==================== block 1
Figure 1. Placement by cell class (block 1).
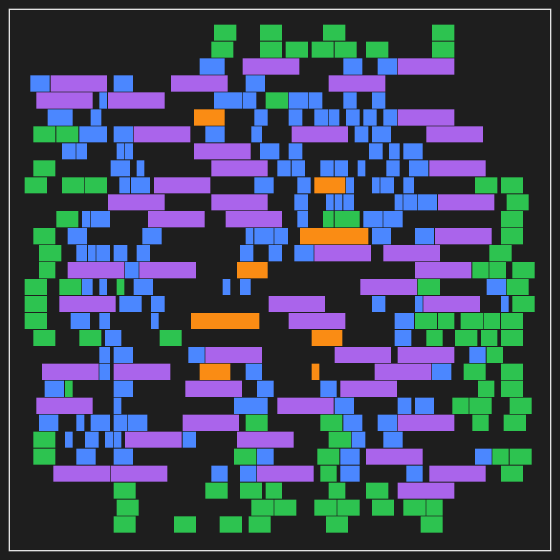

$ cat src/rtl/hazard_scoreboard.sv
// rtl/hazard_scoreboard.sv - load-use hazard detection with a shadow EX/MEM/WB pipeline
//
// Purpose: tracks the destination of the instructions in EX, MEM and WB and
// raises stall/bubble for a load-use pair, flush for a taken branch, and
// counts stall cycles and flushes with saturating counters.
//
// Ports:
//   clk, rst                       clock, asynchronous active-high reset
//   id_valid                       an instruction occupies ID
//   id_rs, id_rt                   ID source registers
//   id_useRs, id_useRt             ID instruction reads rs / rt
//   id_regWr, id_memRead, id_rd    ID writer flag, load flag, destination
//   branchTaken                    branch in EX resolved taken this cycle
//   stall, bubble, flush           pipeline control, combinational
//   IDEXmemRead, IDEXrd            EX slot
//   EXMEMregWr, EXMEMrd            MEM slot (regWr masked when rd is 0)
//   MEMWBregWr, MEMWBrd            WB slot  (regWr masked when rd is 0)
//   stallCnt, flushCnt             saturating event counters

module hazard_scoreboard #(
  parameter int CNT_W = 16
) (
  input  logic             clk,
  input  logic             rst,
  input  logic             id_valid,
  input  logic [4:0]       id_rs,
  input  logic [4:0]       id_rt,
  input  logic             id_useRs,
  input  logic             id_useRt,
  input  logic             id_regWr,
  input  logic             id_memRead,
  input  logic [4:0]       id_rd,
  input  logic             branchTaken,
  output logic             stall,
  output logic             bubble,
  output logic             flush,
  output logic             EXMEMregWr,
  output logic [4:0]       EXMEMrd,
  output logic             MEMWBregWr,
  output logic [4:0]       MEMWBrd,
  output logic             IDEXmemRead,
  output logic [4:0]       IDEXrd,
  output logic [CNT_W-1:0] stallCnt,
  output logic [CNT_W-1:0] flushCnt
);

  typedef struct packed {
    logic       reg_wr;
    logic       mem_read;
    logic [4:0] rd;
  } slot_t;

  localparam logic [CNT_W-1:0] CNT_ONE = {{(CNT_W-1){1'b0}}, 1'b1};

  slot_t ex_q, mem_q, wb_q;
  slot_t ex_d;
  logic  hazard;

  // A load in EX whose result is read by ID cannot be forwarded in time.
  // Register 0 is never a real destination, so it never creates a hazard.
  always_comb begin
    hazard = id_valid && ex_q.mem_read && ex_q.reg_wr && (ex_q.rd != 5'd0) &&
             ((id_useRs && (id_rs == ex_q.rd)) || (id_useRt && (id_rt == ex_q.rd)));
  end

  // A taken branch makes the ID instruction wrong-path, so it overrides the stall.
  assign flush  = branchTaken;
  assign stall  = hazard && !branchTaken;
  assign bubble = stall || flush;

  // Once the bubble enters EX the load has moved to MEM, which is what
  // limits every load-use stall to a single cycle.
  always_comb begin
    ex_d = '0;
    if (id_valid && !bubble) begin
      ex_d.reg_wr   = id_regWr;
      ex_d.mem_read = id_memRead;
      ex_d.rd       = id_rd;
    end
  end

  always_ff @(posedge clk or posedge rst) begin
    if (rst) begin
      ex_q     <= '0;
      mem_q    <= '0;
      wb_q     <= '0;
      stallCnt <= '0;
      flushCnt <= '0;
    end else begin
      ex_q  <= ex_d;
      mem_q <= ex_q;
      wb_q  <= mem_q;
      if (stall && (stallCnt != '1)) begin
        stallCnt <= stallCnt + CNT_ONE;
      end
      if (flush && (flushCnt != '1)) begin
        flushCnt <= flushCnt + CNT_ONE;
      end
    end
  end

  assign IDEXmemRead = ex_q.mem_read;
  assign IDEXrd      = ex_q.rd;
  assign EXMEMregWr  = mem_q.reg_wr && (mem_q.rd != 5'd0);
  assign EXMEMrd     = mem_q.rd;
  assign MEMWBregWr  = wb_q.reg_wr && (wb_q.rd != 5'd0);
  assign MEMWBrd     = wb_q.rd;

endmodule

$ cat config.mk
export PLATFORM = sky130hd
export DESIGN_NAME = hazard_scoreboard
export DESIGN_NICKNAME = d
export VERILOG_FILES = /design/src/rtl/hazard_scoreboard.sv
export SDC_FILE = /design/constraint.sdc
export NUM_CORES = 1
export LEC_CHECK = 0
export CAP_MARGIN = 10
export CORE_MARGIN = 2
export CORE_UTILIZATION = 35
export DETAILED_ROUTE_END_ITERATION = 6
export GPL_TIMING_DRIVEN = 0
export RECOVER_POWER = 50
export SETUP_SLACK_MARGIN = 0.15
export SKIP_CTS_REPAIR_TIMING = 1
export SLEW_MARGIN = 15
export SYNTH_ARGS = -nofsm -noshare
export SYNTH_HDL_FRONTEND = slang
export SYNTH_SLANG_ARGS = --single-unit
$ cat constraint.sdc
create_clock -name clk -period 4.49 [get_ports clk]
set_input_delay 0.449 -clock clk [delete_from_list [all_inputs] [get_ports clk]]
set_output_delay 0.449 -clock clk [all_outputs]
set_load 0.05 [all_outputs]
==================== block 2
**src/rtl/reg_dump_pkg.sv**
```systemverilog
// reg_dump_pkg: FSM state encoding and record layout shared by the register dump reader.
package reg_dump_pkg;
  typedef enum logic [1:0] {IDLE, LOAD, SEND, DONE} state_t;
  localparam int BYTES_PER_REG = 5;
  localparam logic [2:0] LAST_BYTE = 3'(BYTES_PER_REG - 1);
endpackage

```
**src/rtl/reg_dump_ser.sv**
```systemverilog
// reg_dump_ser: snapshots one 32-bit register and streams {index, word MSB..LSB} over valid/ready.
module reg_dump_ser
  import reg_dump_pkg::*;
(
  input  logic        clk,
  input  logic        rst_n,
  input  logic        load,
  input  logic        send,
  input  logic        clr,
  input  logic [31:0] word_in,
  input  logic [4:0]  index,
  input  logic        tx_ready,
  output logic [7:0]  tx_data,
  output logic        last
);
  logic [31:0] word_q;
  logic [2:0]  cnt_q;
  logic        acc;
  always_ff @(posedge clk)
    if (!rst_n || clr) begin
      word_q <= '0;
      cnt_q  <= '0;
    end else if (load) begin
      word_q <= word_in;
      cnt_q  <= '0;
    end else if (acc) cnt_q <= cnt_q + 3'd1;
  // Byte selection depends only on registered state, so data holds steady under backpressure.
  always_comb begin
    acc     = send && tx_ready;
    last    = acc && cnt_q == LAST_BYTE;
    tx_data = !send       ? 8'h00 :
              cnt_q == 3'd0 ? {3'b000, index} :
              cnt_q == 3'd1 ? word_q[31:24] :
              cnt_q == 3'd2 ? word_q[23:16] :
              cnt_q == 3'd3 ? word_q[15:8]  : word_q[7:0];
  end
endmodule

```
**src/rtl/reg_dump_reader.sv**
```systemverilog
// reg_dump_reader: walks register indices FIRST_REG..LAST_REG through the debug read port
// and emits a 5-byte record per register on a valid/ready byte stream.
module reg_dump_reader
  import reg_dump_pkg::*;
#(
  parameter int FIRST_REG = 0,
  parameter int LAST_REG  = 31
) (
  input  logic        clk,
  input  logic        rst_n,
  input  logic        start,
  input  logic        abort,
  output logic [4:0]  req_dbg,
  input  logic [31:0] data_dbg,
  output logic [7:0]  tx_data,
  output logic        tx_valid,
  input  logic        tx_ready,
  output logic        busy,
  output logic        done
);
  localparam logic [4:0] FIRST = 5'(FIRST_REG);
  localparam logic [4:0] LAST  = 5'(LAST_REG);
  state_t     state_q, state_d;
  logic [4:0] idx_q, idx_d;
  logic       last;
  always_ff @(posedge clk)
    if (!rst_n) begin
      state_q <= IDLE;
      idx_q   <= '0;
    end else begin
      state_q <= state_d;
      idx_q   <= idx_d;
    end
  // Increment is only taken below LAST, so the index never wraps past 31.
  always_comb begin
    state_d = state_q;
    idx_d   = idx_q;
    unique case (state_q)
      IDLE: if (start) begin
        state_d = LOAD;
        idx_d   = FIRST;
      end
      LOAD: state_d = SEND;
      SEND: if (last) begin
        state_d = idx_q == LAST ? DONE : LOAD;
        idx_d   = idx_q == LAST ? idx_q : idx_q + 5'd1;
      end
      default: state_d = IDLE;
    endcase
    if (abort) begin
      state_d = IDLE;
      idx_d   = '0;
    end
  end
  always_comb begin
    busy     = state_q != IDLE;
    done     = state_q == DONE;
    tx_valid = state_q == SEND;
    req_dbg  = (state_q == LOAD || state_q == SEND) ? idx_q : 5'd0;
  end
  reg_dump_ser u_ser (
    .clk      (clk),
    .rst_n    (rst_n),
    .load     (state_q == LOAD),
    .send     (state_q == SEND),
    .clr      (abort),
    .word_in  (data_dbg),
    .index    (idx_q),
    .tx_ready (tx_ready),
    .tx_data  (tx_data),
    .last     (last)
  );
endmodule

```
**config.mk**
```make
export PLATFORM = sky130hd
export DESIGN_NAME = reg_dump_reader
export DESIGN_NICKNAME = d
export VERILOG_FILES = /design/src/rtl/reg_dump_pkg.sv /design/src/rtl/reg_dump_ser.sv /design/src/rtl/reg_dump_reader.sv
export SDC_FILE = /design/constraint.sdc
export NUM_CORES = 1
export LEC_CHECK = 0
export ABC_AREA = 1
export CORE_ASPECT_RATIO = 1.75
export CORE_UTILIZATION = 55
export CTS_BUF_LIST = sky130_fd_sc_hd__clkbuf_8
export CTS_CLUSTER_SIZE = 28
export DETAILED_ROUTE_END_ITERATION = 7
export GPL_ROUTABILITY_DRIVEN = 0
export HOLD_SLACK_MARGIN = 0.05
export MAX_ROUTING_LAYER = met4
export PLACE_DENSITY = 0.84
export SLEW_MARGIN = 20
export SYNTH_ARGS = -nofsm -noshare
export SYNTH_HDL_FRONTEND = slang
export SYNTH_SLANG_ARGS = --single-unit
```
**constraint.sdc**
```tcl
create_clock -name clk -period 5.4 [get_ports clk]
set_clock_uncertainty 0.15 [all_clocks]
set_input_delay 1.08 -clock clk [delete_from_list [all_inputs] [get_ports clk]]
set_output_delay 1.08 -clock clk [all_outputs]
set_load 0.01 [all_outputs]
```
==================== block 3
$ cat config.mk
export PLATFORM = sky130hd
export DESIGN_NAME = seg_scan_bcd
export DESIGN_NICKNAME = d
export VERILOG_FILES = /design/src/rtl/seg_scan_bcd.sv
export SDC_FILE = /design/constraint.sdc
export NUM_CORES = 1
export LEC_CHECK = 0
export CORE_MARGIN = 5
export CORE_UTILIZATION = 50
export CTS_CLUSTER_SIZE = 25
export DETAILED_ROUTE_END_ITERATION = 12
export PLACE_DENSITY_LB_ADDON = 0.08
export SLEW_MARGIN = 0
export SYNTH_ARGS = -nofsm -noshare
export SYNTH_HDL_FRONTEND = slang
export SYNTH_SLANG_ARGS = --single-unit
$ cat constraint.sdc
create_clock -name clk -period 2.1 [get_ports clk]
set_input_delay 0.21 -clock clk [delete_from_list [all_inputs] [get_ports clk]]
set_output_delay 0.21 -clock clk [all_outputs]
set_load 0.01 [all_outputs]
$ cat src/rtl/seg_scan_bcd.sv
// Sequential binary-to-BCD converter (shift-and-add-3) feeding a double-buffered,
// time-multiplexed common-anode seven-segment scanner with blanking and overflow.
module seg_scan_bcd #(
  parameter int BIN_W    = 8,
  parameter int DIGITS   = 3,
  parameter int SCAN_DIV = 50000,
  parameter int BLANK_LZ = 1
) (
  input  logic              clk,
  input  logic              rst,
  input  logic [BIN_W-1:0]  bin_in,
  input  logic              bin_vld,
  output logic              bin_rdy,
  output logic              ovf,
  output logic [7:0]        seg_led,
  output logic [DIGITS-1:0] seg_sel
);

  localparam int ND    = BIN_W * 3 / 10 + 1;
  localparam int EXT_W = 4 * (ND + DIGITS);
  localparam int CNT_W = $clog2(BIN_W + 1);
  localparam int DIV_W = $clog2(SCAN_DIV);
  localparam int IDX_W = (DIGITS > 1) ? $clog2(DIGITS) : 1;

  typedef enum logic [1:0] {S_IDLE, S_SHIFT, S_LOAD} state_t;

  state_t              state_q, state_d;
  logic [BIN_W-1:0]    bin_q, bin_d;
  logic [ND*4-1:0]     bcd_q, bcd_d, bcd_adj;
  logic [CNT_W-1:0]    cnt_q, cnt_d;
  logic [DIGITS*4-1:0] disp_q, disp_d;
  logic                ovf_q, ovf_d;
  logic [DIV_W-1:0]    div_q, div_d;
  logic [IDX_W-1:0]    idx_q, idx_d;
  logic [7:0]          seg_led_q, seg_led_d;
  logic [DIGITS-1:0]   seg_sel_q, seg_sel_d;
  logic [EXT_W-1:0]    bcd_ext;
  logic [3:0]          nib;
  logic                hi_nz;

  function automatic logic [7:0] seg_dec(input logic [3:0] n);
    case (n)
      4'd0:    seg_dec = 8'hC0;
      4'd1:    seg_dec = 8'hF9;
      4'd2:    seg_dec = 8'hA4;
      4'd3:    seg_dec = 8'hB0;
      4'd4:    seg_dec = 8'h99;
      4'd5:    seg_dec = 8'h92;
      4'd6:    seg_dec = 8'h82;
      4'd7:    seg_dec = 8'hF8;
      4'd8:    seg_dec = 8'h80;
      4'd9:    seg_dec = 8'h90;
      default: seg_dec = 8'hFF;
    endcase
  endfunction

  // Zero-extended so digits beyond the converter width read as blank zeros.
  assign bcd_ext = EXT_W'(bcd_q);

  always_comb begin
    state_d = state_q;
    bin_d   = bin_q;
    bcd_d   = bcd_q;
    cnt_d   = cnt_q;
    disp_d  = disp_q;
    ovf_d   = ovf_q;
    bcd_adj = bcd_q;
    for (int n = 0; n < ND; n++) begin
      if (bcd_adj[n*4 +: 4] >= 4'd5) bcd_adj[n*4 +: 4] = bcd_adj[n*4 +: 4] + 4'd3;
    end
    case (state_q)
      S_IDLE: begin
        if (bin_vld) begin
          bin_d   = bin_in;
          bcd_d   = '0;
          cnt_d   = '0;
          state_d = S_SHIFT;
        end
      end
      S_SHIFT: begin
        {bcd_d, bin_d} = {bcd_adj, bin_q} << 1;
        cnt_d = cnt_q + 1'b1;
        if (cnt_q == CNT_W'(BIN_W - 1)) state_d = S_LOAD;
      end
      S_LOAD: begin
        disp_d  = bcd_ext[DIGITS*4-1:0];
        ovf_d   = |bcd_ext[EXT_W-1:DIGITS*4];
        state_d = S_IDLE;
      end
      default: state_d = S_IDLE;
    endcase
  end

  always_comb begin
    div_d = div_q + 1'b1;
    idx_d = idx_q;
    if (div_q == DIV_W'(SCAN_DIV - 1)) begin
      div_d = '0;
      idx_d = (idx_q == IDX_W'(DIGITS - 1)) ? '0 : idx_q + 1'b1;
    end
    nib   = '0;
    hi_nz = 1'b0;
    for (int i = 0; i < DIGITS; i++) begin
      if (idx_q == IDX_W'(i)) nib = disp_q[i*4 +: 4];
      if (IDX_W'(i) >= idx_q && disp_q[i*4 +: 4] != 4'd0) hi_nz = 1'b1;
    end
    // Overflow dash wins over blanking; digit 0 is never blanked.
    if (ovf_q)
      seg_led_d = 8'hBF;
    else if (BLANK_LZ != 0 && idx_q != '0 && !hi_nz)
      seg_led_d = 8'hFF;
    else
      seg_led_d = seg_dec(nib);
    seg_sel_d = ~(DIGITS'(1) << idx_q);
  end

  always_ff @(posedge clk or posedge rst) begin
    if (rst) begin
      state_q   <= S_IDLE;
      bin_q     <= '0;
      bcd_q     <= '0;
      cnt_q     <= '0;
      disp_q    <= '0;
      ovf_q     <= 1'b0;
      div_q     <= '0;
      idx_q     <= '0;
      seg_led_q <= 8'hC0;
      seg_sel_q <= ~DIGITS'(1);
    end else begin
      state_q   <= state_d;
      bin_q     <= bin_d;
      bcd_q     <= bcd_d;
      cnt_q     <= cnt_d;
      disp_q    <= disp_d;
      ovf_q     <= ovf_d;
      div_q     <= div_d;
      idx_q     <= idx_d;
      seg_led_q <= seg_led_d;
      seg_sel_q <= seg_sel_d;
    end
  end

  assign bin_rdy = (state_q == S_IDLE);
  assign ovf     = ovf_q;
  assign seg_led = seg_led_q;
  assign seg_sel = seg_sel_q;

endmodule

==================== block 4
--- config.mk ---
export PLATFORM = sky130hd
export DESIGN_NAME = hamming_stream_encoder
export DESIGN_NICKNAME = d
export VERILOG_FILES = /design/src/rtl/hamming_pkg.sv /design/src/rtl/hamming_parity_gen.sv /design/src/rtl/hamming_stream_encoder.sv
export SDC_FILE = /design/constraint.sdc
export NUM_CORES = 1
export LEC_CHECK = 0
export ABC_CLOCK_PERIOD_IN_PS = 2200
export CAP_MARGIN = 20
export CORE_UTILIZATION = 46
export CTS_CLUSTER_DIAMETER = 150
export CTS_CLUSTER_SIZE = 10
export DETAILED_ROUTE_END_ITERATION = 10
export PLACE_DENSITY_LB_ADDON = 0.15
export SETUP_SLACK_MARGIN = 0.1
export SKIP_CTS_REPAIR_TIMING = 1
export SYNTH_ARGS = -nofsm -noshare
export SYNTH_HDL_FRONTEND = slang
export SYNTH_HIERARCHICAL = 1
export SYNTH_SLANG_ARGS = --single-unit
--- constraint.sdc ---
create_clock -name clk -period 2.2 [get_ports clk]
set_input_delay 0.33 -clock clk [delete_from_list [all_inputs] [get_ports clk]]
set_output_delay 0.33 -clock clk [all_outputs]
set_load 0.005 [all_outputs]
--- src/rtl/hamming_pkg.sv ---
// rtl/hamming_pkg.sv - Shared Hamming width derivation and position-mapping helpers
// Purpose : parity-width calculation, Hamming position -> data index mapping and
//           codeword width derivation, shared by the encoder and the matching decoder.
// Macro   : HAMMING_SECDED_EN adds one overall-parity bit to the codeword width.
package hamming_pkg;

    // Smallest R with 2^R >= data_w + R + 1.
    function automatic int calc_par_w(input int data_w);
        int r;
        r = 1;
        for (int i = 0; i < 8; i++) begin
            if ((1 << r) < data_w + r + 1) r = r + 1;
        end
        return r;
    endfunction

    function automatic bit is_pow2(input int v);
        return (v > 0) && ((v & (v - 1)) == 0);
    endfunction

    // Data index carried at 1-based Hamming position pos; -1 for parity positions.
    function automatic int data_index(input int pos);
        int idx;
        idx = 0;
        if (is_pow2(pos)) return -1;
        for (int p = 1; p < pos; p++) begin
            if (!is_pow2(p)) idx = idx + 1;
        end
        return idx;
    endfunction

    function automatic int calc_cw_w(input int data_w);
`ifdef HAMMING_SECDED_EN
        return data_w + calc_par_w(data_w) + 1;
`else
        return data_w + calc_par_w(data_w);
`endif
    endfunction

endpackage

--- src/rtl/hamming_parity_gen.sv ---
// rtl/hamming_parity_gen.sv - Combinational Hamming codeword generator
// Purpose : maps data_i onto non-power-of-two positions and computes the parity bits.
// Ports   : data_i     - data word (DATA_W bits)
//           codeword_o - codeword, bit k = Hamming position k+1 (CW_W bits)
// Macro   : HAMMING_SECDED_EN appends an overall even-parity bit as the MSB.
module hamming_parity_gen
    import hamming_pkg::*;
#(
    parameter int  DATA_W = 4,
    localparam int PAR_W  = calc_par_w(DATA_W),
    localparam int CW_W   = calc_cw_w(DATA_W)
) (
    input  logic [DATA_W-1:0] data_i,
    output logic [CW_W-1:0]   codeword_o
);

    localparam int HC_W = DATA_W + PAR_W;

    // Data bits covered by parity bit i: those whose position has bit i set.
    function automatic logic [DATA_W-1:0] cover_mask(input int bit_i);
        logic [DATA_W-1:0] m;
        m = '0;
        for (int p = 1; p <= HC_W; p++) begin
            if (!is_pow2(p) && (((p >> bit_i) & 1) != 0))
                m = m | ({{(DATA_W-1){1'b0}}, 1'b1} << data_index(p));
        end
        return m;
    endfunction

    logic [PAR_W-1:0] par;
    logic [HC_W-1:0]  hc;

    for (genvar i = 0; i < PAR_W; i++) begin : g_par
        localparam logic [DATA_W-1:0] MASK = cover_mask(i);
        assign par[i] = ^(data_i & MASK);
    end

    for (genvar p = 1; p <= HC_W; p++) begin : g_pos
        localparam int DI = data_index(p);
        if (DI < 0) begin : g_parity
            assign hc[p-1] = par[$clog2(p)];
        end else begin : g_data
            assign hc[p-1] = data_i[DI];
        end
    end

`ifdef HAMMING_SECDED_EN
    assign codeword_o = {^hc, hc};
`else
    assign codeword_o = hc;
`endif

endmodule

--- src/rtl/hamming_stream_encoder.sv ---
// rtl/hamming_stream_encoder.sv - Streaming Hamming encoder with skid buffer and word counter
// Purpose : accepts data words over a valid/ready handshake, encodes them and presents
//           codewords one cycle later through a main + skid output stage.
// Ports   : clk, rst_n (async, active-low), enable (input gate),
//           in_valid/in_ready/in_data    - upstream word handshake
//           out_valid/out_ready/out_data - downstream codeword handshake
//           count_clear/word_count       - saturating accepted-word counter
// Macro   : HAMMING_SECDED_EN widens out_data by one overall-parity bit.
module hamming_stream_encoder
    import hamming_pkg::*;
#(
    parameter int  DATA_W = 4,
    parameter int  CNT_W  = 16,
    localparam int CW_W   = calc_cw_w(DATA_W)
) (
    input  logic              clk,
    input  logic              rst_n,
    input  logic              enable,
    input  logic              in_valid,
    output logic              in_ready,
    input  logic [DATA_W-1:0] in_data,
    output logic              out_valid,
    input  logic              out_ready,
    output logic [CW_W-1:0]   out_data,
    input  logic              count_clear,
    output logic [CNT_W-1:0]  word_count
);

    logic [CW_W-1:0]  enc_cw;
    logic             run_q;
    logic             main_valid_q, main_valid_d;
    logic [CW_W-1:0]  main_data_q, main_data_d;
    logic             skid_valid_q, skid_valid_d;
    logic [CW_W-1:0]  skid_data_q, skid_data_d;
    logic [CNT_W-1:0] count_q, count_d;
    logic             accept;
    logic             consume;

    hamming_parity_gen #(.DATA_W(DATA_W)) u_parity_gen (
        .data_i     (in_data),
        .codeword_o (enc_cw)
    );

    // run_q keeps in_ready low until the first clock edge after reset release.
    // in_ready depends only on registered state, never on out_ready.
    assign in_ready   = enable & run_q & ~skid_valid_q;
    assign accept     = in_valid & in_ready;
    assign out_valid  = main_valid_q;
    assign out_data   = main_data_q;
    assign consume    = main_valid_q & out_ready;
    assign word_count = count_q;

    always_comb begin
        main_valid_d = main_valid_q;
        main_data_d  = main_data_q;
        skid_valid_d = skid_valid_q;
        skid_data_d  = skid_data_q;
        if (consume) begin
            if (skid_valid_q) begin
                // Skid full means no accept this cycle; promote the older word.
                main_data_d  = skid_data_q;
                skid_valid_d = 1'b0;
            end else if (accept) begin
                main_data_d  = enc_cw;
            end else begin
                main_valid_d = 1'b0;
            end
        end else if (accept) begin
            if (!main_valid_q) begin
                main_valid_d = 1'b1;
                main_data_d  = enc_cw;
            end else begin
                skid_valid_d = 1'b1;
                skid_data_d  = enc_cw;
            end
        end
    end

    always_comb begin
        count_d = count_q;
        if (count_clear) begin
            count_d = '0;
        end else if (accept && (count_q != {CNT_W{1'b1}})) begin
            count_d = count_q + CNT_W'(1);
        end
    end

    always_ff @(posedge clk or negedge rst_n) begin
        if (!rst_n) begin
            run_q        <= 1'b0;
            main_valid_q <= 1'b0;
            main_data_q  <= '0;
            skid_valid_q <= 1'b0;
            skid_data_q  <= '0;
            count_q      <= '0;
        end else begin
            run_q        <= 1'b1;
            main_valid_q <= main_valid_d;
            main_data_q  <= main_data_d;
            skid_valid_q <= skid_valid_d;
            skid_data_q  <= skid_data_d;
            count_q      <= count_d;
        end
    end

endmodule

==================== block 5
## config.mk

```make
export PLATFORM = sky130hd
export DESIGN_NAME = hazard_ctrl
export DESIGN_NICKNAME = d
export VERILOG_FILES = /design/src/rtl/hazard_ctrl.sv
export SDC_FILE = /design/constraint.sdc
export NUM_CORES = 1
export LEC_CHECK = 0
export ABC_AREA = 1
export CAP_MARGIN = 10
export CORE_ASPECT_RATIO = 0.75
export CORE_MARGIN = 2
export CORE_UTILIZATION = 56
export DETAILED_ROUTE_END_ITERATION = 10
export GPL_ROUTABILITY_DRIVEN = 1
export PLACE_DENSITY_LB_ADDON = 0.15
export SYNTH_ARGS = -nofsm -noshare
export SYNTH_HDL_FRONTEND = slang
export SYNTH_SLANG_ARGS = --single-unit
```

## constraint.sdc

```tcl
create_clock -name clk -period 4.2 [get_ports clk]
set_clock_uncertainty 0.15 [all_clocks]
set_input_delay 0.42 -clock clk [delete_from_list [all_inputs] [get_ports clk]]
set_output_delay 0.42 -clock clk [all_outputs]
set_load 0.1 [all_outputs]
```

## src/rtl/hazard_ctrl.sv

```systemverilog
// Pipeline hazard controller: EX forwarding selects, load-use/branch/memory-wait
// stall and flush strobes, memory-wait timeout. Optional macro: FORWARDING_EN.
module hazard_ctrl #(
  parameter int REG_ADDR_WIDTH = 5,
  parameter int MEM_TIMEOUT    = 16
) (
  input  logic                      clk,
  input  logic                      rst,
  input  logic                      id_valid,
  input  logic [REG_ADDR_WIDTH-1:0] id_rs1,
  input  logic [REG_ADDR_WIDTH-1:0] id_rs2,
  input  logic [REG_ADDR_WIDTH-1:0] id_rd,
  input  logic                      id_reg_write,
  input  logic                      id_is_load,
  input  logic                      ex_pc_src,
  input  logic                      mem_busy,
  output logic [1:0]                fwd_a_sel,
  output logic [1:0]                fwd_b_sel,
  output logic                      stall_f,
  output logic                      stall_d,
  output logic                      flush_d,
  output logic                      flush_e,
  output logic                      freeze,
  output logic                      mem_timeout
);

  localparam int CW = $clog2(MEM_TIMEOUT + 1);
  localparam logic [CW-1:0] CNT_MAX  = CW'(MEM_TIMEOUT);
  localparam logic [CW-1:0] CNT_LAST = CW'(MEM_TIMEOUT - 1);

  typedef logic [REG_ADDR_WIDTH-1:0] reg_t;

  reg_t          ex_rd;
  logic          ex_rw;
  reg_t          mem_rd;
  logic          mem_rw;
  reg_t          wb_rd;
  logic          wb_rw;
  logic [CW-1:0] cnt;
  logic          to_q;
  logic          hz;
  logic          ld_ex;

  assign ld_ex = id_valid && !flush_e;

`ifdef FORWARDING_EN

  reg_t ex_rs1;
  reg_t ex_rs2;
  logic ex_ld;

  // Source operand registers of the instruction now in EX
  always_ff @(posedge clk or posedge rst) begin
    if (rst) begin
      ex_rs1 <= '0;
      ex_rs2 <= '0;
      ex_ld  <= 1'b0;
    end else if (!freeze) begin
      ex_rs1 <= ld_ex ? id_rs1 : '0;
      ex_rs2 <= ld_ex ? id_rs2 : '0;
      ex_ld  <= ld_ex && id_is_load;
    end
  end

  logic mem_a;
  logic mem_b;
  logic wb_a;
  logic wb_b;

  assign mem_a = mem_rw && mem_rd != '0 && mem_rd == ex_rs1;
  assign mem_b = mem_rw && mem_rd != '0 && mem_rd == ex_rs2;
  assign wb_a  = wb_rw && wb_rd != '0 && wb_rd == ex_rs1;
  assign wb_b  = wb_rw && wb_rd != '0 && wb_rd == ex_rs2;

  // Operand selects, MEM result has priority over WB result
  always_comb begin
    fwd_a_sel = 2'b00;
    fwd_b_sel = 2'b00;
    if (mem_a)
      fwd_a_sel = 2'b10;
    else if (wb_a)
      fwd_a_sel = 2'b01;
    if (mem_b)
      fwd_b_sel = 2'b10;
    else if (wb_b)
      fwd_b_sel = 2'b01;
  end

  // Load in EX whose result the decode instruction needs
  always_comb begin
    hz = 1'b0;
    if (id_valid && ex_ld && ex_rw && ex_rd != '0)
      hz = (ex_rd == id_rs1) || (ex_rd == id_rs2);
  end

`else

  logic ex_hit;
  logic mem_hit;
  logic wb_hit;

  assign fwd_a_sel = 2'b00;
  assign fwd_b_sel = 2'b00;

  assign ex_hit  = ex_rw && ex_rd != '0 &&
                   (ex_rd == id_rs1 || ex_rd == id_rs2);
  assign mem_hit = mem_rw && mem_rd != '0 &&
                   (mem_rd == id_rs1 || mem_rd == id_rs2);
  assign wb_hit  = wb_rw && wb_rd != '0 &&
                   (wb_rd == id_rs1 || wb_rd == id_rs2);

  // Without bypass paths, any pending producer stalls decode
  always_comb begin
    hz = id_valid && (ex_hit || mem_hit || wb_hit);
  end

`endif

  // Shadow destination pipeline, held while memory is busy
  always_ff @(posedge clk or posedge rst) begin
    if (rst) begin
      ex_rd  <= '0;
      ex_rw  <= 1'b0;
      mem_rd <= '0;
      mem_rw <= 1'b0;
      wb_rd  <= '0;
      wb_rw  <= 1'b0;
    end else if (!freeze) begin
      ex_rd  <= ld_ex ? id_rd : '0;
      ex_rw  <= ld_ex && id_reg_write;
      mem_rd <= ex_rd;
      mem_rw <= ex_rw;
      wb_rd  <= mem_rd;
      wb_rw  <= mem_rw;
    end
  end

  // Strobes: memory wait, then branch, then data hazard
  always_comb begin
    stall_f = 1'b0;
    stall_d = 1'b0;
    flush_d = 1'b0;
    flush_e = 1'b0;
    freeze  = 1'b0;
    priority case (1'b1)
      mem_busy: begin
        freeze  = 1'b1;
        stall_f = 1'b1;
        stall_d = 1'b1;
      end
      ex_pc_src: begin
        flush_d = 1'b1;
        flush_e = 1'b1;
      end
      hz: begin
        stall_f = 1'b1;
        stall_d = 1'b1;
        flush_e = 1'b1;
      end
      default: ;
    endcase
  end

  // Consecutive busy-cycle counter with sticky timeout flag
  always_ff @(posedge clk or posedge rst) begin
    if (rst) begin
      cnt  <= '0;
      to_q <= 1'b0;
    end else begin
      if (!mem_busy)
        cnt <= '0;
      else if (cnt != CNT_MAX)
        cnt <= cnt + 1'b1;
      if (mem_busy && cnt == CNT_LAST)
        to_q <= 1'b1;
    end
  end

  assign mem_timeout = to_q || (mem_busy && cnt == CNT_LAST);

endmodule

```

Figure 2. Cells by drive strength (block 1).
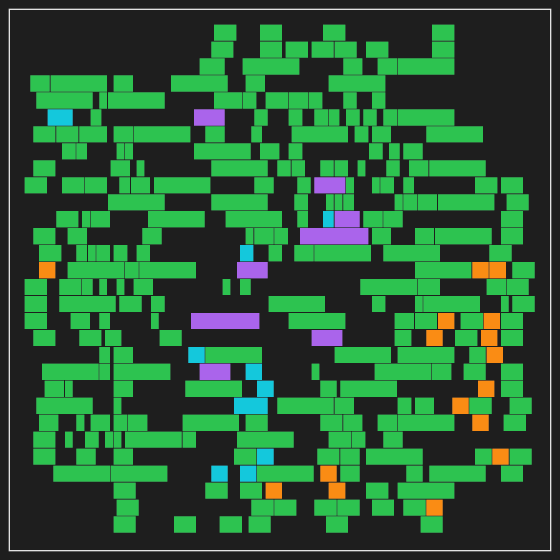
colour	size	cells	share	most used
orange	_3 and _4 cells	16	5.5%	buf_4
green	_0 and _1 cells	258	88%	clkdlybuf4s50_1
purple	_6 and larger	8	2.7%	clkbuf_8
cyan	_2 cells	10	3.4%	and3_2

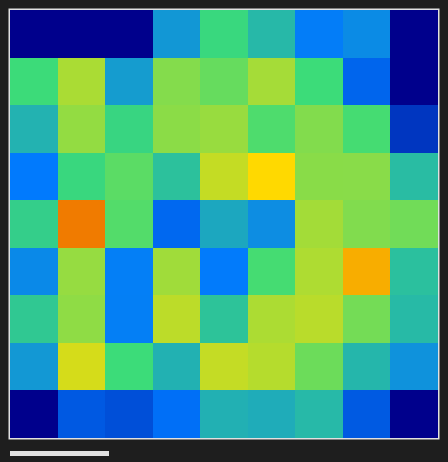
Figure 3: block 1, cell area per tile.
Scale bar: 20 µm. The die is cut into 9 by 9 equal tiles; dark blue is low, red is high, 0 to 100% covered.
densest ninth of the die	east
tiles over 75% full	3.7%
emptiest ninth of the die	north-east

## Picture notes: Figure 1
colour	class	cells
orange	clock drivers and dummy loads	8
green	remaining buffers and delay cells	95
purple	sequential cells	51
blue	combinational and other logic	138

==> results.cfg, block 1 <==
; yosys + openroad results
[status]
status = finished with violations
violations = max-capacitance violations, max-slew violations

[cts]
clk_transition_reported_paths_ns = 0.09
cts_buffer_depth = 2

[finish]
seq-cell-share_pct = 38.1
clock_tree_area_fraction_pct = 3.96
final_cell_mix = clkdlybuf4s50_1 (72), dfrtp_1 (51), xnor2_1 (32)
multi_input_comb_cells = 133
nClkBuffers = 6
fin_nets = 316
regArea_um2 = 1280
fillCellCount = 642
combGateArea_um2 = 931
nNonClkBuffers = 95

[placed_design]
io_buffer_count = 75
dp_slack_ns = 1.14
dp_hpwl_um = 3780

[sta]
max_slew_margin_pct = -13.3
slew_viol_final = 33
setup_slack_ns = 0.856

[setup_path]
path_delay_family = buffers and inverters
start_kind = input port
end_kind = output pin

[global_route]
grt_max_degree = 33
grt_pass1_wl_um = 8580
antenna_found_initial = 0

[job]
maxCapViolations = 1

[pwr]
p_int_uw = 871
p_comb_uw = 378

[synthesis]
netlist_top_cells_count = dfrtp_1 (51), xnor2_1 (32), nand4_1 (21)
syn-instance-count = 208
top_cell = dfrtp_1

[hold_path]
whs_endpoint = mem_q[6]
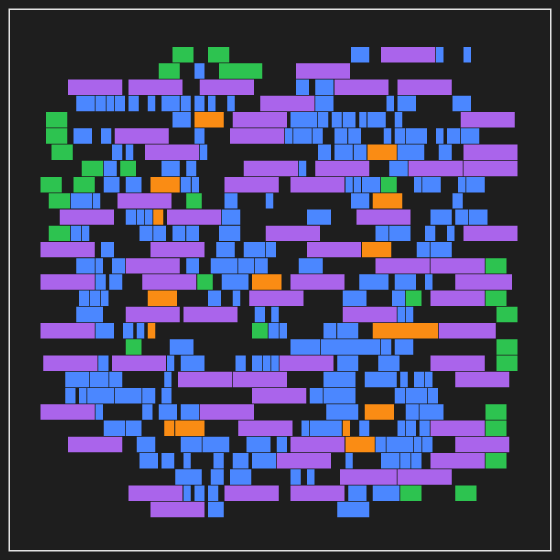
Figure 4: block 3, placement by cell class.
colour	class	cells
orange	clock drivers and dummy loads	15
blue	combinational and other logic	211
green	remaining buffers and delay cells	29
purple	sequential cells	66

==> results.cfg, block 3 <==
; yosys + openroad results
[status]
status = finished clean

[setup_path]
crit_slowest_cell = dfrtp_1
crit_fanout = 10
path_delay_family = flip-flops
crit_path_cell_trace = mux2i_1 > a2bb2oi_2 > inv_2 > ha_1 > a21oi_1 > nand4bb_1
r2r_cells = 6
critPathKind = reg -> reg
arrival_ns = 2.08
cp.buffers_inverters = 1
r2r_slack_ns = 0.23

[synthesis]
synth_seq_share_pct = 51.1
synth-xor-area-share_pct = 4.60
syn-instance-count = 292
synth_async_sr_flop_share_pct = 100
synth_stat.cells = 292
synth_area_um2 = 3240
synthDistinctLibCells = 52

[pwr]
power_frac_clock_pct = 21.9
p_int_mw = 3.07
p_seq_share_pct = 40.6
powerDensity_nw_per_um2 = 1270

[finish]
drive_gt1_share_pct = 15.6
largest_reg_flops = 16
flop-count = 66
final_cell_mix = dfrtp_1 (63), nand2_1 (25), clkdlybuf4s50_1 (21)
fin_area_um2 = 3700
regMostFlops = div_q
regArea_um2 = 1660
comb_area_share_pct = 38.9

[placed_design]
dp_hpwl_um = 3810

[cts]
numCtsBuffers = 9
hold_buffers = 0

[global_route]
gr-total-overflow = 0
grt_pass1_vias = 2161
grtUsageMet1_pct = 20.0
grt_pass1_wl_um = 10000

[floorplan]
fp_util_pct = 51.3
die_h_um = 90.5

[route]
vias = 2138
drc_errors = 0
wl_per_cell_um = 14.0
m1WireLength_um = 2800

[job]
warning_count = 29

[hold_path]
hold_path_class = in -> async
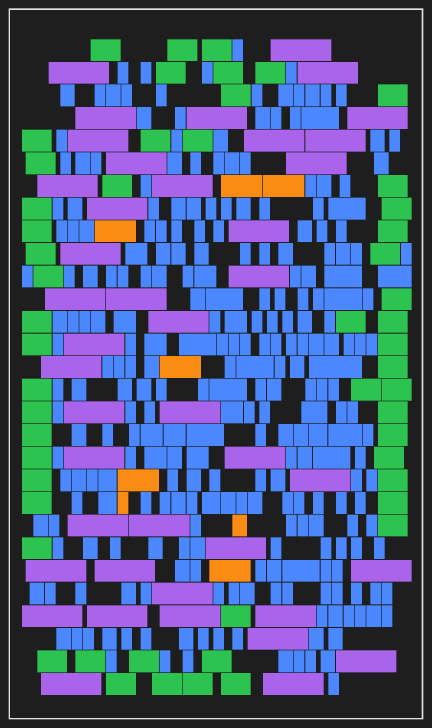
Figure 5: block 2, placement by cell class.
colour	class	cells
orange	clock drivers and dummy loads	8
purple	sequential cells	42
blue	combinational and other logic	266
green	remaining buffers and delay cells	52

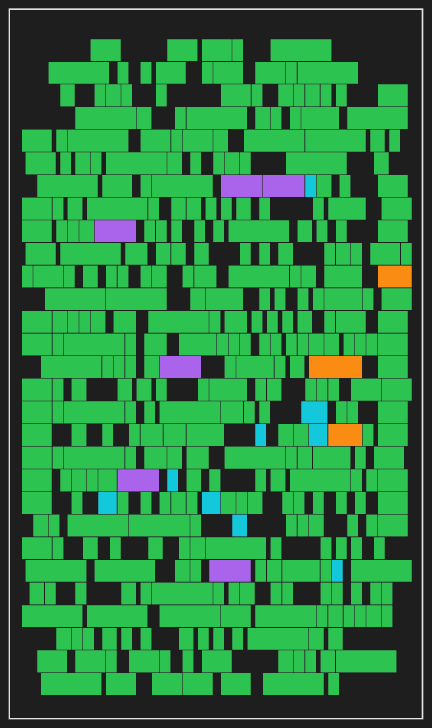
Figure 6: block 2, cells by drive strength.
colour	size	cells	share	most used
cyan	_2 cells	9	2.4%	inv_2
purple	_6 and larger	6	1.6%	clkbuf_8
green	_0 and _1 cells	350	95%	nand2_1
orange	_3 and _4 cells	3	0.82%	nor2_4

==> results.cfg, block 2 <==
; yosys + openroad results
[status]
status = finished clean

[finish]
layout.cells.non_filler = 414
layout_top_cell = nand2_1
syn_to_final_growth_pct = 27.9
fin_area_um2 = 2770

[cts]
numCtsBuffers = 5
cts_buffer_depth = 2
hold_buffers = 0
clk_transition_reported_paths_ns = 0.08
clk_latency_ns = 0.29

[global_route]
gr-usage-met2_pct = 51.1
grt_use_met3_pct = 4.30
busiest_layer = met2
antenna_found_initial = 0

[placed_design]
io_buffer_count = 52

[hold_path]
worstHoldPathCells = 2
min-delay-start = u_ser.word_q[10]

[floorplan]
taps = 46
die_w_um = 49.5
rows = 29
die_h_um = 85.1

[synthesis]
synth_adder_area_share_pct = 6.35
syn_nets = 370
edf_count = 0

[job]
warning_count = 32

[route]
drt-initial-drc-count = 24
vias = 2120
met2_wirelength_um = 2800

[sta]
setup_slack_ns = 1.87
rsz0062_at_grt = false
finalSetupViolCount = 0
clock.fmax_mhz = 283

[setup_path]
r2r_cells = 5
r2r_start = state_q[1]
cp.buffers_inverters = 2

[pwr]
p_sw_uw = 159
swShare_pct = 25.6
total_power_uw = 621
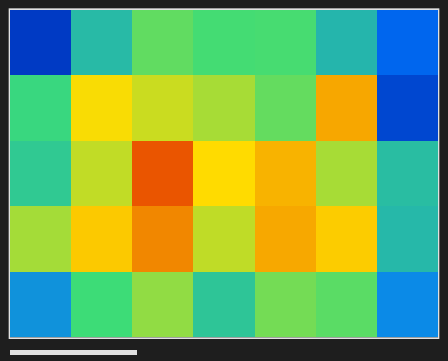
Figure 7: block 5, cell area per tile.
Scale bar: 20 µm. The die is cut into 7 by 5 equal tiles; dark blue is low, red is high, 0 to 100% covered.
fullest tile	90%
mean over tiles	56%
densest ninth of the die	centre
tiles over 75% full	23%

==> results.cfg, block 5 <==
; yosys + openroad results
[status]
status = finished clean

[global_route]
grt_pass1_vias = 1352

[synthesis]
post_synth.cell_area_avg_um2 = 6.43
synth-xor-area-share_pct = 4.17
yosys.area.top_type_share_pct = 35.8
topCellsByArea = dfrtp_1 (36%), nand2_1 (23%), inv_1 (7.6%), nor2_1 (5.6%), o21ai_0 (4.8%)
yosys_area_um2 = 1680
synth_stat.cells = 261

[sta]
clock.fmax_mhz = 370
hold_ws_ns = 0.326
setup_tns_ns = 0
setup_slack_ns = 1.49

[setup_path]
startpoint = mem_busy
r2r_cells = 11
crit_path_end = flush_e
required_ns = 3.63
r2r_slack_ns = 2.61
cp.buffers_inverters = 3
path_delay_family = buffers and inverters

[pwr]
p_comb_share_pct = 25.9
power.leakage_nw = 1.12

[finish]
fin_nets = 309
flop-count = 24
fillCellCount = 264
layout.cells.non_filler = 321
nClkBuffers = 3
final_util_pct = 68.6

[cts]
cts_root_buffer = clkbuf_8
htreeDepth = 1

[hold_path]
worstHoldPathCells = 1
whs_endpoint = to_q

[route]
met2_wirelength_um = 1430

[floorplan]
core-area_um2 = 2890
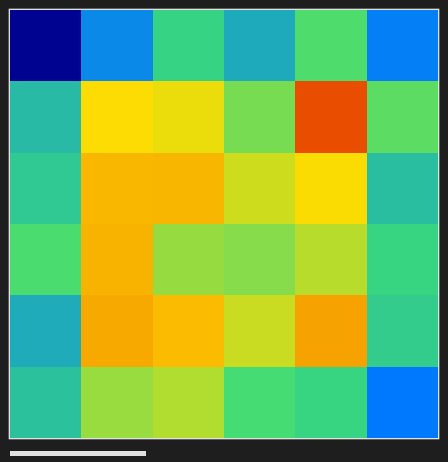
Figure 8: block 4, cell area per tile.
Scale bar: 20 µm. The die is cut into 6 by 6 equal tiles; dark blue is low, red is high, 0 to 100% covered.
nearly empty tiles	2.8%
emptiest ninth of the die	north-west
mean over tiles	56%

==> results.cfg, block 4 <==
; yosys + openroad results
[global_route]
busiest_layer = met2
gr-total-overflow = 0

[route]
ant_nets = 0
first_pass_iters = 5

[finish]
inverters = 4
fillCellCount = 265
final_util_pct = 66.5
largest_reg_flops = 16

[synthesis]
largest_area_cell = dfrtp_1
synth_adder_area_share_pct = 1.47
edf_count = 0
post_synth.cell_area_avg_um2 = 10.4
synth_seq_share_pct = 48.4

[sta]
rsz0062_at_grt = true
hold_viol = 0

[setup_path]
arrival_ns = 2.25
regToRegEndpoint = word_count[15]
r2r_slack_ns = 0.11

[placed_design]
placed_area_um2 = 2140

[status]
status = finished clean

[pwr]
p_comb_uw = 521

[floorplan]
die_area_um2 = 3960

==> notes/layouts.md <==
Pictures saved along the way, in no particular order.

Wire density map.
Plate I
Scale bar: 20 µm. The die is cut into 17 by 17 equal tiles; dark blue is low, red is high, scaled to the fullest tile. Values are wire area over tile area, all layers added.
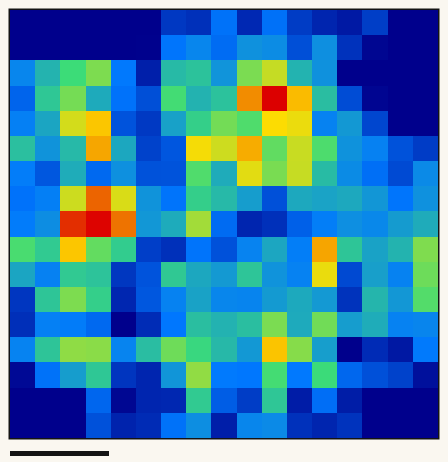
Plate II
Scale bar: 10 µm. The die is cut into 10 by 17 equal tiles; dark blue is low, red is high, scaled to the fullest tile. Values are wire area over tile area, all layers added.
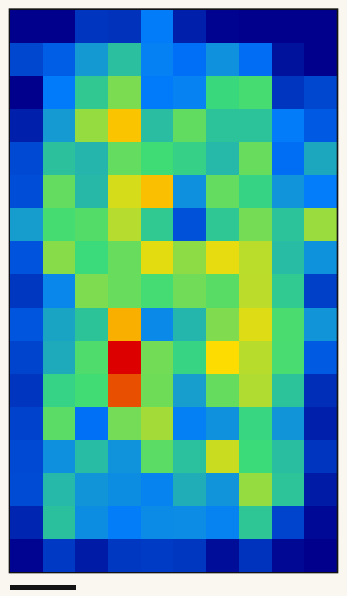
Plate III
Scale bar: 20 µm. The die is cut into 13 by 10 equal tiles; dark blue is low, red is high, scaled to the fullest tile. Values are wire area over tile area, all layers added.
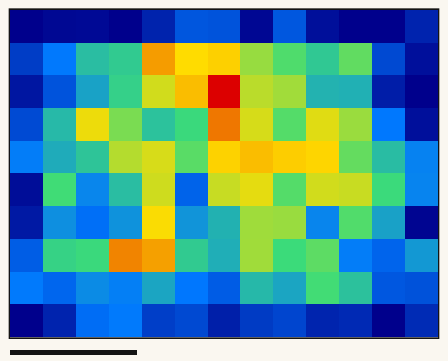
Plate IV
Scale bar: 20 µm. The die is cut into 13 by 13 equal tiles; dark blue is low, red is high, scaled to the fullest tile. Values are wire area over tile area, all layers added.
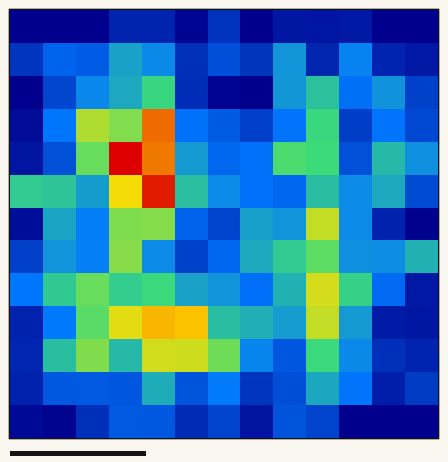
Plate V
Scale bar: 20 µm. The die is cut into 18 by 18 equal tiles; dark blue is low, red is high, scaled to the fullest tile. Values are wire area over tile area, all layers added.
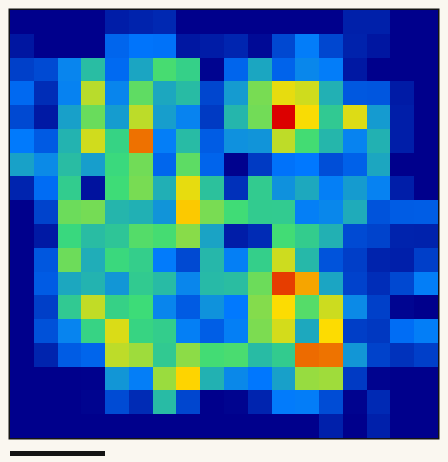
- block 4 = Plate IV
- block 1 = Plate I
- block 2 = Plate II
- block 3 = Plate V
- block 5 = Plate III


==================== block 6
Figure 9. Wire density map (block 6).
Scale bar: 50 µm. The die is cut into 35 by 31 equal tiles; dark blue is low, red is high, scaled to the fullest tile. Values are wire area over tile area, all layers added.
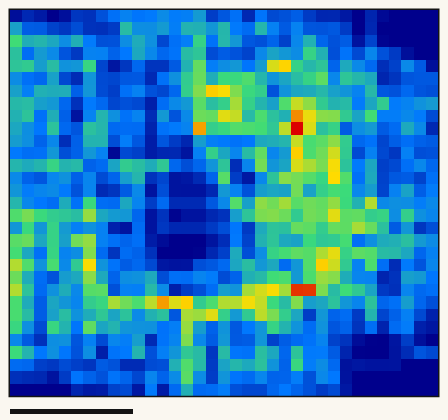

## config.mk

```make
export PLATFORM = sky130hd
export DESIGN_NAME = instruction_fetch_unit_flat
export DESIGN_NICKNAME = d
export VERILOG_FILES = /design/src/rtl/instruction_fetch_unit_pkg.sv /design/src/rtl/instruction_fetch_unit_if.sv /design/src/rtl/instruction_fetch_unit_pc_next_logic.sv /design/src/rtl/instruction_fetch_unit.sv /design/src/flat_wrapper.sv
export SDC_FILE = /design/constraint.sdc
export NUM_CORES = 1
export LEC_CHECK = 0
export CAP_MARGIN = 20
export CORE_ASPECT_RATIO = 0.9
export CORE_UTILIZATION = 40
export CTS_CLUSTER_DIAMETER = 60
export DETAILED_ROUTE_END_ITERATION = 10
export PLACE_DENSITY = 0.7
export SLEW_MARGIN = 0
export SYNTH_ARGS = -nofsm -noshare
export SYNTH_HDL_FRONTEND = slang
export SYNTH_SLANG_ARGS = --single-unit
```

## constraint.sdc

```tcl
create_clock -name clock -period 6.2 [get_ports clock]
set_clock_uncertainty 0.15 [all_clocks]
set_input_delay 1.86 -clock clock [delete_from_list [all_inputs] [get_ports clock]]
set_output_delay 1.86 -clock clock [all_outputs]
set_load 0.03 [all_outputs]
```

## src/rtl/instruction_fetch_unit_pkg.sv

```systemverilog
// Shared fetch-stage definitions: PC-select encodings, fetch FSM states and
// the control-word field positions the control unit also decodes.
package instruction_fetch_unit_pkg;

    typedef enum logic [1:0] {
        PS_HOLD   = 2'b00,
        PS_INC    = 2'b01,
        PS_BRANCH = 2'b10,
        PS_REG    = 2'b11
    } ps_sel_e;

    typedef enum logic {
        FETCH_IDLE = 1'b0,
        FETCH_WAIT = 1'b1
    } fetch_state_e;

    localparam logic [31:0] DEFAULT_NOP_INSTR = 32'hD503201F;

    // Bit positions of IL and PS inside the control word.
    localparam int unsigned CW_IL_BIT = 0;
    localparam int unsigned CW_PS_LSB = 1;
    localparam int unsigned CW_PS_MSB = 2;

    // Word-granular 26-bit signed branch offset turned into a byte offset.
    function automatic logic [63:0] branch_offset(input logic [25:0] imm26);
        return {{36{imm26[25]}}, imm26, 2'b00};
    endfunction

endpackage

```

## src/rtl/instruction_fetch_unit_if.sv

```systemverilog
// Instruction-memory request/ready bus between the fetch unit and memory.
interface instruction_fetch_unit_if;

    logic        imem_req;
    logic [63:0] imem_addr;
    logic        imem_ready;
    logic [31:0] imem_rdata;

    modport master (
        output imem_req,
        output imem_addr,
        input  imem_ready,
        input  imem_rdata
    );

    modport slave (
        input  imem_req,
        input  imem_addr,
        output imem_ready,
        output imem_rdata
    );

endinterface

```

## src/rtl/instruction_fetch_unit_pc_next_logic.sv

```systemverilog
// Combinational next-PC selection: hold, +4, relative branch, or register load.
module pc_next_logic
    import instruction_fetch_unit_pkg::*;
(
    input  logic [63:0] pc_i,
    input  logic [1:0]  ps_i,
    input  logic [63:0] k_i,
    input  logic [63:0] reg_a_i,
    output logic [63:0] pc_next_o
);

    logic [63:0] pc_inc;
    logic [63:0] pc_branch;
    logic [37:0] unused_k_hi;

    // Only the low 26 bits of k carry the branch offset.
    assign unused_k_hi = k_i[63:26];

    assign pc_inc    = pc_i + 64'd4;
    assign pc_branch = pc_i + branch_offset(k_i[25:0]);

    always_comb begin
        pc_next_o = pc_i;
        case (ps_sel_e'(ps_i))
            PS_HOLD:   pc_next_o = pc_i;
            PS_INC:    pc_next_o = pc_inc;
            PS_BRANCH: pc_next_o = pc_branch;
            PS_REG:    pc_next_o = reg_a_i;
            default:   pc_next_o = pc_i;
        endcase
    end

endmodule

```

## src/rtl/instruction_fetch_unit.sv

```systemverilog
// Fetch stage: owns PC and IR, issues instruction-memory fetches and stalls
// the control unit while a fetch is outstanding.
module instruction_fetch_unit
    import instruction_fetch_unit_pkg::*;
#(
    parameter logic [63:0] RESET_PC  = 64'h0,
    parameter int unsigned TIMEOUT   = 16,
    parameter logic [31:0] NOP_INSTR = DEFAULT_NOP_INSTR
) (
    input  logic                      clock,
    input  logic                      reset,
    input  logic [1:0]                ps,
    input  logic                      il,
    input  logic [63:0]               k,
    input  logic [63:0]               reg_a,
    instruction_fetch_unit_if.master  imem,
    output logic [31:0]               instruction,
    output logic [63:0]               pc,
    output logic                      ir_valid,
    output logic                      stall,
    output logic                      fault
);

    localparam int unsigned CNT_W = (TIMEOUT > 1) ? $clog2(TIMEOUT) : 1;
    localparam logic [CNT_W-1:0] CNT_LAST = CNT_W'(TIMEOUT - 1);

    fetch_state_e     state_q;
    logic [63:0]      pc_q;
    logic [63:0]      pc_d;
    logic [63:0]      addr_q;
    logic             req_q;
    logic [31:0]      ir_q;
    logic             ir_valid_q;
    logic             fault_q;
    logic [CNT_W-1:0] cnt_q;

    pc_next_logic u_pc_next (
        .pc_i      (pc_q),
        .ps_i      (ps),
        .k_i       (k),
        .reg_a_i   (reg_a),
        .pc_next_o (pc_d)
    );

    always_ff @(posedge clock or negedge reset) begin
        if (!reset) begin
            state_q    <= FETCH_IDLE;
            pc_q       <= RESET_PC;
            addr_q     <= '0;
            req_q      <= 1'b0;
            ir_q       <= NOP_INSTR;
            ir_valid_q <= 1'b0;
            fault_q    <= 1'b0;
            cnt_q      <= '0;
        end else begin
            ir_valid_q <= 1'b0;
            case (state_q)
                FETCH_IDLE: begin
                    // PC advances on the same edge that latches the fetch address,
                    // so a fetch always uses the pre-update PC.
                    pc_q <= pc_d;
                    if (il) begin
                        if (pc_q[1:0] != 2'b00) begin
                            fault_q <= 1'b1;
                        end else begin
                            addr_q  <= pc_q;
                            req_q   <= 1'b1;
                            cnt_q   <= '0;
                            state_q <= FETCH_WAIT;
                        end
                    end
                end
                FETCH_WAIT: begin
                    if (imem.imem_ready) begin
                        ir_q       <= imem.imem_rdata;
                        ir_valid_q <= 1'b1;
                        req_q      <= 1'b0;
                        state_q    <= FETCH_IDLE;
                    end else if (cnt_q == CNT_LAST) begin
                        req_q   <= 1'b0;
                        fault_q <= 1'b1;
                        state_q <= FETCH_IDLE;
                    end else begin
                        cnt_q <= cnt_q + CNT_W'(1);
                    end
                end
                default: begin
                    req_q   <= 1'b0;
                    state_q <= FETCH_IDLE;
                end
            endcase
        end
    end

    assign imem.imem_req  = req_q;
    assign imem.imem_addr = addr_q;
    assign instruction    = ir_q;
    assign pc             = pc_q;
    assign ir_valid       = ir_valid_q;
    assign stall          = (state_q == FETCH_WAIT);
    assign fault          = fault_q;

endmodule

```

## src/flat_wrapper.sv

```systemverilog
// flat-port wrapper written by rule: the top's interface ports become plain ports
module instruction_fetch_unit_flat import instruction_fetch_unit_pkg::*;
#(
    parameter logic [63:0] RESET_PC  = 64'h0,
    parameter int unsigned TIMEOUT   = 16,
    parameter logic [31:0] NOP_INSTR = DEFAULT_NOP_INSTR
)
  (clock, reset, ps, il, k, reg_a, instruction, pc, ir_valid, stall, fault, imem_imem_req, imem_imem_addr, imem_imem_ready, imem_imem_rdata);
  instruction_fetch_unit_if imem_i ();
  input  logic clock;
  input  logic reset;
  input  logic [1:0] ps;
  input  logic il;
  input  logic [63:0] k;
  input  logic [63:0] reg_a;
  output logic [31:0] instruction;
  output logic [63:0] pc;
  output logic ir_valid;
  output logic stall;
  output logic fault;
  output wire logic [$bits(imem_i.imem_req)-1:0] imem_imem_req;
  output wire logic [$bits(imem_i.imem_addr)-1:0] imem_imem_addr;
  input wire logic [$bits(imem_i.imem_ready)-1:0] imem_imem_ready;
  input wire logic [$bits(imem_i.imem_rdata)-1:0] imem_imem_rdata;
  assign imem_imem_req = imem_i.imem_req;
  assign imem_imem_addr = imem_i.imem_addr;
  assign imem_i.imem_ready = imem_imem_ready;
  assign imem_i.imem_rdata = imem_imem_rdata;
  instruction_fetch_unit #(.RESET_PC(RESET_PC), .TIMEOUT(TIMEOUT), .NOP_INSTR(NOP_INSTR)) u_core (.clock(clock), .reset(reset), .ps(ps), .il(il), .k(k), .reg_a(reg_a), .imem(imem_i), .instruction(instruction), .pc(pc), .ir_valid(ir_valid), .stall(stall), .fault(fault));
endmodule
```

==================== block 7
### config.mk
export PLATFORM = sky130hd
export DESIGN_NAME = register_file
export DESIGN_NICKNAME = d
export VERILOG_FILES = /design/src/rtl/register_file.sv
export SDC_FILE = /design/constraint.sdc
export NUM_CORES = 2
export LEC_CHECK = 0
export CAP_MARGIN = 10
export CORE_ASPECT_RATIO = 0.9
export CORE_MARGIN = 1.5
export CORE_UTILIZATION = 25
export DETAILED_ROUTE_END_ITERATION = 10
export SLEW_MARGIN = 30
export SYNTH_ARGS = -nofsm -noshare
export SYNTH_HDL_FRONTEND = slang
export SYNTH_SLANG_ARGS = --single-unit
### constraint.sdc
create_clock -name clk -period 3.1 [get_ports clk]
set_clock_uncertainty 0.05 [all_clocks]
set_input_delay 0.62 -clock clk [delete_from_list [all_inputs] [get_ports clk]]
set_output_delay 0.62 -clock clk [all_outputs]
set_load 0.01 [all_outputs]
### src/rtl/register_file.sv
// Register file with two combinational read ports and one synchronous write
// port. Index 0 is hard-wired to zero. A synchronous reset clears every entry
// and wins over a write in the same cycle.
module register_file #(
    parameter int ADDR_WIDTH = 5,
    parameter int DATA_WIDTH = 32
) (
    input  logic                  clk,
    input  logic                  reset,
    input  logic                  wen,
    input  logic [ADDR_WIDTH-1:0] waddr,
    input  logic [DATA_WIDTH-1:0] wdata,
    input  logic [ADDR_WIDTH-1:0] raddr1,
    output logic [DATA_WIDTH-1:0] rdata1,
    input  logic [ADDR_WIDTH-1:0] raddr2,
    output logic [DATA_WIDTH-1:0] rdata2
);

    localparam int DEPTH = 2 ** ADDR_WIDTH;

    // Storage array. Entry 0 exists only so the index range is uniform; it is
    // never written by a normal write and is masked on every read.
    logic [DATA_WIDTH-1:0] regs [DEPTH];

    // A write lands only when enabled and aimed at a non-zero index.
    logic write_hit;
    assign write_hit = wen && (waddr != '0);

    // Storage update: reset clears all entries and overrides any write.
    always_ff @(posedge clk) begin
        if (reset) begin
            for (int i = 0; i < DEPTH; i++) begin
                regs[i] <= '0;
            end
        end else if (write_hit) begin
            regs[waddr] <= wdata;
        end
    end

    // Read ports are asynchronous and see only the stored value, so a write in
    // progress is not forwarded. Index 0 is forced to zero so it is defined
    // even before the first reset.
    logic [ADDR_WIDTH-1:0] raddr_sel [2];
    logic [DATA_WIDTH-1:0] rdata_sel [2];

    assign raddr_sel[0] = raddr1;
    assign raddr_sel[1] = raddr2;

    for (genvar gi = 0; gi < 2; gi++) begin : g_read_port
        // Combinational read mux with the zero-register override.
        always_comb begin
            rdata_sel[gi] = '0;
            if (raddr_sel[gi] != '0) begin
                rdata_sel[gi] = regs[raddr_sel[gi]];
            end
        end
    end

    assign rdata1 = rdata_sel[0];
    assign rdata2 = rdata_sel[1];

endmodule

==================== block 8
<file path="config.mk">
export PLATFORM = sky130hd
export DESIGN_NAME = uart_tx_core
export DESIGN_NICKNAME = d
export VERILOG_FILES = /design/src/rtl/uart_pkg.sv /design/src/rtl/uart_baud_gen.sv /design/src/rtl/uart_tx_core.sv
export SDC_FILE = /design/constraint.sdc
export NUM_CORES = 1
export LEC_CHECK = 0
export CAP_MARGIN = 20
export CORE_ASPECT_RATIO = 1.1
export CORE_MARGIN = 8
export CORE_UTILIZATION = 37
export CTS_CLUSTER_SIZE = 14
export DETAILED_ROUTE_END_ITERATION = 6
export PLACE_DENSITY = 0.67
export SLEW_MARGIN = 40
export SYNTH_ARGS = -nofsm -noshare
export SYNTH_HDL_FRONTEND = slang
export SYNTH_SLANG_ARGS = --single-unit
export TNS_END_PERCENT = 50
</file>
<file path="constraint.sdc">
create_clock -name i_clk -period 2.2 [get_ports i_clk]
set_input_delay 0.22 -clock i_clk [delete_from_list [all_inputs] [get_ports i_clk]]
set_output_delay 0.22 -clock i_clk [all_outputs]
set_load 0.05 [all_outputs]
</file>
<file path="src/rtl/uart_pkg.sv">
// rtl/uart_pkg.sv - shared UART definitions: frame FSM states and baud divisor helper
package uart_pkg;

    // Frame sequencer states shared by the transmit and receive cores
    typedef enum logic [2:0] {
        IDLE   = 3'd0,
        START  = 3'd1,
        DATA   = 3'd2,
        PARITY = 3'd3,
        STOP   = 3'd4
    } uart_state_t;

    // Clock cycles per line bit, truncated
    function automatic int calc_div(input int clk_freq, input int baud);
        return clk_freq / baud;
    endfunction

endpackage

</file>
<file path="src/rtl/uart_baud_gen.sv">
// rtl/uart_baud_gen.sv - bit-period tick generator, one tick every DIV enabled cycles
module uart_baud_gen #(
    parameter int DIV = 434
) (
    input  logic i_clk,
    input  logic i_rst,
    input  logic i_en,
    output logic o_tick
);

    localparam int              LP_W    = (DIV > 1) ? $clog2(DIV) : 1;
    localparam logic [LP_W-1:0] LP_LAST = LP_W'(DIV - 1);

    logic [LP_W-1:0] r_cnt;

    // Count enabled cycles; held at zero while disabled so each enable starts a fresh period
    always_ff @(posedge i_clk) begin
        if (i_rst || !i_en || (r_cnt == LP_LAST)) begin
            r_cnt <= '0;
        end else begin
            r_cnt <= r_cnt + 1'b1;
        end
    end

    assign o_tick = i_en && (r_cnt == LP_LAST);

endmodule

</file>
<file path="src/rtl/uart_tx_core.sv">
// rtl/uart_tx_core.sv - UART transmitter core; optional parity bit via UART_TX_PARITY_EN
module uart_tx_core
    import uart_pkg::*;
#(
    parameter int P_CLK_FREQ   = 50_000_000,
    parameter int P_BAUD       = 115200,
    parameter int P_DATA_WIDTH = 8,
    parameter int P_STOP_BITS  = 1,
    parameter int P_PARITY_ODD = 0
) (
    input  logic                    i_clk,
    input  logic                    i_rst,
    input  logic [P_DATA_WIDTH-1:0] i_tx_data,
    input  logic                    i_tx_valid,
    output logic                    o_tx_ready,
    output logic                    o_uart_tx
);

    localparam int       LP_DIV       = calc_div(P_CLK_FREQ, P_BAUD);
    localparam logic [2:0] LP_LAST_BIT = 3'(P_DATA_WIDTH - 1);
    localparam logic     LP_LAST_STOP = 1'(P_STOP_BITS - 1);
    // An illegal parameter set never raises ready, so no malformed frame can go out
    localparam logic     LP_CFG_OK    = (P_DATA_WIDTH >= 5) && (P_DATA_WIDTH <= 8) &&
                                        (P_STOP_BITS >= 1) && (P_STOP_BITS <= 2) &&
                                        (P_PARITY_ODD >= 0) && (P_PARITY_ODD <= 1) &&
                                        (LP_DIV >= 1);

    uart_state_t             r_state;
    logic [P_DATA_WIDTH-1:0] r_shift;
    logic [2:0]              r_bit_cnt;
    logic                    r_stop_cnt;
    logic                    r_tx;
    logic                    r_ready;
`ifdef UART_TX_PARITY_EN
    localparam logic         LP_ODD_BIT   = 1'(P_PARITY_ODD);
    logic                    r_parity;
`endif

    logic w_tick;
    logic w_baud_en;

    assign w_baud_en = (r_state != IDLE);

    uart_baud_gen #(
        .DIV (LP_DIV)
    ) u_baud_gen (
        .i_clk  (i_clk),
        .i_rst  (i_rst),
        .i_en   (w_baud_en),
        .o_tick (w_tick)
    );

    // Frame sequencer: every output is registered so the line never glitches
    always_ff @(posedge i_clk) begin
        if (i_rst) begin
            r_state    <= IDLE;
            r_shift    <= '0;
            r_bit_cnt  <= '0;
            r_stop_cnt <= 1'b0;
            r_tx       <= 1'b1;
            r_ready    <= 1'b0;
`ifdef UART_TX_PARITY_EN
            r_parity   <= 1'b0;
`endif
        end else begin
            case (r_state)
                IDLE: begin
                    r_tx    <= 1'b1;
                    r_ready <= LP_CFG_OK;
                    if (i_tx_valid && r_ready) begin
                        r_shift <= i_tx_data;
                        r_tx    <= 1'b0;
                        r_ready <= 1'b0;
                        r_state <= START;
`ifdef UART_TX_PARITY_EN
                        r_parity <= (^i_tx_data) ^ LP_ODD_BIT;
`endif
                    end
                end
                START: begin
                    if (w_tick) begin
                        r_tx      <= r_shift[0];
                        r_shift   <= r_shift >> 1;
                        r_bit_cnt <= '0;
                        r_state   <= DATA;
                    end
                end
                DATA: begin
                    if (w_tick) begin
                        if (r_bit_cnt == LP_LAST_BIT) begin
`ifdef UART_TX_PARITY_EN
                            r_tx    <= r_parity;
                            r_state <= PARITY;
`else
                            r_tx       <= 1'b1;
                            r_stop_cnt <= 1'b0;
                            r_state    <= STOP;
`endif
                        end else begin
                            r_tx      <= r_shift[0];
                            r_shift   <= r_shift >> 1;
                            r_bit_cnt <= r_bit_cnt + 3'd1;
                        end
                    end
                end
`ifdef UART_TX_PARITY_EN
                PARITY: begin
                    if (w_tick) begin
                        r_tx       <= 1'b1;
                        r_stop_cnt <= 1'b0;
                        r_state    <= STOP;
                    end
                end
`endif
                STOP: begin
                    if (w_tick) begin
                        if (r_stop_cnt == LP_LAST_STOP) begin
                            r_ready <= LP_CFG_OK;
                            r_state <= IDLE;
                        end else begin
                            r_stop_cnt <= 1'b1;
                        end
                    end
                end
                default: begin
                    r_tx    <= 1'b1;
                    r_state <= IDLE;
                end
            endcase
        end
    end

    assign o_uart_tx  = r_tx;
    assign o_tx_ready = r_ready;

endmodule

</file>
==================== block 9
File: src/rtl/apb_cfg_pkg.sv
// rtl/apb_cfg_pkg.sv - shared types and constants for the APB to cfg strobe bridge
package apb_cfg_pkg;

  typedef enum logic [1:0] {IDLE, ISSUE, RWAIT, RESP} apb_cfg_state_e;

  localparam int unsigned APB_CFG_ERR_RDATA = 0;
  localparam int unsigned APB_CFG_IDX_SHIFT = 2;

endpackage

File: src/rtl/apb_cfg_timeout.sv
// rtl/apb_cfg_timeout.sv - load/count/expire counter bounding the read wait (used under APB_CFG_TIMEOUT_EN)
module apb_cfg_timeout #(
  parameter int unsigned TIMEOUT_CYCLES = 16
) (
  input  logic clk,
  input  logic rstn,
  input  logic load_i,
  input  logic count_i,
  output logic expire_o
);

  localparam int unsigned CW = $clog2(TIMEOUT_CYCLES + 1);

  logic [CW-1:0] cnt_q;

  // expire_o marks the last permitted wait cycle, so the caller errors out on that edge
  assign expire_o = (cnt_q == CW'(TIMEOUT_CYCLES - 1));

  always_ff @(posedge clk or negedge rstn) begin
    if (!rstn) begin
      cnt_q <= '0;
    end else if (load_i) begin
      cnt_q <= '0;
    end else if (count_i && !expire_o) begin
      cnt_q <= cnt_q + CW'(1);
    end
  end

endmodule

File: src/rtl/apb_cfg_bridge.sv
// rtl/apb_cfg_bridge.sv - APB3 slave issuing one cfg wr/rd strobe per transfer; APB_CFG_TIMEOUT_EN adds read timeout
module apb_cfg_bridge
  import apb_cfg_pkg::*;
#(
  parameter int unsigned ADDR_WIDTH     = 32,
  parameter int unsigned DATA_WIDTH     = 32,
  parameter int unsigned TIMEOUT_CYCLES = 16
) (
  input  logic                  clk,
  input  logic                  rstn,
  input  logic                  psel,
  input  logic                  penable,
  input  logic                  pwrite,
  input  logic [ADDR_WIDTH-1:0] paddr,
  input  logic [DATA_WIDTH-1:0] pwdata,
  output logic [DATA_WIDTH-1:0] prdata,
  output logic                  pready,
  output logic                  pslverr,
  output logic [ADDR_WIDTH-1:0] cfg_addr,
  output logic [DATA_WIDTH-1:0] cfg_wdata,
  output logic                  cfg_wr,
  output logic                  cfg_rd,
  input  logic [DATA_WIDTH-1:0] cfg_rdata,
  input  logic                  cfg_rdata_vld
);

  localparam logic [DATA_WIDTH-1:0] ERR_RDATA = DATA_WIDTH'(APB_CFG_ERR_RDATA);

  apb_cfg_state_e        state_q;
  logic                  write_q;
  logic [DATA_WIDTH-1:0] prdata_q;
  logic                  pready_q;
  logic                  pslverr_q;
  logic [ADDR_WIDTH-1:0] cfg_addr_q;
  logic [DATA_WIDTH-1:0] cfg_wdata_q;
  logic                  cfg_wr_q;
  logic                  cfg_rd_q;
  logic                  timeout;
  logic                  misaligned;

  assign misaligned = |paddr[APB_CFG_IDX_SHIFT-1:0];

`ifdef APB_CFG_TIMEOUT_EN
  apb_cfg_timeout #(
    .TIMEOUT_CYCLES(TIMEOUT_CYCLES)
  ) u_timeout (
    .clk      (clk),
    .rstn     (rstn),
    .load_i   (state_q == ISSUE),
    .count_i  (state_q == RWAIT),
    .expire_o (timeout)
  );
`else
  logic unused_timeout_cycles;
  assign unused_timeout_cycles = ^TIMEOUT_CYCLES;
  assign timeout = 1'b0;
`endif

  // Strobes, pready, pslverr and prdata default low each cycle so they pulse only where set
  always_ff @(posedge clk or negedge rstn) begin
    if (!rstn) begin
      state_q     <= IDLE;
      write_q     <= 1'b0;
      prdata_q    <= ERR_RDATA;
      pready_q    <= 1'b0;
      pslverr_q   <= 1'b0;
      cfg_addr_q  <= '0;
      cfg_wdata_q <= '0;
      cfg_wr_q    <= 1'b0;
      cfg_rd_q    <= 1'b0;
    end else begin
      cfg_wr_q  <= 1'b0;
      cfg_rd_q  <= 1'b0;
      pready_q  <= 1'b0;
      pslverr_q <= 1'b0;
      prdata_q  <= ERR_RDATA;
      case (state_q)
        IDLE: begin
          if (psel && !penable) begin
            if (misaligned) begin
              pready_q  <= 1'b1;
              pslverr_q <= 1'b1;
              state_q   <= RESP;
            end else begin
              cfg_addr_q  <= paddr >> APB_CFG_IDX_SHIFT;
              cfg_wdata_q <= pwdata;
              write_q     <= pwrite;
              cfg_wr_q    <= pwrite;
              cfg_rd_q    <= !pwrite;
              state_q     <= ISSUE;
            end
          end
        end
        ISSUE: begin
          if (write_q) begin
            pready_q <= 1'b1;
            state_q  <= RESP;
          end else begin
            state_q  <= RWAIT;
          end
        end
        RWAIT: begin
          if (cfg_rdata_vld) begin
            prdata_q <= cfg_rdata;
            pready_q <= 1'b1;
            state_q  <= RESP;
          end else if (timeout) begin
            pready_q  <= 1'b1;
            pslverr_q <= 1'b1;
            state_q   <= RESP;
          end
        end
        RESP:    state_q <= IDLE;
        default: state_q <= IDLE;
      endcase
    end
  end

  assign prdata    = prdata_q;
  assign pready    = pready_q;
  assign pslverr   = pslverr_q;
  assign cfg_addr  = cfg_addr_q;
  assign cfg_wdata = cfg_wdata_q;
  assign cfg_wr    = cfg_wr_q;
  assign cfg_rd    = cfg_rd_q;

endmodule

File: config.mk
export PLATFORM = sky130hd
export DESIGN_NAME = apb_cfg_bridge
export DESIGN_NICKNAME = d
export VERILOG_FILES = /design/src/rtl/apb_cfg_pkg.sv /design/src/rtl/apb_cfg_timeout.sv /design/src/rtl/apb_cfg_bridge.sv
export SDC_FILE = /design/constraint.sdc
export NUM_CORES = 1
export LEC_CHECK = 0
export CELL_PAD_IN_SITES_DETAIL_PLACEMENT = 1
export CELL_PAD_IN_SITES_GLOBAL_PLACEMENT = 1
export CORE_MARGIN = 4
export CORE_UTILIZATION = 31
export CTS_BUF_LIST = sky130_fd_sc_hd__clkbuf_4
export DETAILED_ROUTE_END_ITERATION = 8
export GPL_ROUTABILITY_DRIVEN = 1
export PLACE_DENSITY = 0.89
export SLEW_MARGIN = 40
export SYNTH_ARGS = -nofsm -noshare
export SYNTH_HDL_FRONTEND = slang
export SYNTH_HIERARCHICAL = 1
export SYNTH_SLANG_ARGS = --single-unit
File: constraint.sdc
create_clock -name clk -period 2.4 [get_ports clk]
set_input_delay 0.24 -clock clk [delete_from_list [all_inputs] [get_ports clk]]
set_output_delay 0.24 -clock clk [all_outputs]
set_load 0.02 [all_outputs]
Figure 10. Placement by cell class (block 9).
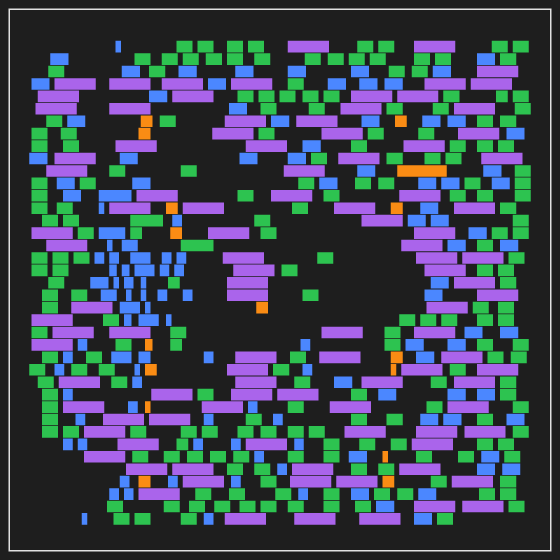
colour	class	cells
green	remaining buffers and delay cells	206
purple	sequential cells	101
orange	clock drivers and dummy loads	16
blue	combinational and other logic	125

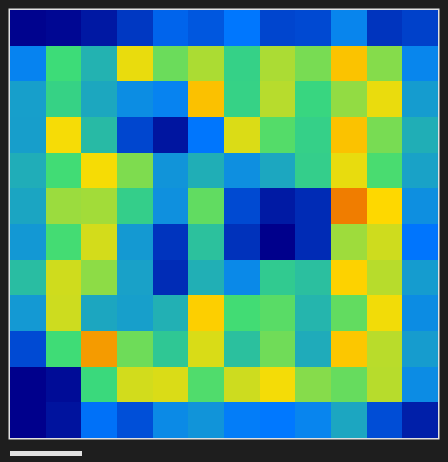
Figure 11: block 9, cell area per tile.
Scale bar: 20 µm. The die is cut into 12 by 12 equal tiles; dark blue is low, red is high, 0 to 100% covered.
mean over tiles	42%
tiles over 75% full	6.2%
emptiest ninth of the die	centre
fullest tile	86%
nearly empty tiles	3.5%

==> results.cfg, block 9 <==
; yosys + openroad results
[sta]
skew_ns = 0.0114
setup_slack_ns = 0.382
finalSetupViolCount = 0
slew_viol_final = 0

[finish]
fillCellCount = 1201
fin_nets = 550
nNonClkBuffers = 206
clock_tree_area_fraction_pct = 2.13
syn_to_final_growth_pct = 60.5
multi_input_comb_cells = 123

[synthesis]
synth_seq_share_pct = 67.2
largest_area_cell = dfrtp_1
topCellsByArea = dfrtp_1 (67%), mux2_2 (18%), and3_1 (5.3%), buf_6 (1.8%), ha_1 (1.7%)
synth-simple-area-share_pct = 7.98
synth-xor-area-share_pct = 0
synth_stat.cells = 239
synth_adder_area_share_pct = 1.66
edf_count = 0
synthFlopType = dfrtp_1
post_synth.cell_area_avg_um2 = 15.7
yosys.area.top_type_share_pct = 67.2
mux_area_share_pct = 19.1
synth_area_um2 = 3760

[route]
drt_wl_total_um = 11200
drt-initial-drc-count = 128
vias = 2733

[setup_path]
crit_path_cell_trace = inv_1 > ha_1 > nand3b_4 > nor3_4 > buf_12 > mux2_2
r2r_start = state_q[0]
startpoint = state_q[0]
crit_slowest_cell = dfrtp_1
regToRegEndpoint = cfg_addr[17]

[job]
warning_count = 30

[pwr]
p_sw_mw = 2.34

[floorplan]
core-area_um2 = 11700
rows = 39

[cts]
numCtsBuffers = 9

[hold_path]
hold_path_class = in -> async

[status]
status = finished clean

[placed_design]
dp.cells = 574
gp_congestion = 0.818
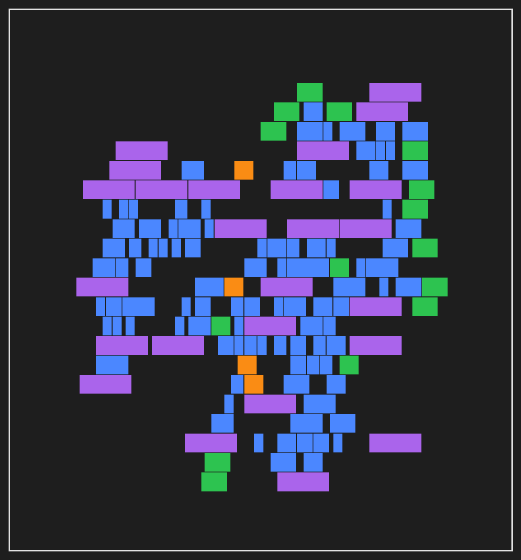
Figure 12: block 8, placement by cell class.
colour	class	cells
blue	combinational and other logic	97
green	remaining buffers and delay cells	15
purple	sequential cells	25
orange	clock drivers and dummy loads	4

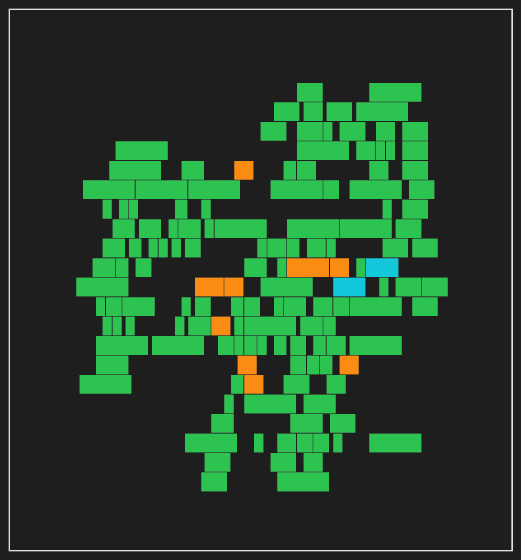
Figure 13: block 8, cells by drive strength.
colour	size	cells	share
green	_0 and _1 cells	130	92%
cyan	_2 cells	2	1.4%
orange	_3 and _4 cells	9	6.4%

==> results.cfg, block 8 <==
; yosys + openroad results
[synthesis]
post_synth.cell_area_avg_um2 = 9.13
synthFlopType = dfxtp_1
logic_family = simple AND/OR/NAND/NOR gates
netlist_top_cells_count = dfxtp_1 (25), nor2_1 (22), mux2i_1 (9)
syn_nets = 145
top_cell = dfxtp_1
yosys_warnings = 0

[sta]
rsz0062_at_grt = false
max_slew_margin_pct = 66.6
skew_ns = 0.00140
setup_tns_ns = 0

[status]
status = finished clean

[route]
vias = 932
wl_met3_um = 46
first_pass_iters = 4
wl_per_cell_um = 12.3
drc_errors = 0

[pwr]
p_seq_share_pct = 58.5
p_sw_uw = 233

[floorplan]
die_area_um2 = 5280
die_h_um = 75.4
rows = 21

[finish]
layout.cells.non_filler = 175
flop-count = 25
regMostFlops = u_baud_gen.r_cnt
clock_tree_area_fraction_pct = 2.21
n_antenna_cell = 0

[hold_path]
min-delay-start = i_tx_data[7]

[global_route]
gr-usage-met2_pct = 15.4
grt_use_met3_pct = 1.82
grtUsageMet1_pct = 9.37
track_usage_pct = 8.63

[job]
warning_count = 27
maxCapViolations = 0

[cts]
clk_transition_reported_paths_ns = 0.14
cts_root_buffer = clkbuf_4
hold_buffers = 0

[setup_path]
crit_path_cell_trace = ha_1 > ha_1 > o21a_1 > a211o_1 > a21oi_4 > nor2_1 > a211oi_1

[placed_design]
dp.cells = 171
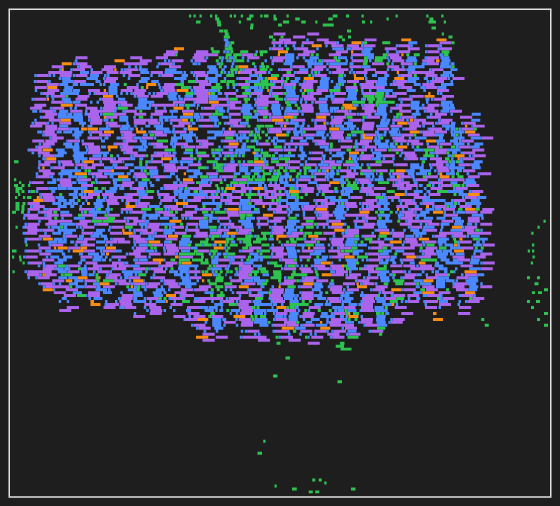
Figure 14: block 7, placement by cell class.
colour	class	cells
orange	clock drivers and dummy loads	194
purple	sequential cells	1,024
green	remaining buffers and delay cells	744
blue	combinational and other logic	2,122

==> results.cfg, block 7 <==
; yosys + openroad results
[status]
status = finished with violations
violations = negative setup slack

[placed_design]
io_buffer_count = 113
dp_slack_ns = -1.26

[floorplan]
core-area_um2 = 215000

[setup_path]
crit_fanout = 6
start_kind = input port
arrival_ns = 2.74

[synthesis]
synthDistinctLibCells = 42
post_synth.cell_area_avg_um2 = 15.5

[pwr]
peakVddDrop_mv = 0.434
power.leakage_nw = 24.4
p_comb_share_pct = 15.8
p_int_mw = 26.1

[hold_path]
hold_path_class = in -> reg
whs_endpoint = regs[11][20]

[route]
top_layer = met5
vias = 36000

[sta]
finalSetupViolCount = 63
clock.fmax_mhz = 293
max_slew_margin_pct = 53.2
setup_slack_ns = -0.309

[finish]
fin_nets = 4046
layout_top_cell = edfxtp_1
final_cell_mix = edfxtp_1 (1,024), and2_1 (994), mux4_2 (472)

[cts]
numCtsBuffers = 104

[global_route]
gr-usage-met2_pct = 27.8
grt_pass1_wl_um = 277000
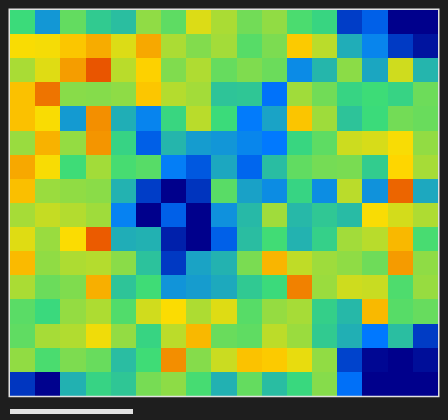
Figure 15: block 6, cell area per tile.
Scale bar: 50 µm. The die is cut into 17 by 16 equal tiles; dark blue is low, red is high, 0 to 100% covered.
tiles over 75% full	11%
mean over tiles	52%
emptiest ninth of the die	centre
fullest tile	90%

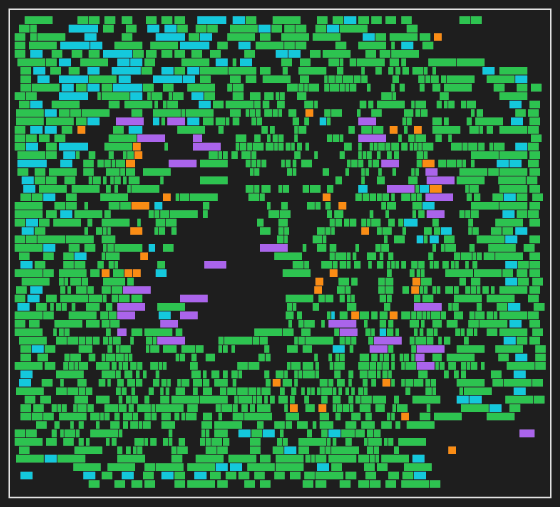
Figure 16: block 6, cells by drive strength.
colour	size	cells	share	most used
green	_0 and _1 cells	1,274	87%	clkdlybuf4s50_1
orange	_3 and _4 cells	33	2.3%	buf_4
purple	_6 and larger	33	2.3%	clkbuf_16
cyan	_2 cells	123	8.4%	mux2_2

About Figure 9:
mean over tiles	0.20
fullest tile	0.69
densest ninth of the die	east
nearly empty tiles	5.3%
tiles over half the peak	14%

==> results.cfg, block 6 <==
; yosys + openroad results
[status]
status = finished clean

[synthesis]
synth_seq_share_pct = 39.5
synth_adder_area_share_pct = 3.33
synthFlopType = dfrtp_1

[sta]
worst_pin_slew_ns = 0.957
setup_slack_ns = 0.573

[finish]
seq-cell-share_pct = 29.0
comb_area_share_pct = 41.5
syn_to_final_growth_pct = 36.2
layout_top_cell = clkdlybuf4s50_1

[placed_design]
io_buffer_count = 291

[setup_path]
critPathKind = in -> reg
startpoint = ps[1]

[cts]
numCtsBuffers = 17

[hold_path]
min-delay-start = u_core.fault

[pwr]
powerDensity_nw_per_um2 = 510

==================== block 10
Figure 17. Wire density map (block 10).
Scale bar: 20 µm. The die is cut into 11 by 19 equal tiles; dark blue is low, red is high, scaled to the fullest tile. Values are wire area over tile area, all layers added.
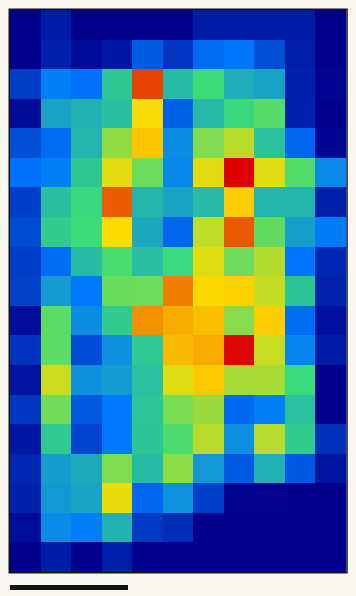

`config.mk`:
```
export PLATFORM = sky130hd
export DESIGN_NAME = char_uart_tx
export DESIGN_NICKNAME = d
export VERILOG_FILES = /design/src/rtl/char_pkg.sv /design/src/rtl/char_fifo.sv /design/src/rtl/char_uart_tx.sv
export SDC_FILE = /design/constraint.sdc
export NUM_CORES = 1
export LEC_CHECK = 0
export ABC_AREA = 1
export ABC_CLOCK_PERIOD_IN_PS = 2400
export CORE_ASPECT_RATIO = 1.75
export CORE_MARGIN = 3
export CORE_UTILIZATION = 58
export DETAILED_ROUTE_END_ITERATION = 8
export MAX_ROUTING_LAYER = met4
export PLACE_DENSITY = 0.79
export SLEW_MARGIN = 15
export SYNTH_ARGS = -nofsm -noshare
export SYNTH_HDL_FRONTEND = slang
export SYNTH_SLANG_ARGS = --single-unit
```
`constraint.sdc`:
```
create_clock -name clk -period 2.4 [get_ports clk]
set_input_delay 0.36 -clock clk [delete_from_list [all_inputs] [get_ports clk]]
set_output_delay 0.36 -clock clk [all_outputs]
set_load 0.005 [all_outputs]
```
`src/rtl/char_pkg.sv`:
```
// Shared types and constants for the character UART transmit path.
// Latency: n/a (definitions only).
// Backpressure: n/a.
package char_pkg;

    localparam int CHAR_W    = 8;
    localparam int DATA_BITS = 8;

    localparam logic START_BIT = 1'b0;
    localparam logic STOP_BIT  = 1'b1;

    typedef enum logic [1:0] {
        IDLE  = 2'd0,
        START = 2'd1,
        DATA  = 2'd2,
        STOP  = 2'd3
    } tx_state_t;

endpackage

```
`src/rtl/char_fifo.sv`:
```
// Small synchronous circular FIFO holding bytes waiting to be serialized.
// Latency: a pushed entry is visible on rdata/count after the push edge.
// Backpressure: push is ignored when full, pop is ignored when empty.
module char_fifo
    import char_pkg::*;
#(
    parameter int WIDTH = CHAR_W,
    parameter int DEPTH = 4
) (
    input  logic                           clk,
    input  logic                           rst,
    input  logic                           push,
    input  logic                           pop,
    input  logic [WIDTH-1:0]               wdata,
    output logic [WIDTH-1:0]               rdata,
    output logic                           full,
    output logic                           empty,
    output logic [$clog2(DEPTH+1)-1:0]     count
);

    localparam int PTR_W = $clog2(DEPTH);
    localparam int CNT_W = $clog2(DEPTH+1);

    logic [WIDTH-1:0] mem [DEPTH];
    logic [PTR_W-1:0] wr_ptr;
    logic [PTR_W-1:0] rd_ptr;
    logic [CNT_W-1:0] cnt;
    logic             do_push;
    logic             do_pop;

    assign full    = (cnt == CNT_W'(DEPTH));
    assign empty   = (cnt == '0);
    assign do_push = push && !full;
    assign do_pop  = pop && !empty;
    assign rdata   = mem[rd_ptr];
    assign count   = cnt;

    // Pointer and occupancy tracking; pointers wrap naturally (DEPTH is a power of two).
    always_ff @(posedge clk) begin
        if (rst) begin
            wr_ptr <= '0;
            rd_ptr <= '0;
            cnt    <= '0;
        end else begin
            if (do_push) wr_ptr <= wr_ptr + PTR_W'(1);
            if (do_pop)  rd_ptr <= rd_ptr + PTR_W'(1);
            case ({do_push, do_pop})
                2'b10:   cnt <= cnt + CNT_W'(1);
                2'b01:   cnt <= cnt - CNT_W'(1);
                default: cnt <= cnt;
            endcase
        end
    end

    // Storage write; contents need no reset since count gates every read.
    always_ff @(posedge clk) begin
        if (do_push) mem[wr_ptr] <= wdata;
    end

endmodule

```
`src/rtl/char_uart_tx.sv`:
```
// Buffers converted bytes and serializes them as UART 8N1 frames, LSB first.
// Latency: byte accepted at edge k into idle block -> start bit drives tx after edge k+1.
// Backpressure: in_ready drops only while the FIFO holds FIFO_DEPTH bytes.
module char_uart_tx
    import char_pkg::*;
#(
    parameter int CLKS_PER_BIT = 16,
    parameter int FIFO_DEPTH   = 4
) (
    input  logic                              clk,
    input  logic                              rst,
    input  logic [CHAR_W-1:0]                 in_char,
    input  logic                              in_valid,
    output logic                              in_ready,
    output logic                              tx,
    output logic                              busy,
    output logic [$clog2(FIFO_DEPTH+1)-1:0]   fifo_count
);

    localparam int                BAUD_W    = $clog2(CLKS_PER_BIT);
    localparam logic [BAUD_W-1:0] BAUD_LAST = BAUD_W'(CLKS_PER_BIT - 1);
    localparam logic [2:0]        LAST_BIT  = 3'(DATA_BITS - 1);

    tx_state_t         state_q, state_d;
    logic [BAUD_W-1:0] baud_q, baud_d;
    logic [2:0]        bit_q, bit_d;
    logic [CHAR_W-1:0] shift_q, shift_d;
    logic              tx_q, tx_d;

    logic              push;
    logic              pop;
    logic              fifo_full;
    logic              fifo_empty;
    logic [CHAR_W-1:0] head;
    logic              baud_last;

    // Ready depends on registered occupancy only, so a same-cycle pop never frees a full FIFO.
    assign in_ready  = !fifo_full;
    assign push      = in_valid && in_ready;
    assign baud_last = (baud_q == BAUD_LAST);
    assign tx        = tx_q;

    char_fifo #(
        .WIDTH (CHAR_W),
        .DEPTH (FIFO_DEPTH)
    ) u_fifo (
        .clk   (clk),
        .rst   (rst),
        .push  (push),
        .pop   (pop),
        .wdata (in_char),
        .rdata (head),
        .full  (fifo_full),
        .empty (fifo_empty),
        .count (fifo_count)
    );

    // State register: FSM, baud/bit counters, shift register and the tx flop.
    always_ff @(posedge clk) begin
        if (rst) begin
            state_q <= IDLE;
            baud_q  <= '0;
            bit_q   <= '0;
            shift_q <= '0;
            tx_q    <= STOP_BIT;
        end else begin
            state_q <= state_d;
            baud_q  <= baud_d;
            bit_q   <= bit_d;
            shift_q <= shift_d;
            tx_q    <= tx_d;
        end
    end

    // Next-state logic: advance through the frame one baud period at a time.
    always_comb begin
        state_d = state_q;
        baud_d  = baud_q;
        bit_d   = bit_q;
        shift_d = shift_q;
        case (state_q)
            IDLE: begin
                if (pop) begin
                    state_d = START;
                    baud_d  = '0;
                    shift_d = head;
                end
            end
            START: begin
                if (baud_last) begin
                    state_d = DATA;
                    baud_d  = '0;
                    bit_d   = '0;
                end else begin
                    baud_d  = baud_q + BAUD_W'(1);
                end
            end
            DATA: begin
                if (baud_last) begin
                    baud_d  = '0;
                    shift_d = shift_q >> 1;
                    if (bit_q == LAST_BIT) state_d = STOP;
                    else                   bit_d   = bit_q + 3'd1;
                end else begin
                    baud_d  = baud_q + BAUD_W'(1);
                end
            end
            STOP: begin
                if (baud_last) begin
                    baud_d = '0;
                    // Chain straight into the next start bit so queued frames are contiguous.
                    if (pop) begin
                        state_d = START;
                        shift_d = head;
                    end else begin
                        state_d = IDLE;
                    end
                end else begin
                    baud_d = baud_q + BAUD_W'(1);
                end
            end
            default: state_d = IDLE;
        endcase
    end

    // Outputs: pop request, busy flag, and the value the tx flop loads at the next edge.
    always_comb begin
        pop  = !fifo_empty && ((state_q == IDLE) || ((state_q == STOP) && baud_last));
        busy = (state_q != IDLE) || (fifo_count != '0);
        case (state_d)
            START:   tx_d = START_BIT;
            DATA:    tx_d = shift_d[0];
            default: tx_d = STOP_BIT;
        endcase
    end

endmodule
```
==================== block 11
File: src/rtl/fp_norm_pack.sv
// Normalise-and-pack back end: shifts a raw mantissa one bit per cycle until the
// hidden bit is set, then packs an IEEE-754 single word with overflow/underflow flags.
module fp_norm_pack #(
  parameter int EXP_W = 8,
  parameter int MAN_W = 23
) (
  input  logic                   clk,
  input  logic                   clear,
  input  logic                   start,
  input  logic                   sign_in,
  input  logic [EXP_W-1:0]       exp_in,
  input  logic [MAN_W+1:0]       mant_in,
  output logic [EXP_W+MAN_W:0]   result,
  output logic                   done,
  output logic                   busy,
  output logic                   overflow,
  output logic                   underflow
);

  localparam int MW = MAN_W + 2;
  localparam logic [EXP_W:0] EMAX = {1'b0, {EXP_W{1'b1}}};
  localparam logic [EXP_W:0] EONE = {{EXP_W{1'b0}}, 1'b1};

  typedef enum logic [1:0] {IDLE, NORM, PACK} state_t;

  state_t                 state_q, state_d;
  logic                   s_q, s_d;
  logic [EXP_W:0]         e_q, e_d;
  logic [MW-1:0]          m_q, m_d;
  logic                   zero_q, zero_d;
  logic                   ovf_q, ovf_d;
  logic                   unf_q, unf_d;
  logic [EXP_W+MAN_W:0]   result_q, result_d;
  logic                   done_q, done_d;
  logic                   busy_q, busy_d;
  logic                   overflow_q, overflow_d;
  logic                   underflow_q, underflow_d;
  logic [EXP_W:0]         e_inc;

  assign e_inc = e_q + EONE;

  always_comb begin
    state_d     = state_q;
    s_d         = s_q;
    e_d         = e_q;
    m_d         = m_q;
    zero_d      = zero_q;
    ovf_d       = ovf_q;
    unf_d       = unf_q;
    result_d    = result_q;
    done_d      = 1'b0;
    overflow_d  = overflow_q;
    underflow_d = underflow_q;

    case (state_q)
      IDLE: begin
        if (start) begin
          s_d     = sign_in;
          e_d     = {1'b0, exp_in};
          m_d     = mant_in;
          zero_d  = 1'b0;
          ovf_d   = 1'b0;
          unf_d   = 1'b0;
          state_d = NORM;
        end
      end
      NORM: begin
        // One normalisation action per cycle; the exponent is one bit wider so it never wraps.
        if (m_q == '0) begin
          zero_d  = 1'b1;
          state_d = PACK;
        end else if (e_q == EMAX) begin
          ovf_d   = 1'b1;
          state_d = PACK;
        end else if (m_q[MW-1]) begin
          m_d = m_q >> 1;
          e_d = e_inc;
          if (e_inc == EMAX) begin
            ovf_d   = 1'b1;
            state_d = PACK;
          end
        end else if (m_q[MW-2]) begin
          state_d = PACK;
        end else if (e_q <= EONE) begin
          unf_d   = 1'b1;
          state_d = PACK;
        end else begin
          m_d = m_q << 1;
          e_d = e_q - EONE;
        end
      end
      PACK: begin
        if (zero_q || unf_q)
          result_d = {s_q, {(EXP_W+MAN_W){1'b0}}};
        else if (ovf_q)
          result_d = {s_q, {EXP_W{1'b1}}, {MAN_W{1'b0}}};
        else
          result_d = {s_q, e_q[EXP_W-1:0], m_q[MAN_W-1:0]};
        overflow_d  = ovf_q;
        underflow_d = unf_q;
        done_d      = 1'b1;
        zero_d      = 1'b0;
        ovf_d       = 1'b0;
        unf_d       = 1'b0;
        state_d     = IDLE;
      end
      default: state_d = IDLE;
    endcase

    busy_d = (state_d != IDLE);
  end

  always_ff @(posedge clk) begin
    if (clear) begin
      state_q     <= IDLE;
      s_q         <= 1'b0;
      e_q         <= '0;
      m_q         <= '0;
      zero_q      <= 1'b0;
      ovf_q       <= 1'b0;
      unf_q       <= 1'b0;
      result_q    <= '0;
      done_q      <= 1'b0;
      busy_q      <= 1'b0;
      overflow_q  <= 1'b0;
      underflow_q <= 1'b0;
    end else begin
      state_q     <= state_d;
      s_q         <= s_d;
      e_q         <= e_d;
      m_q         <= m_d;
      zero_q      <= zero_d;
      ovf_q       <= ovf_d;
      unf_q       <= unf_d;
      result_q    <= result_d;
      done_q      <= done_d;
      busy_q      <= busy_d;
      overflow_q  <= overflow_d;
      underflow_q <= underflow_d;
    end
  end

  assign result    = result_q;
  assign done      = done_q;
  assign busy      = busy_q;
  assign overflow  = overflow_q;
  assign underflow = underflow_q;

endmodule
File: config.mk
export PLATFORM = sky130hd
export DESIGN_NAME = fp_norm_pack
export DESIGN_NICKNAME = d
export VERILOG_FILES = /design/src/rtl/fp_norm_pack.sv
export SDC_FILE = /design/constraint.sdc
export NUM_CORES = 1
export LEC_CHECK = 0
export ABC_AREA = 1
export CORE_MARGIN = 3
export CORE_UTILIZATION = 40
export DETAILED_ROUTE_END_ITERATION = 7
export DONT_BUFFER_PORTS = 1
export PLACE_DENSITY = 0.64
export SLEW_MARGIN = 20
export SYNTH_ARGS = -nofsm -noshare
export SYNTH_HDL_FRONTEND = slang
export SYNTH_SLANG_ARGS = --single-unit
File: constraint.sdc
create_clock -name clk -period 3.1 [get_ports clk]
set_input_delay 0.465 -clock clk [delete_from_list [all_inputs] [get_ports clk]]
set_output_delay 0.465 -clock clk [all_outputs]
set_load 0.01 [all_outputs]
==================== block 12
--- config.mk ---
export PLATFORM = sky130hd
export DESIGN_NAME = px_serializer
export DESIGN_NICKNAME = d
export VERILOG_FILES = /design/src/rtl/px_serializer_pkg.sv /design/src/rtl/px_frame_reg.sv /design/src/rtl/px_serializer.sv
export SDC_FILE = /design/constraint.sdc
export NUM_CORES = 1
export LEC_CHECK = 0
export CORE_MARGIN = 3
export CORE_UTILIZATION = 36
export DETAILED_ROUTE_END_ITERATION = 7
export PLACE_DENSITY = 0.64
export SYNTH_ARGS = -nofsm -noshare
export SYNTH_HDL_FRONTEND = slang
export SYNTH_SLANG_ARGS = --single-unit
--- constraint.sdc ---
create_clock -name Clk -period 4.6 [get_ports Clk]
set_input_delay 0.69 -clock Clk [delete_from_list [all_inputs] [get_ports Clk]]
set_output_delay 0.69 -clock Clk [all_outputs]
set_load 0.005 [all_outputs]
--- src/rtl/px_serializer_pkg.sv ---
// Shared definitions for the background-remover pixel path: pixel width,
// serializer state encoding and the pixel-index width derivation.
package px_serializer_pkg;

  localparam int PIX_W = 8;

  typedef enum logic [1:0] {
    ST_IDLE = 2'd0,
    ST_SEND = 2'd1,
    ST_DONE = 2'd2
  } px_state_e;

  // Index width for a frame of n pixels; never narrower than one bit.
  function automatic int px_idx_w(input int n);
    return (n <= 1) ? 1 : $clog2(n);
  endfunction

endpackage

--- src/rtl/px_frame_reg.sv ---
// Captured frame store: snapshots the three colour buses and the background
// colour on capture, then presents one selected pixel and whether it matches
// the background.
module px_frame_reg
  import px_serializer_pkg::*;
#(
  parameter  int NUM_PIXELS = 4,
  localparam int IDX_W      = px_idx_w(NUM_PIXELS)
) (
  input  logic                        Clk,
  input  logic                        Reset,
  input  logic                        capture,
  input  logic [PIX_W*NUM_PIXELS-1:0] red_in,
  input  logic [PIX_W*NUM_PIXELS-1:0] green_in,
  input  logic [PIX_W*NUM_PIXELS-1:0] blue_in,
  input  logic [PIX_W-1:0]            bg_r,
  input  logic [PIX_W-1:0]            bg_g,
  input  logic [PIX_W-1:0]            bg_b,
  input  logic [IDX_W-1:0]            sel,
  output logic [PIX_W-1:0]            pix_r,
  output logic [PIX_W-1:0]            pix_g,
  output logic [PIX_W-1:0]            pix_b,
  output logic                        is_bg
);

  logic [PIX_W-1:0] r_q [NUM_PIXELS];
  logic [PIX_W-1:0] g_q [NUM_PIXELS];
  logic [PIX_W-1:0] b_q [NUM_PIXELS];
  logic [PIX_W-1:0] bgr_q, bgg_q, bgb_q;

  // Snapshot the whole frame and background colour; later bus changes are ignored.
  always_ff @(posedge Clk or posedge Reset) begin
    if (Reset) begin
      for (int i = 0; i < NUM_PIXELS; i++) begin
        r_q[i] <= '0;
        g_q[i] <= '0;
        b_q[i] <= '0;
      end
      bgr_q <= '0;
      bgg_q <= '0;
      bgb_q <= '0;
    end else if (capture) begin
      for (int i = 0; i < NUM_PIXELS; i++) begin
        r_q[i] <= red_in[PIX_W*i +: PIX_W];
        g_q[i] <= green_in[PIX_W*i +: PIX_W];
        b_q[i] <= blue_in[PIX_W*i +: PIX_W];
      end
      bgr_q <= bg_r;
      bgg_q <= bg_g;
      bgb_q <= bg_b;
    end
  end

  assign pix_r = r_q[sel];
  assign pix_g = g_q[sel];
  assign pix_b = b_q[sel];
  assign is_bg = (pix_r == bgr_q) && (pix_g == bgg_q) && (pix_b == bgb_q);

endmodule

--- src/rtl/px_serializer.sv ---
// Frame serializer: captures a processed frame on Start, streams it one pixel
// per valid/ready handshake, counts background-coloured pixels, and parks in
// DONE until acknowledged.
module px_serializer
  import px_serializer_pkg::*;
#(
  parameter  int NUM_PIXELS = 4,
  localparam int IDX_W      = px_idx_w(NUM_PIXELS)
) (
  input  logic                        Clk,
  input  logic                        Reset,
  input  logic                        Start,
  input  logic [PIX_W*NUM_PIXELS-1:0] red_in,
  input  logic [PIX_W*NUM_PIXELS-1:0] green_in,
  input  logic [PIX_W*NUM_PIXELS-1:0] blue_in,
  input  logic [PIX_W-1:0]            bg_r,
  input  logic [PIX_W-1:0]            bg_g,
  input  logic [PIX_W-1:0]            bg_b,
  input  logic                        Out_Ready,
  input  logic                        Ack,
  output logic                        Out_Valid,
  output logic [PIX_W-1:0]            Out_Red,
  output logic [PIX_W-1:0]            Out_Green,
  output logic [PIX_W-1:0]            Out_Blue,
  output logic [IDX_W-1:0]            Out_Idx,
  output logic                        Out_Last,
  output logic [IDX_W:0]              Bg_Count,
  output logic                        Qi,
  output logic                        Qs,
  output logic                        Qd
);

  localparam logic [IDX_W-1:0] LAST_IDX = IDX_W'(NUM_PIXELS - 1);
  localparam logic [IDX_W-1:0] PTR_ONE  = IDX_W'(1);
  localparam logic [IDX_W:0]   CNT_ONE  = (IDX_W + 1)'(1);

  px_state_e        state_q, state_d;
  logic [IDX_W-1:0] ptr_q;
  logic [IDX_W:0]   cnt_q;
  logic             capture, xfer, is_last;
  logic             is_bg;
  logic [PIX_W-1:0] pix_r, pix_g, pix_b;

  px_frame_reg #(.NUM_PIXELS(NUM_PIXELS)) u_frame (
    .Clk      (Clk),
    .Reset    (Reset),
    .capture  (capture),
    .red_in   (red_in),
    .green_in (green_in),
    .blue_in  (blue_in),
    .bg_r     (bg_r),
    .bg_g     (bg_g),
    .bg_b     (bg_b),
    .sel      (ptr_q),
    .pix_r    (pix_r),
    .pix_g    (pix_g),
    .pix_b    (pix_b),
    .is_bg    (is_bg)
  );

  assign is_last = (ptr_q == LAST_IDX);

  // State register.
  always_ff @(posedge Clk or posedge Reset) begin
    if (Reset) state_q <= ST_IDLE;
    else       state_q <= state_d;
  end

  // Next state plus capture/transfer strobes; Start only counts in IDLE, Ack only in DONE.
  always_comb begin
    state_d = state_q;
    capture = 1'b0;
    xfer    = 1'b0;
    unique case (state_q)
      ST_IDLE: begin
        if (Start) begin
          capture = 1'b1;
          state_d = ST_SEND;
        end
      end
      ST_SEND: begin
        if (Out_Ready) begin
          xfer = 1'b1;
          if (is_last) state_d = ST_DONE;
        end
      end
      ST_DONE: begin
        if (Ack) state_d = ST_IDLE;
      end
      default: state_d = ST_IDLE;
    endcase
  end

  // Pointer and background counter; the pointer stops on the last pixel instead of wrapping.
  always_ff @(posedge Clk or posedge Reset) begin
    if (Reset) begin
      ptr_q <= '0;
      cnt_q <= '0;
    end else if (capture) begin
      ptr_q <= '0;
      cnt_q <= '0;
    end else if (xfer) begin
      if (!is_last) ptr_q <= ptr_q + PTR_ONE;
      if (is_bg)    cnt_q <= cnt_q + CNT_ONE;
    end
  end

  assign Qi        = (state_q == ST_IDLE);
  assign Qs        = (state_q == ST_SEND);
  assign Qd        = (state_q == ST_DONE);
  assign Out_Valid = Qs;
  assign Out_Red   = Qs ? pix_r : '0;
  assign Out_Green = Qs ? pix_g : '0;
  assign Out_Blue  = Qs ? pix_b : '0;
  assign Out_Idx   = Qs ? ptr_q : '0;
  assign Out_Last  = Qs && is_last;
  assign Bg_Count  = cnt_q;

endmodule

Figure 18. Cells by drive strength (block 10).
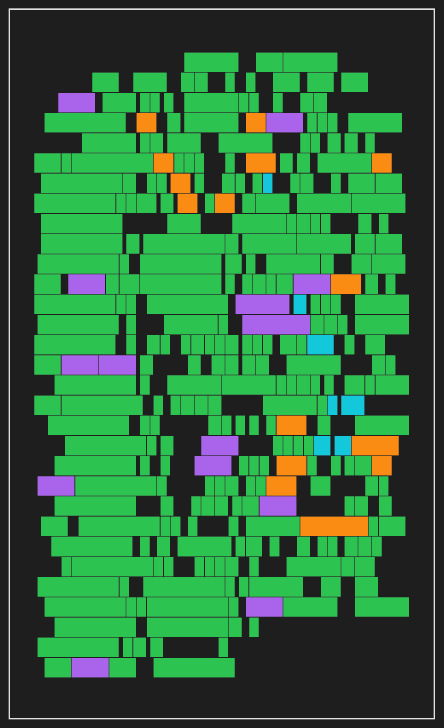
colour	size	cells	share
purple	_6 and larger	14	4.4%
green	_0 and _1 cells	280	89%
cyan	_2 cells	7	2.2%
orange	_3 and _4 cells	15	4.7%

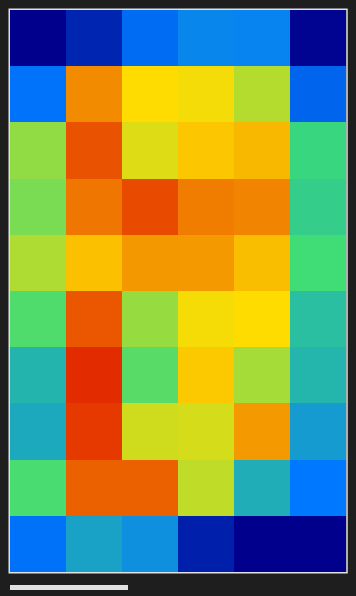
Figure 19: block 10, cell area per tile.
Scale bar: 20 µm. The die is cut into 6 by 10 equal tiles; dark blue is low, red is high, 0 to 100% covered.
emptiest ninth of the die	south-east
fullest tile	95%
tiles over 75% full	32%
mean over tiles	56%

Notes on Figure 17 above:
fullest tile	0.44
emptiest ninth of the die	south-east
nearly empty tiles	15%
mean over tiles	0.15
tiles over half the peak	27%

==> results.cfg, block 10 <==
; yosys + openroad results
[finish]
regArea_um2 = 1500
final_cell_mix = nand2_1 (59), nor2_1 (40), edfxtp_1 (32)
fillCellCount = 317
largest_reg_flops = 32

[pwr]
power_leader = sequential cells
power_frac_clock_pct = 25.1

[setup_path]
path_delay_family = adder cells
crit_path_cell_trace = ha_4 > nand3_4 > nand2_2 > nand2_4 > nor2_8 > ha_1 > inv_1 > fa_1 > a21oi_1 > o21ai_0 > o21ai_0 > a21oi_1

[synthesis]
logic_family = simple AND/OR/NAND/NOR gates
syn-instance-count = 284
top_cell = nand2_1
largest_area_cell = edfxtp_1

[job]
maxCapViolations = 0

[global_route]
busiest_layer = met2
gr-usage-met2_pct = 35.2

[route]
vias = 2003

[sta]
max_slew_margin_pct = 67.8
hold_viol = 0

[status]
status = finished clean

[cts]
cts_tree = done

[hold_path]
min-delay-start = bit_q[1]
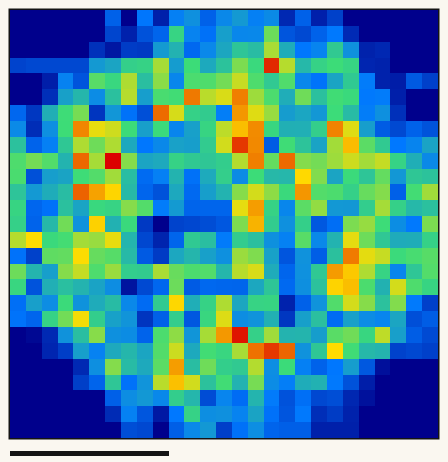
Figure 20: block 12, wire density map.
Scale bar: 50 µm. The die is cut into 27 by 27 equal tiles; dark blue is low, red is high, scaled to the fullest tile. Values are wire area over tile area, all layers added.
nearly empty tiles	13%
fullest tile	0.40
mean over tiles	0.14
emptiest ninth of the die	south-west
tiles over half the peak	25%

==> results.cfg, block 12 <==
; yosys + openroad results
[synthesis]
synth-xor-area-share_pct = 3.68
top_cell = nand2_1
synthFlopType = dfrtp_1
yosys.area.top_type_share_pct = 53.4
synth_area_um2 = 5950
logic_family = simple AND/OR/NAND/NOR gates
yosys_area_um2 = 5950

[setup_path]
slowest_delay_ns = 0.97
crit_cells = 4
start_kind = register
crit_path_cell_trace = inv_1 > and2_1 > nor3_1 > clkdlybuf4s50_1
cp.buffers_inverters = 2
path_delay_family = flip-flops

[route]
wl_met3_um = 784
drt_wl_total_um = 16400
met2_wirelength_um = 8050
m1WireLength_um = 7330

[cts]
cts_root_buffer = clkbuf_16
cts_buffer_depth = 2
post_cts_buffers = 0

[status]
status = finished clean

[hold_path]
whs_endpoint = u_frame.b_q[5]

[global_route]
gr-total-overflow = 0
grtUsageMet1_pct = 24.8
grt_pass1_vias = 5209

[sta]
clock.fmax_mhz = 292
finalCriticalPeriod_ns = 3.42

[pwr]
power_leader = combinational logic

[floorplan]
die_area_um2 = 18100
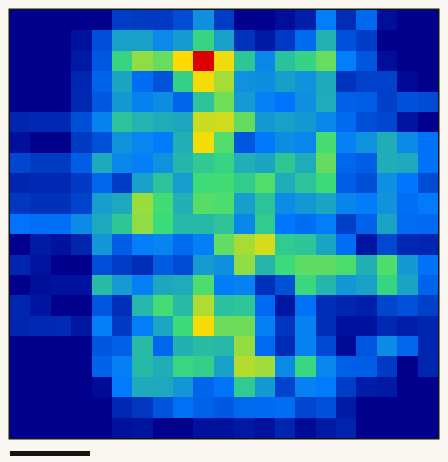
Figure 21: block 11, wire density map.
Scale bar: 20 µm. The die is cut into 21 by 21 equal tiles; dark blue is low, red is high, scaled to the fullest tile. Values are wire area over tile area, all layers added.
mean over tiles	0.16
emptiest ninth of the die	south-west
fullest tile	0.70
nearly empty tiles	16%

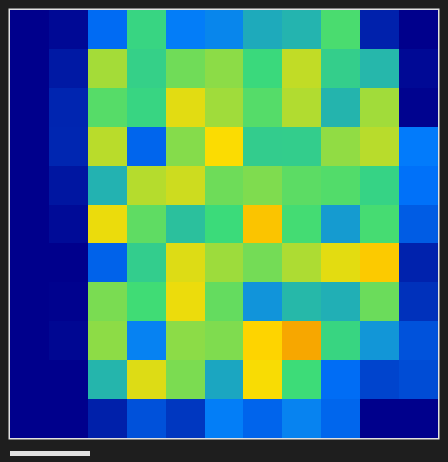
Figure 22: block 11, cell area per tile.
Scale bar: 20 µm. The die is cut into 11 by 11 equal tiles; dark blue is low, red is high, 0 to 100% covered.
emptiest ninth of the die	south-west
densest ninth of the die	centre
tiles over 75% full	3.3%

==> results.cfg, block 11 <==
; yosys + openroad results
[placed_design]
gp_congestion = 0.895
io_buffer_count = 0
dp.cells = 757

[route]
drt-initial-drc-count = 423
drc_errors = 0

[finish]
nClkBuffers = 11
nNonClkBuffers = 10
multi_input_comb_cells = 499
final_util_pct = 44.4

[cts]
htreeDepth = 3

[status]
status = finished clean

[floorplan]
die_h_um = 107

[synthesis]
yosys.area.top_type_share_pct = 37.1
synthDistinctLibCells = 29
synth-simple-area-share_pct = 35.3

[hold_path]
whs_endpoint = result[0]

[pwr]
powerDensity_nw_per_um2 = 678

## Gallery

Placement by cell class.
(a)
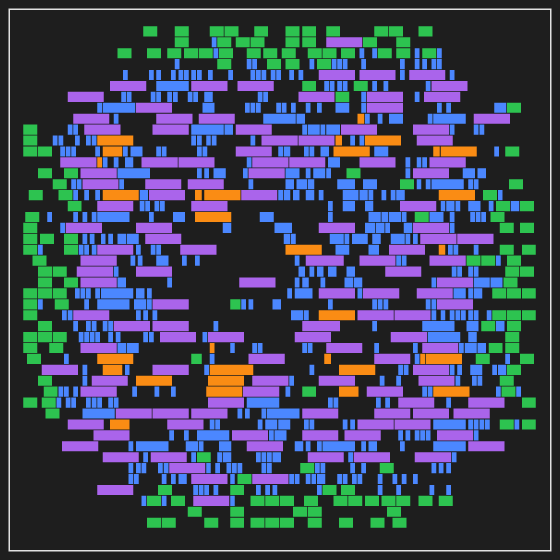
(b)
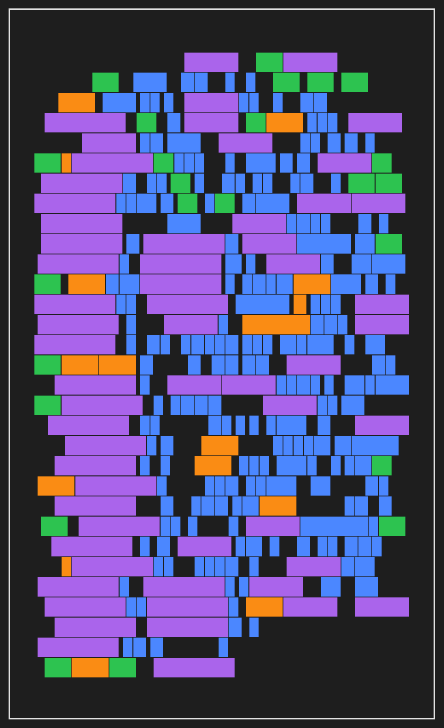
(c)
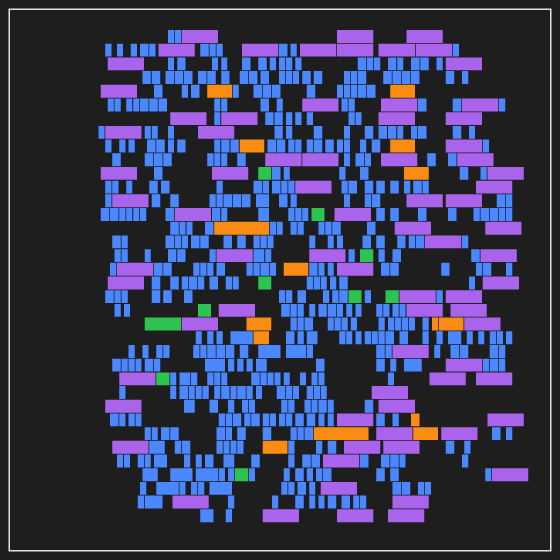
For block 12, see (a).
For block 11, see (c).
For block 10, see (b).


==================== block 13
Figure 23. Placement by cell class (block 13).
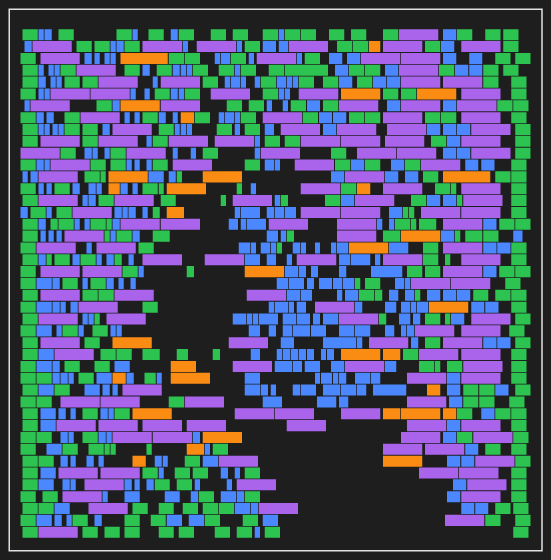
[config.mk]
export PLATFORM = sky130hd
export DESIGN_NAME = mem_port_arbiter
export DESIGN_NICKNAME = d
export VERILOG_FILES = /design/src/rtl/mem_port_arbiter.sv
export SDC_FILE = /design/constraint.sdc
export NUM_CORES = 1
export LEC_CHECK = 0
export CORE_AREA = 2 2 120 122
export CTS_CLUSTER_DIAMETER = 40
export DETAILED_ROUTE_END_ITERATION = 12
export DIE_AREA = 0 0 122 124
export GPL_TIMING_DRIVEN = 0
export PLACE_DENSITY = 0.91
export SLEW_MARGIN = 5
export SYNTH_ARGS = -nofsm -noshare
export SYNTH_HDL_FRONTEND = slang
export SYNTH_SLANG_ARGS = --single-unit
[constraint.sdc]
create_clock -name clk -period 15.3 [get_ports clk]
set_clock_uncertainty 0.1 [all_clocks]
set_input_delay 3.06 -clock clk [delete_from_list [all_inputs] [get_ports clk]]
set_output_delay 3.06 -clock clk [all_outputs]
set_load 0.01 [all_outputs]
[src/rtl/mem_port_arbiter.sv]
// Arbitrates a single-port, variable-latency memory between instruction fetch and
// the data stage: data priority, IF starvation guard, and a per-access timeout.
module mem_port_arbiter #(
    parameter int ADDR_W       = 32,
    parameter int DATA_W       = 32,
    parameter int STARVE_LIMIT = 4,
    parameter int TIMEOUT      = 255
) (
    input  logic              clk,
    input  logic              reset,
    input  logic              if_req,
    input  logic [ADDR_W-1:0] if_addr,
    output logic [DATA_W-1:0] if_rdata,
    output logic              if_ready,
    input  logic              d_req,
    input  logic              d_we,
    input  logic [ADDR_W-1:0] d_addr,
    input  logic [DATA_W-1:0] d_wdata,
    output logic [DATA_W-1:0] d_rdata,
    output logic              d_ready,
    output logic              mem_req,
    output logic              mem_we,
    output logic [ADDR_W-1:0] mem_addr,
    output logic [DATA_W-1:0] mem_wdata,
    input  logic [DATA_W-1:0] mem_rdata,
    input  logic              mem_ack,
    output logic              stall_if,
    output logic              stall_mem,
    output logic              timeout_err
);
    typedef enum logic [1:0] {IDLE, GNT_IF, GNT_D, DONE} state_e;

    localparam int              SW         = $clog2(STARVE_LIMIT + 1);
    localparam logic [SW-1:0]   STARVE_MAX = SW'(STARVE_LIMIT);
    localparam logic [9:0]      TO_LAST    = 10'(TIMEOUT - 1);

    state_e            state_q;
    logic              mem_req_q, mem_we_q;
    logic [ADDR_W-1:0] mem_addr_q;
    logic [DATA_W-1:0] mem_wdata_q, if_rdata_q, d_rdata_q;
    logic              if_ready_q, d_ready_q, timeout_q;
    logic [SW-1:0]     starve_q, starve_d;
    logic [9:0]        tcnt_q;
    logic              pick_if;

    // NOTE: every always_comb output gets a value before any branch so no latch is inferred.
    always_comb begin
        pick_if  = if_req && (!d_req || starve_q == STARVE_MAX);
        starve_d = '0;
        if (!pick_if && if_req)
            starve_d = (starve_q == STARVE_MAX) ? STARVE_MAX : starve_q + SW'(1);
    end

    // NOTE: sequential state uses non-blocking assignments only; ready pulses default low each cycle.
    always_ff @(posedge clk or posedge reset) begin
        if (reset) begin
            state_q     <= IDLE;
            mem_req_q   <= 1'b0;
            mem_we_q    <= 1'b0;
            mem_addr_q  <= '0;
            mem_wdata_q <= '0;
            if_rdata_q  <= '0;
            d_rdata_q   <= '0;
            if_ready_q  <= 1'b0;
            d_ready_q   <= 1'b0;
            timeout_q   <= 1'b0;
            starve_q    <= '0;
            tcnt_q      <= '0;
        end else begin
            if_ready_q <= 1'b0;
            d_ready_q  <= 1'b0;
            unique case (state_q)
                IDLE: begin
                    if (if_req || d_req) begin
                        state_q     <= pick_if ? GNT_IF : GNT_D;
                        mem_req_q   <= 1'b1;
                        mem_we_q    <= pick_if ? 1'b0 : d_we;
                        mem_addr_q  <= pick_if ? if_addr : d_addr;
                        mem_wdata_q <= pick_if ? '0 : d_wdata;
                        starve_q    <= starve_d;
                        tcnt_q      <= '0;
                    end
                end
                GNT_IF, GNT_D: begin
                    // An ack in the final allowed cycle completes normally rather than aborting.
                    if (mem_ack || tcnt_q == TO_LAST) begin
                        state_q   <= DONE;
                        mem_req_q <= 1'b0;
                        mem_we_q  <= 1'b0;
                        if (!mem_ack)
                            timeout_q <= 1'b1;
                        if (state_q == GNT_IF) begin
                            if_ready_q <= 1'b1;
                            if_rdata_q <= mem_ack ? mem_rdata : '0;
                        end else begin
                            d_ready_q <= 1'b1;
                            if (!mem_ack)
                                d_rdata_q <= '0;
                            else if (!mem_we_q)
                                d_rdata_q <= mem_rdata;
                        end
                    end else begin
                        tcnt_q <= tcnt_q + 10'd1;
                    end
                end
                DONE:    state_q <= IDLE;
                default: state_q <= IDLE;
            endcase
        end
    end

    assign mem_req     = mem_req_q;
    assign mem_we      = mem_we_q;
    assign mem_addr    = mem_addr_q;
    assign mem_wdata   = mem_wdata_q;
    assign if_rdata    = if_rdata_q;
    assign d_rdata     = d_rdata_q;
    assign if_ready    = if_ready_q;
    assign d_ready     = d_ready_q;
    assign timeout_err = timeout_q;
    assign stall_if    = if_req & ~if_ready_q;
    assign stall_mem   = d_req & ~d_ready_q;

endmodule

==> results.cfg <==
; yosys + openroad results
[status]
status = finished clean

[setup_path]
path_delay_family = buffers and inverters
critPathKind = in -> out
required_ns = 12.14
crit_path_cell_trace = clkdlybuf4s50_1 > nor2b_1 > clkdlybuf4s50_1
crit_cells = 3
arrival_ns = 4.47

[pwr]
p_comb_uw = 904
total_power_mw = 2.01
p_int_mw = 1.29
p_seq_uw = 675

[floorplan]
die_area_um2 = 15100
die_h_um = 124
rows = 43

[sta]
finalCriticalPeriod_ns = 7.63
setup_slack_ns = 7.67
hold_ws_ns = 0.367
finalSetupViolCount = 0

[placed_design]
gp_congestion = 0.815
dp_slack_ns = 7.69

[finish]
largest_class = registers
comb_area_share_pct = 23.6
inverters = 12
fin_nets = 993

[hold_path]
min-delay-start = mem_wdata[30]
whs_endpoint = mem_wdata[30]

[global_route]
gr-total-overflow = 0
track_usage_pct = 25.8
busiest_layer = met2
grt_pass1_wl_um = 29800

[synthesis]
largest_area_cell = dfrtp_1
yosys_warnings = 0
ys_ff = 148
synth_async_sr_flop_share_pct = 100
synthDistinctLibCells = 55
netlist_top_cells_count = dfrtp_1 (148), nand2_1 (114), a22o_1 (63)
top_cell = dfrtp_1

[cts]
clk_transition_reported_paths_ns = 0.07

[route]
drt-initial-drc-count = 293
wl_met3_um = 1820
ant_nets = 0
top_layer = met4
About Figure 23:
colour	class	cells
orange	clock drivers and dummy loads	32
purple	sequential cells	148
blue	combinational and other logic	378
green	remaining buffers and delay cells	308



## Gallery

Cells by drive strength.
shot_01.png
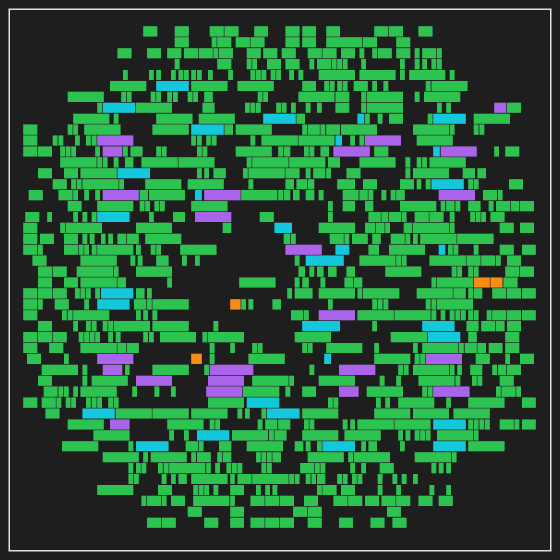
shot_02.png
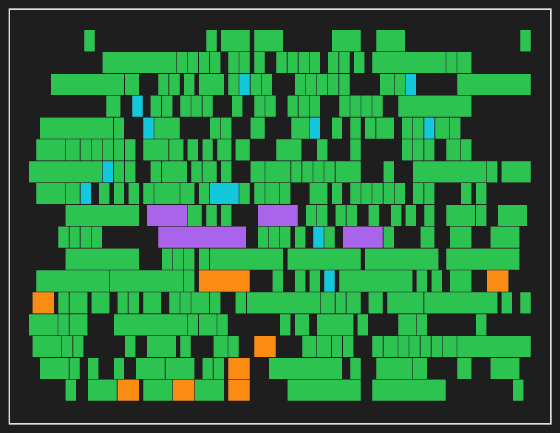
shot_03.png
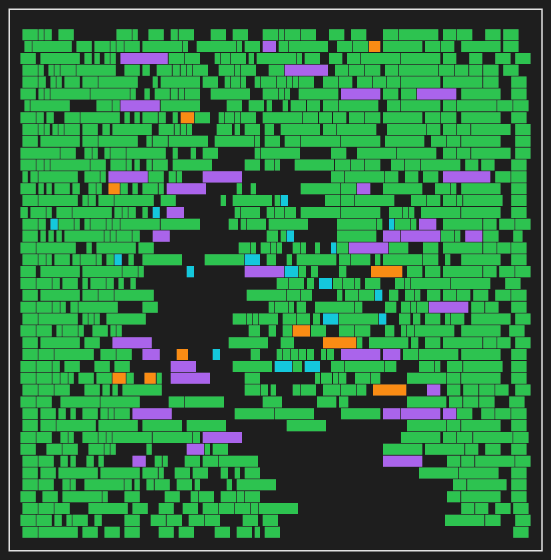
shot_04.png
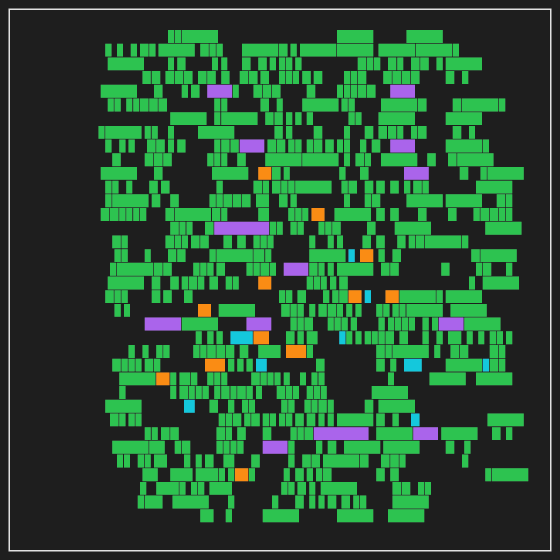
shot_05.png
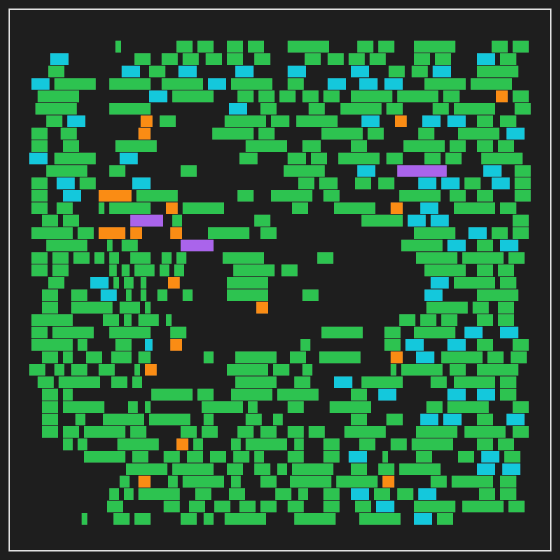
shot_06.png
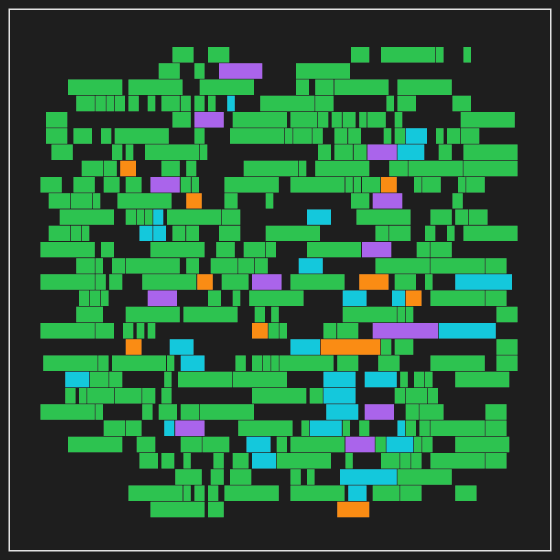
| picture | from |
|---|---|
| shot_04.png | block 11 |
| shot_01.png | block 12 |
| shot_05.png | block 9 |
| shot_06.png | block 3 |
| shot_02.png | block 5 |
| shot_03.png | block 13 |
Of these, fewest cells: shot_02.png

Key to shot_06.png:
colour	size	cells	share	most used
cyan	_2 cells	28	8.7%	mux2_2
purple	_6 and larger	12	3.7%	clkbuf_8
green	_0 and _1 cells	271	84%	dfrtp_1
orange	_3 and _4 cells	10	3.1%	buf_4


==> screenshots <==
Routing congestion map.
panel A
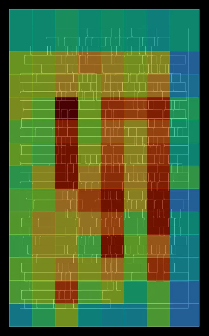
panel B
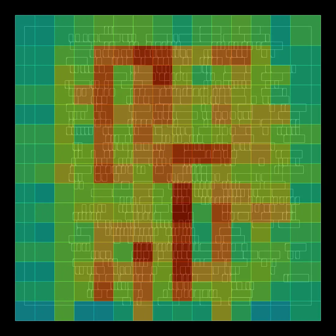
panel C
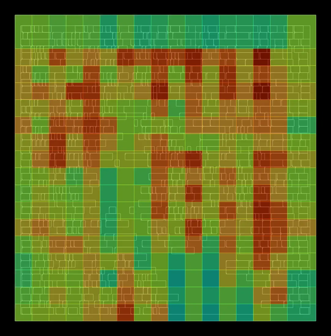
panel D
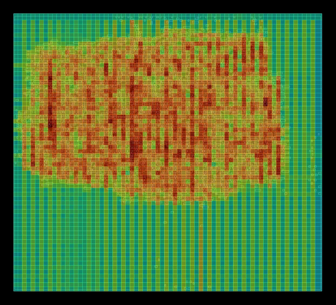
panel E
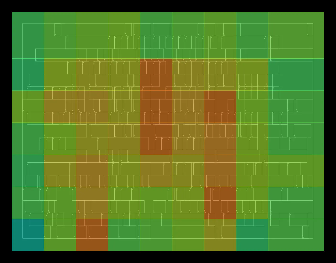
panel F
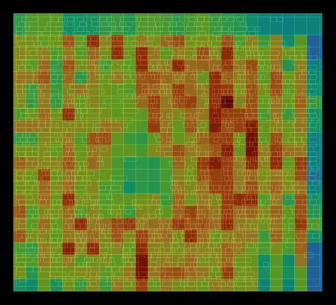
- panel E = block 5
- panel F = block 6
- panel C = block 13
- panel B = block 11
- panel A = block 10
- panel D = block 7

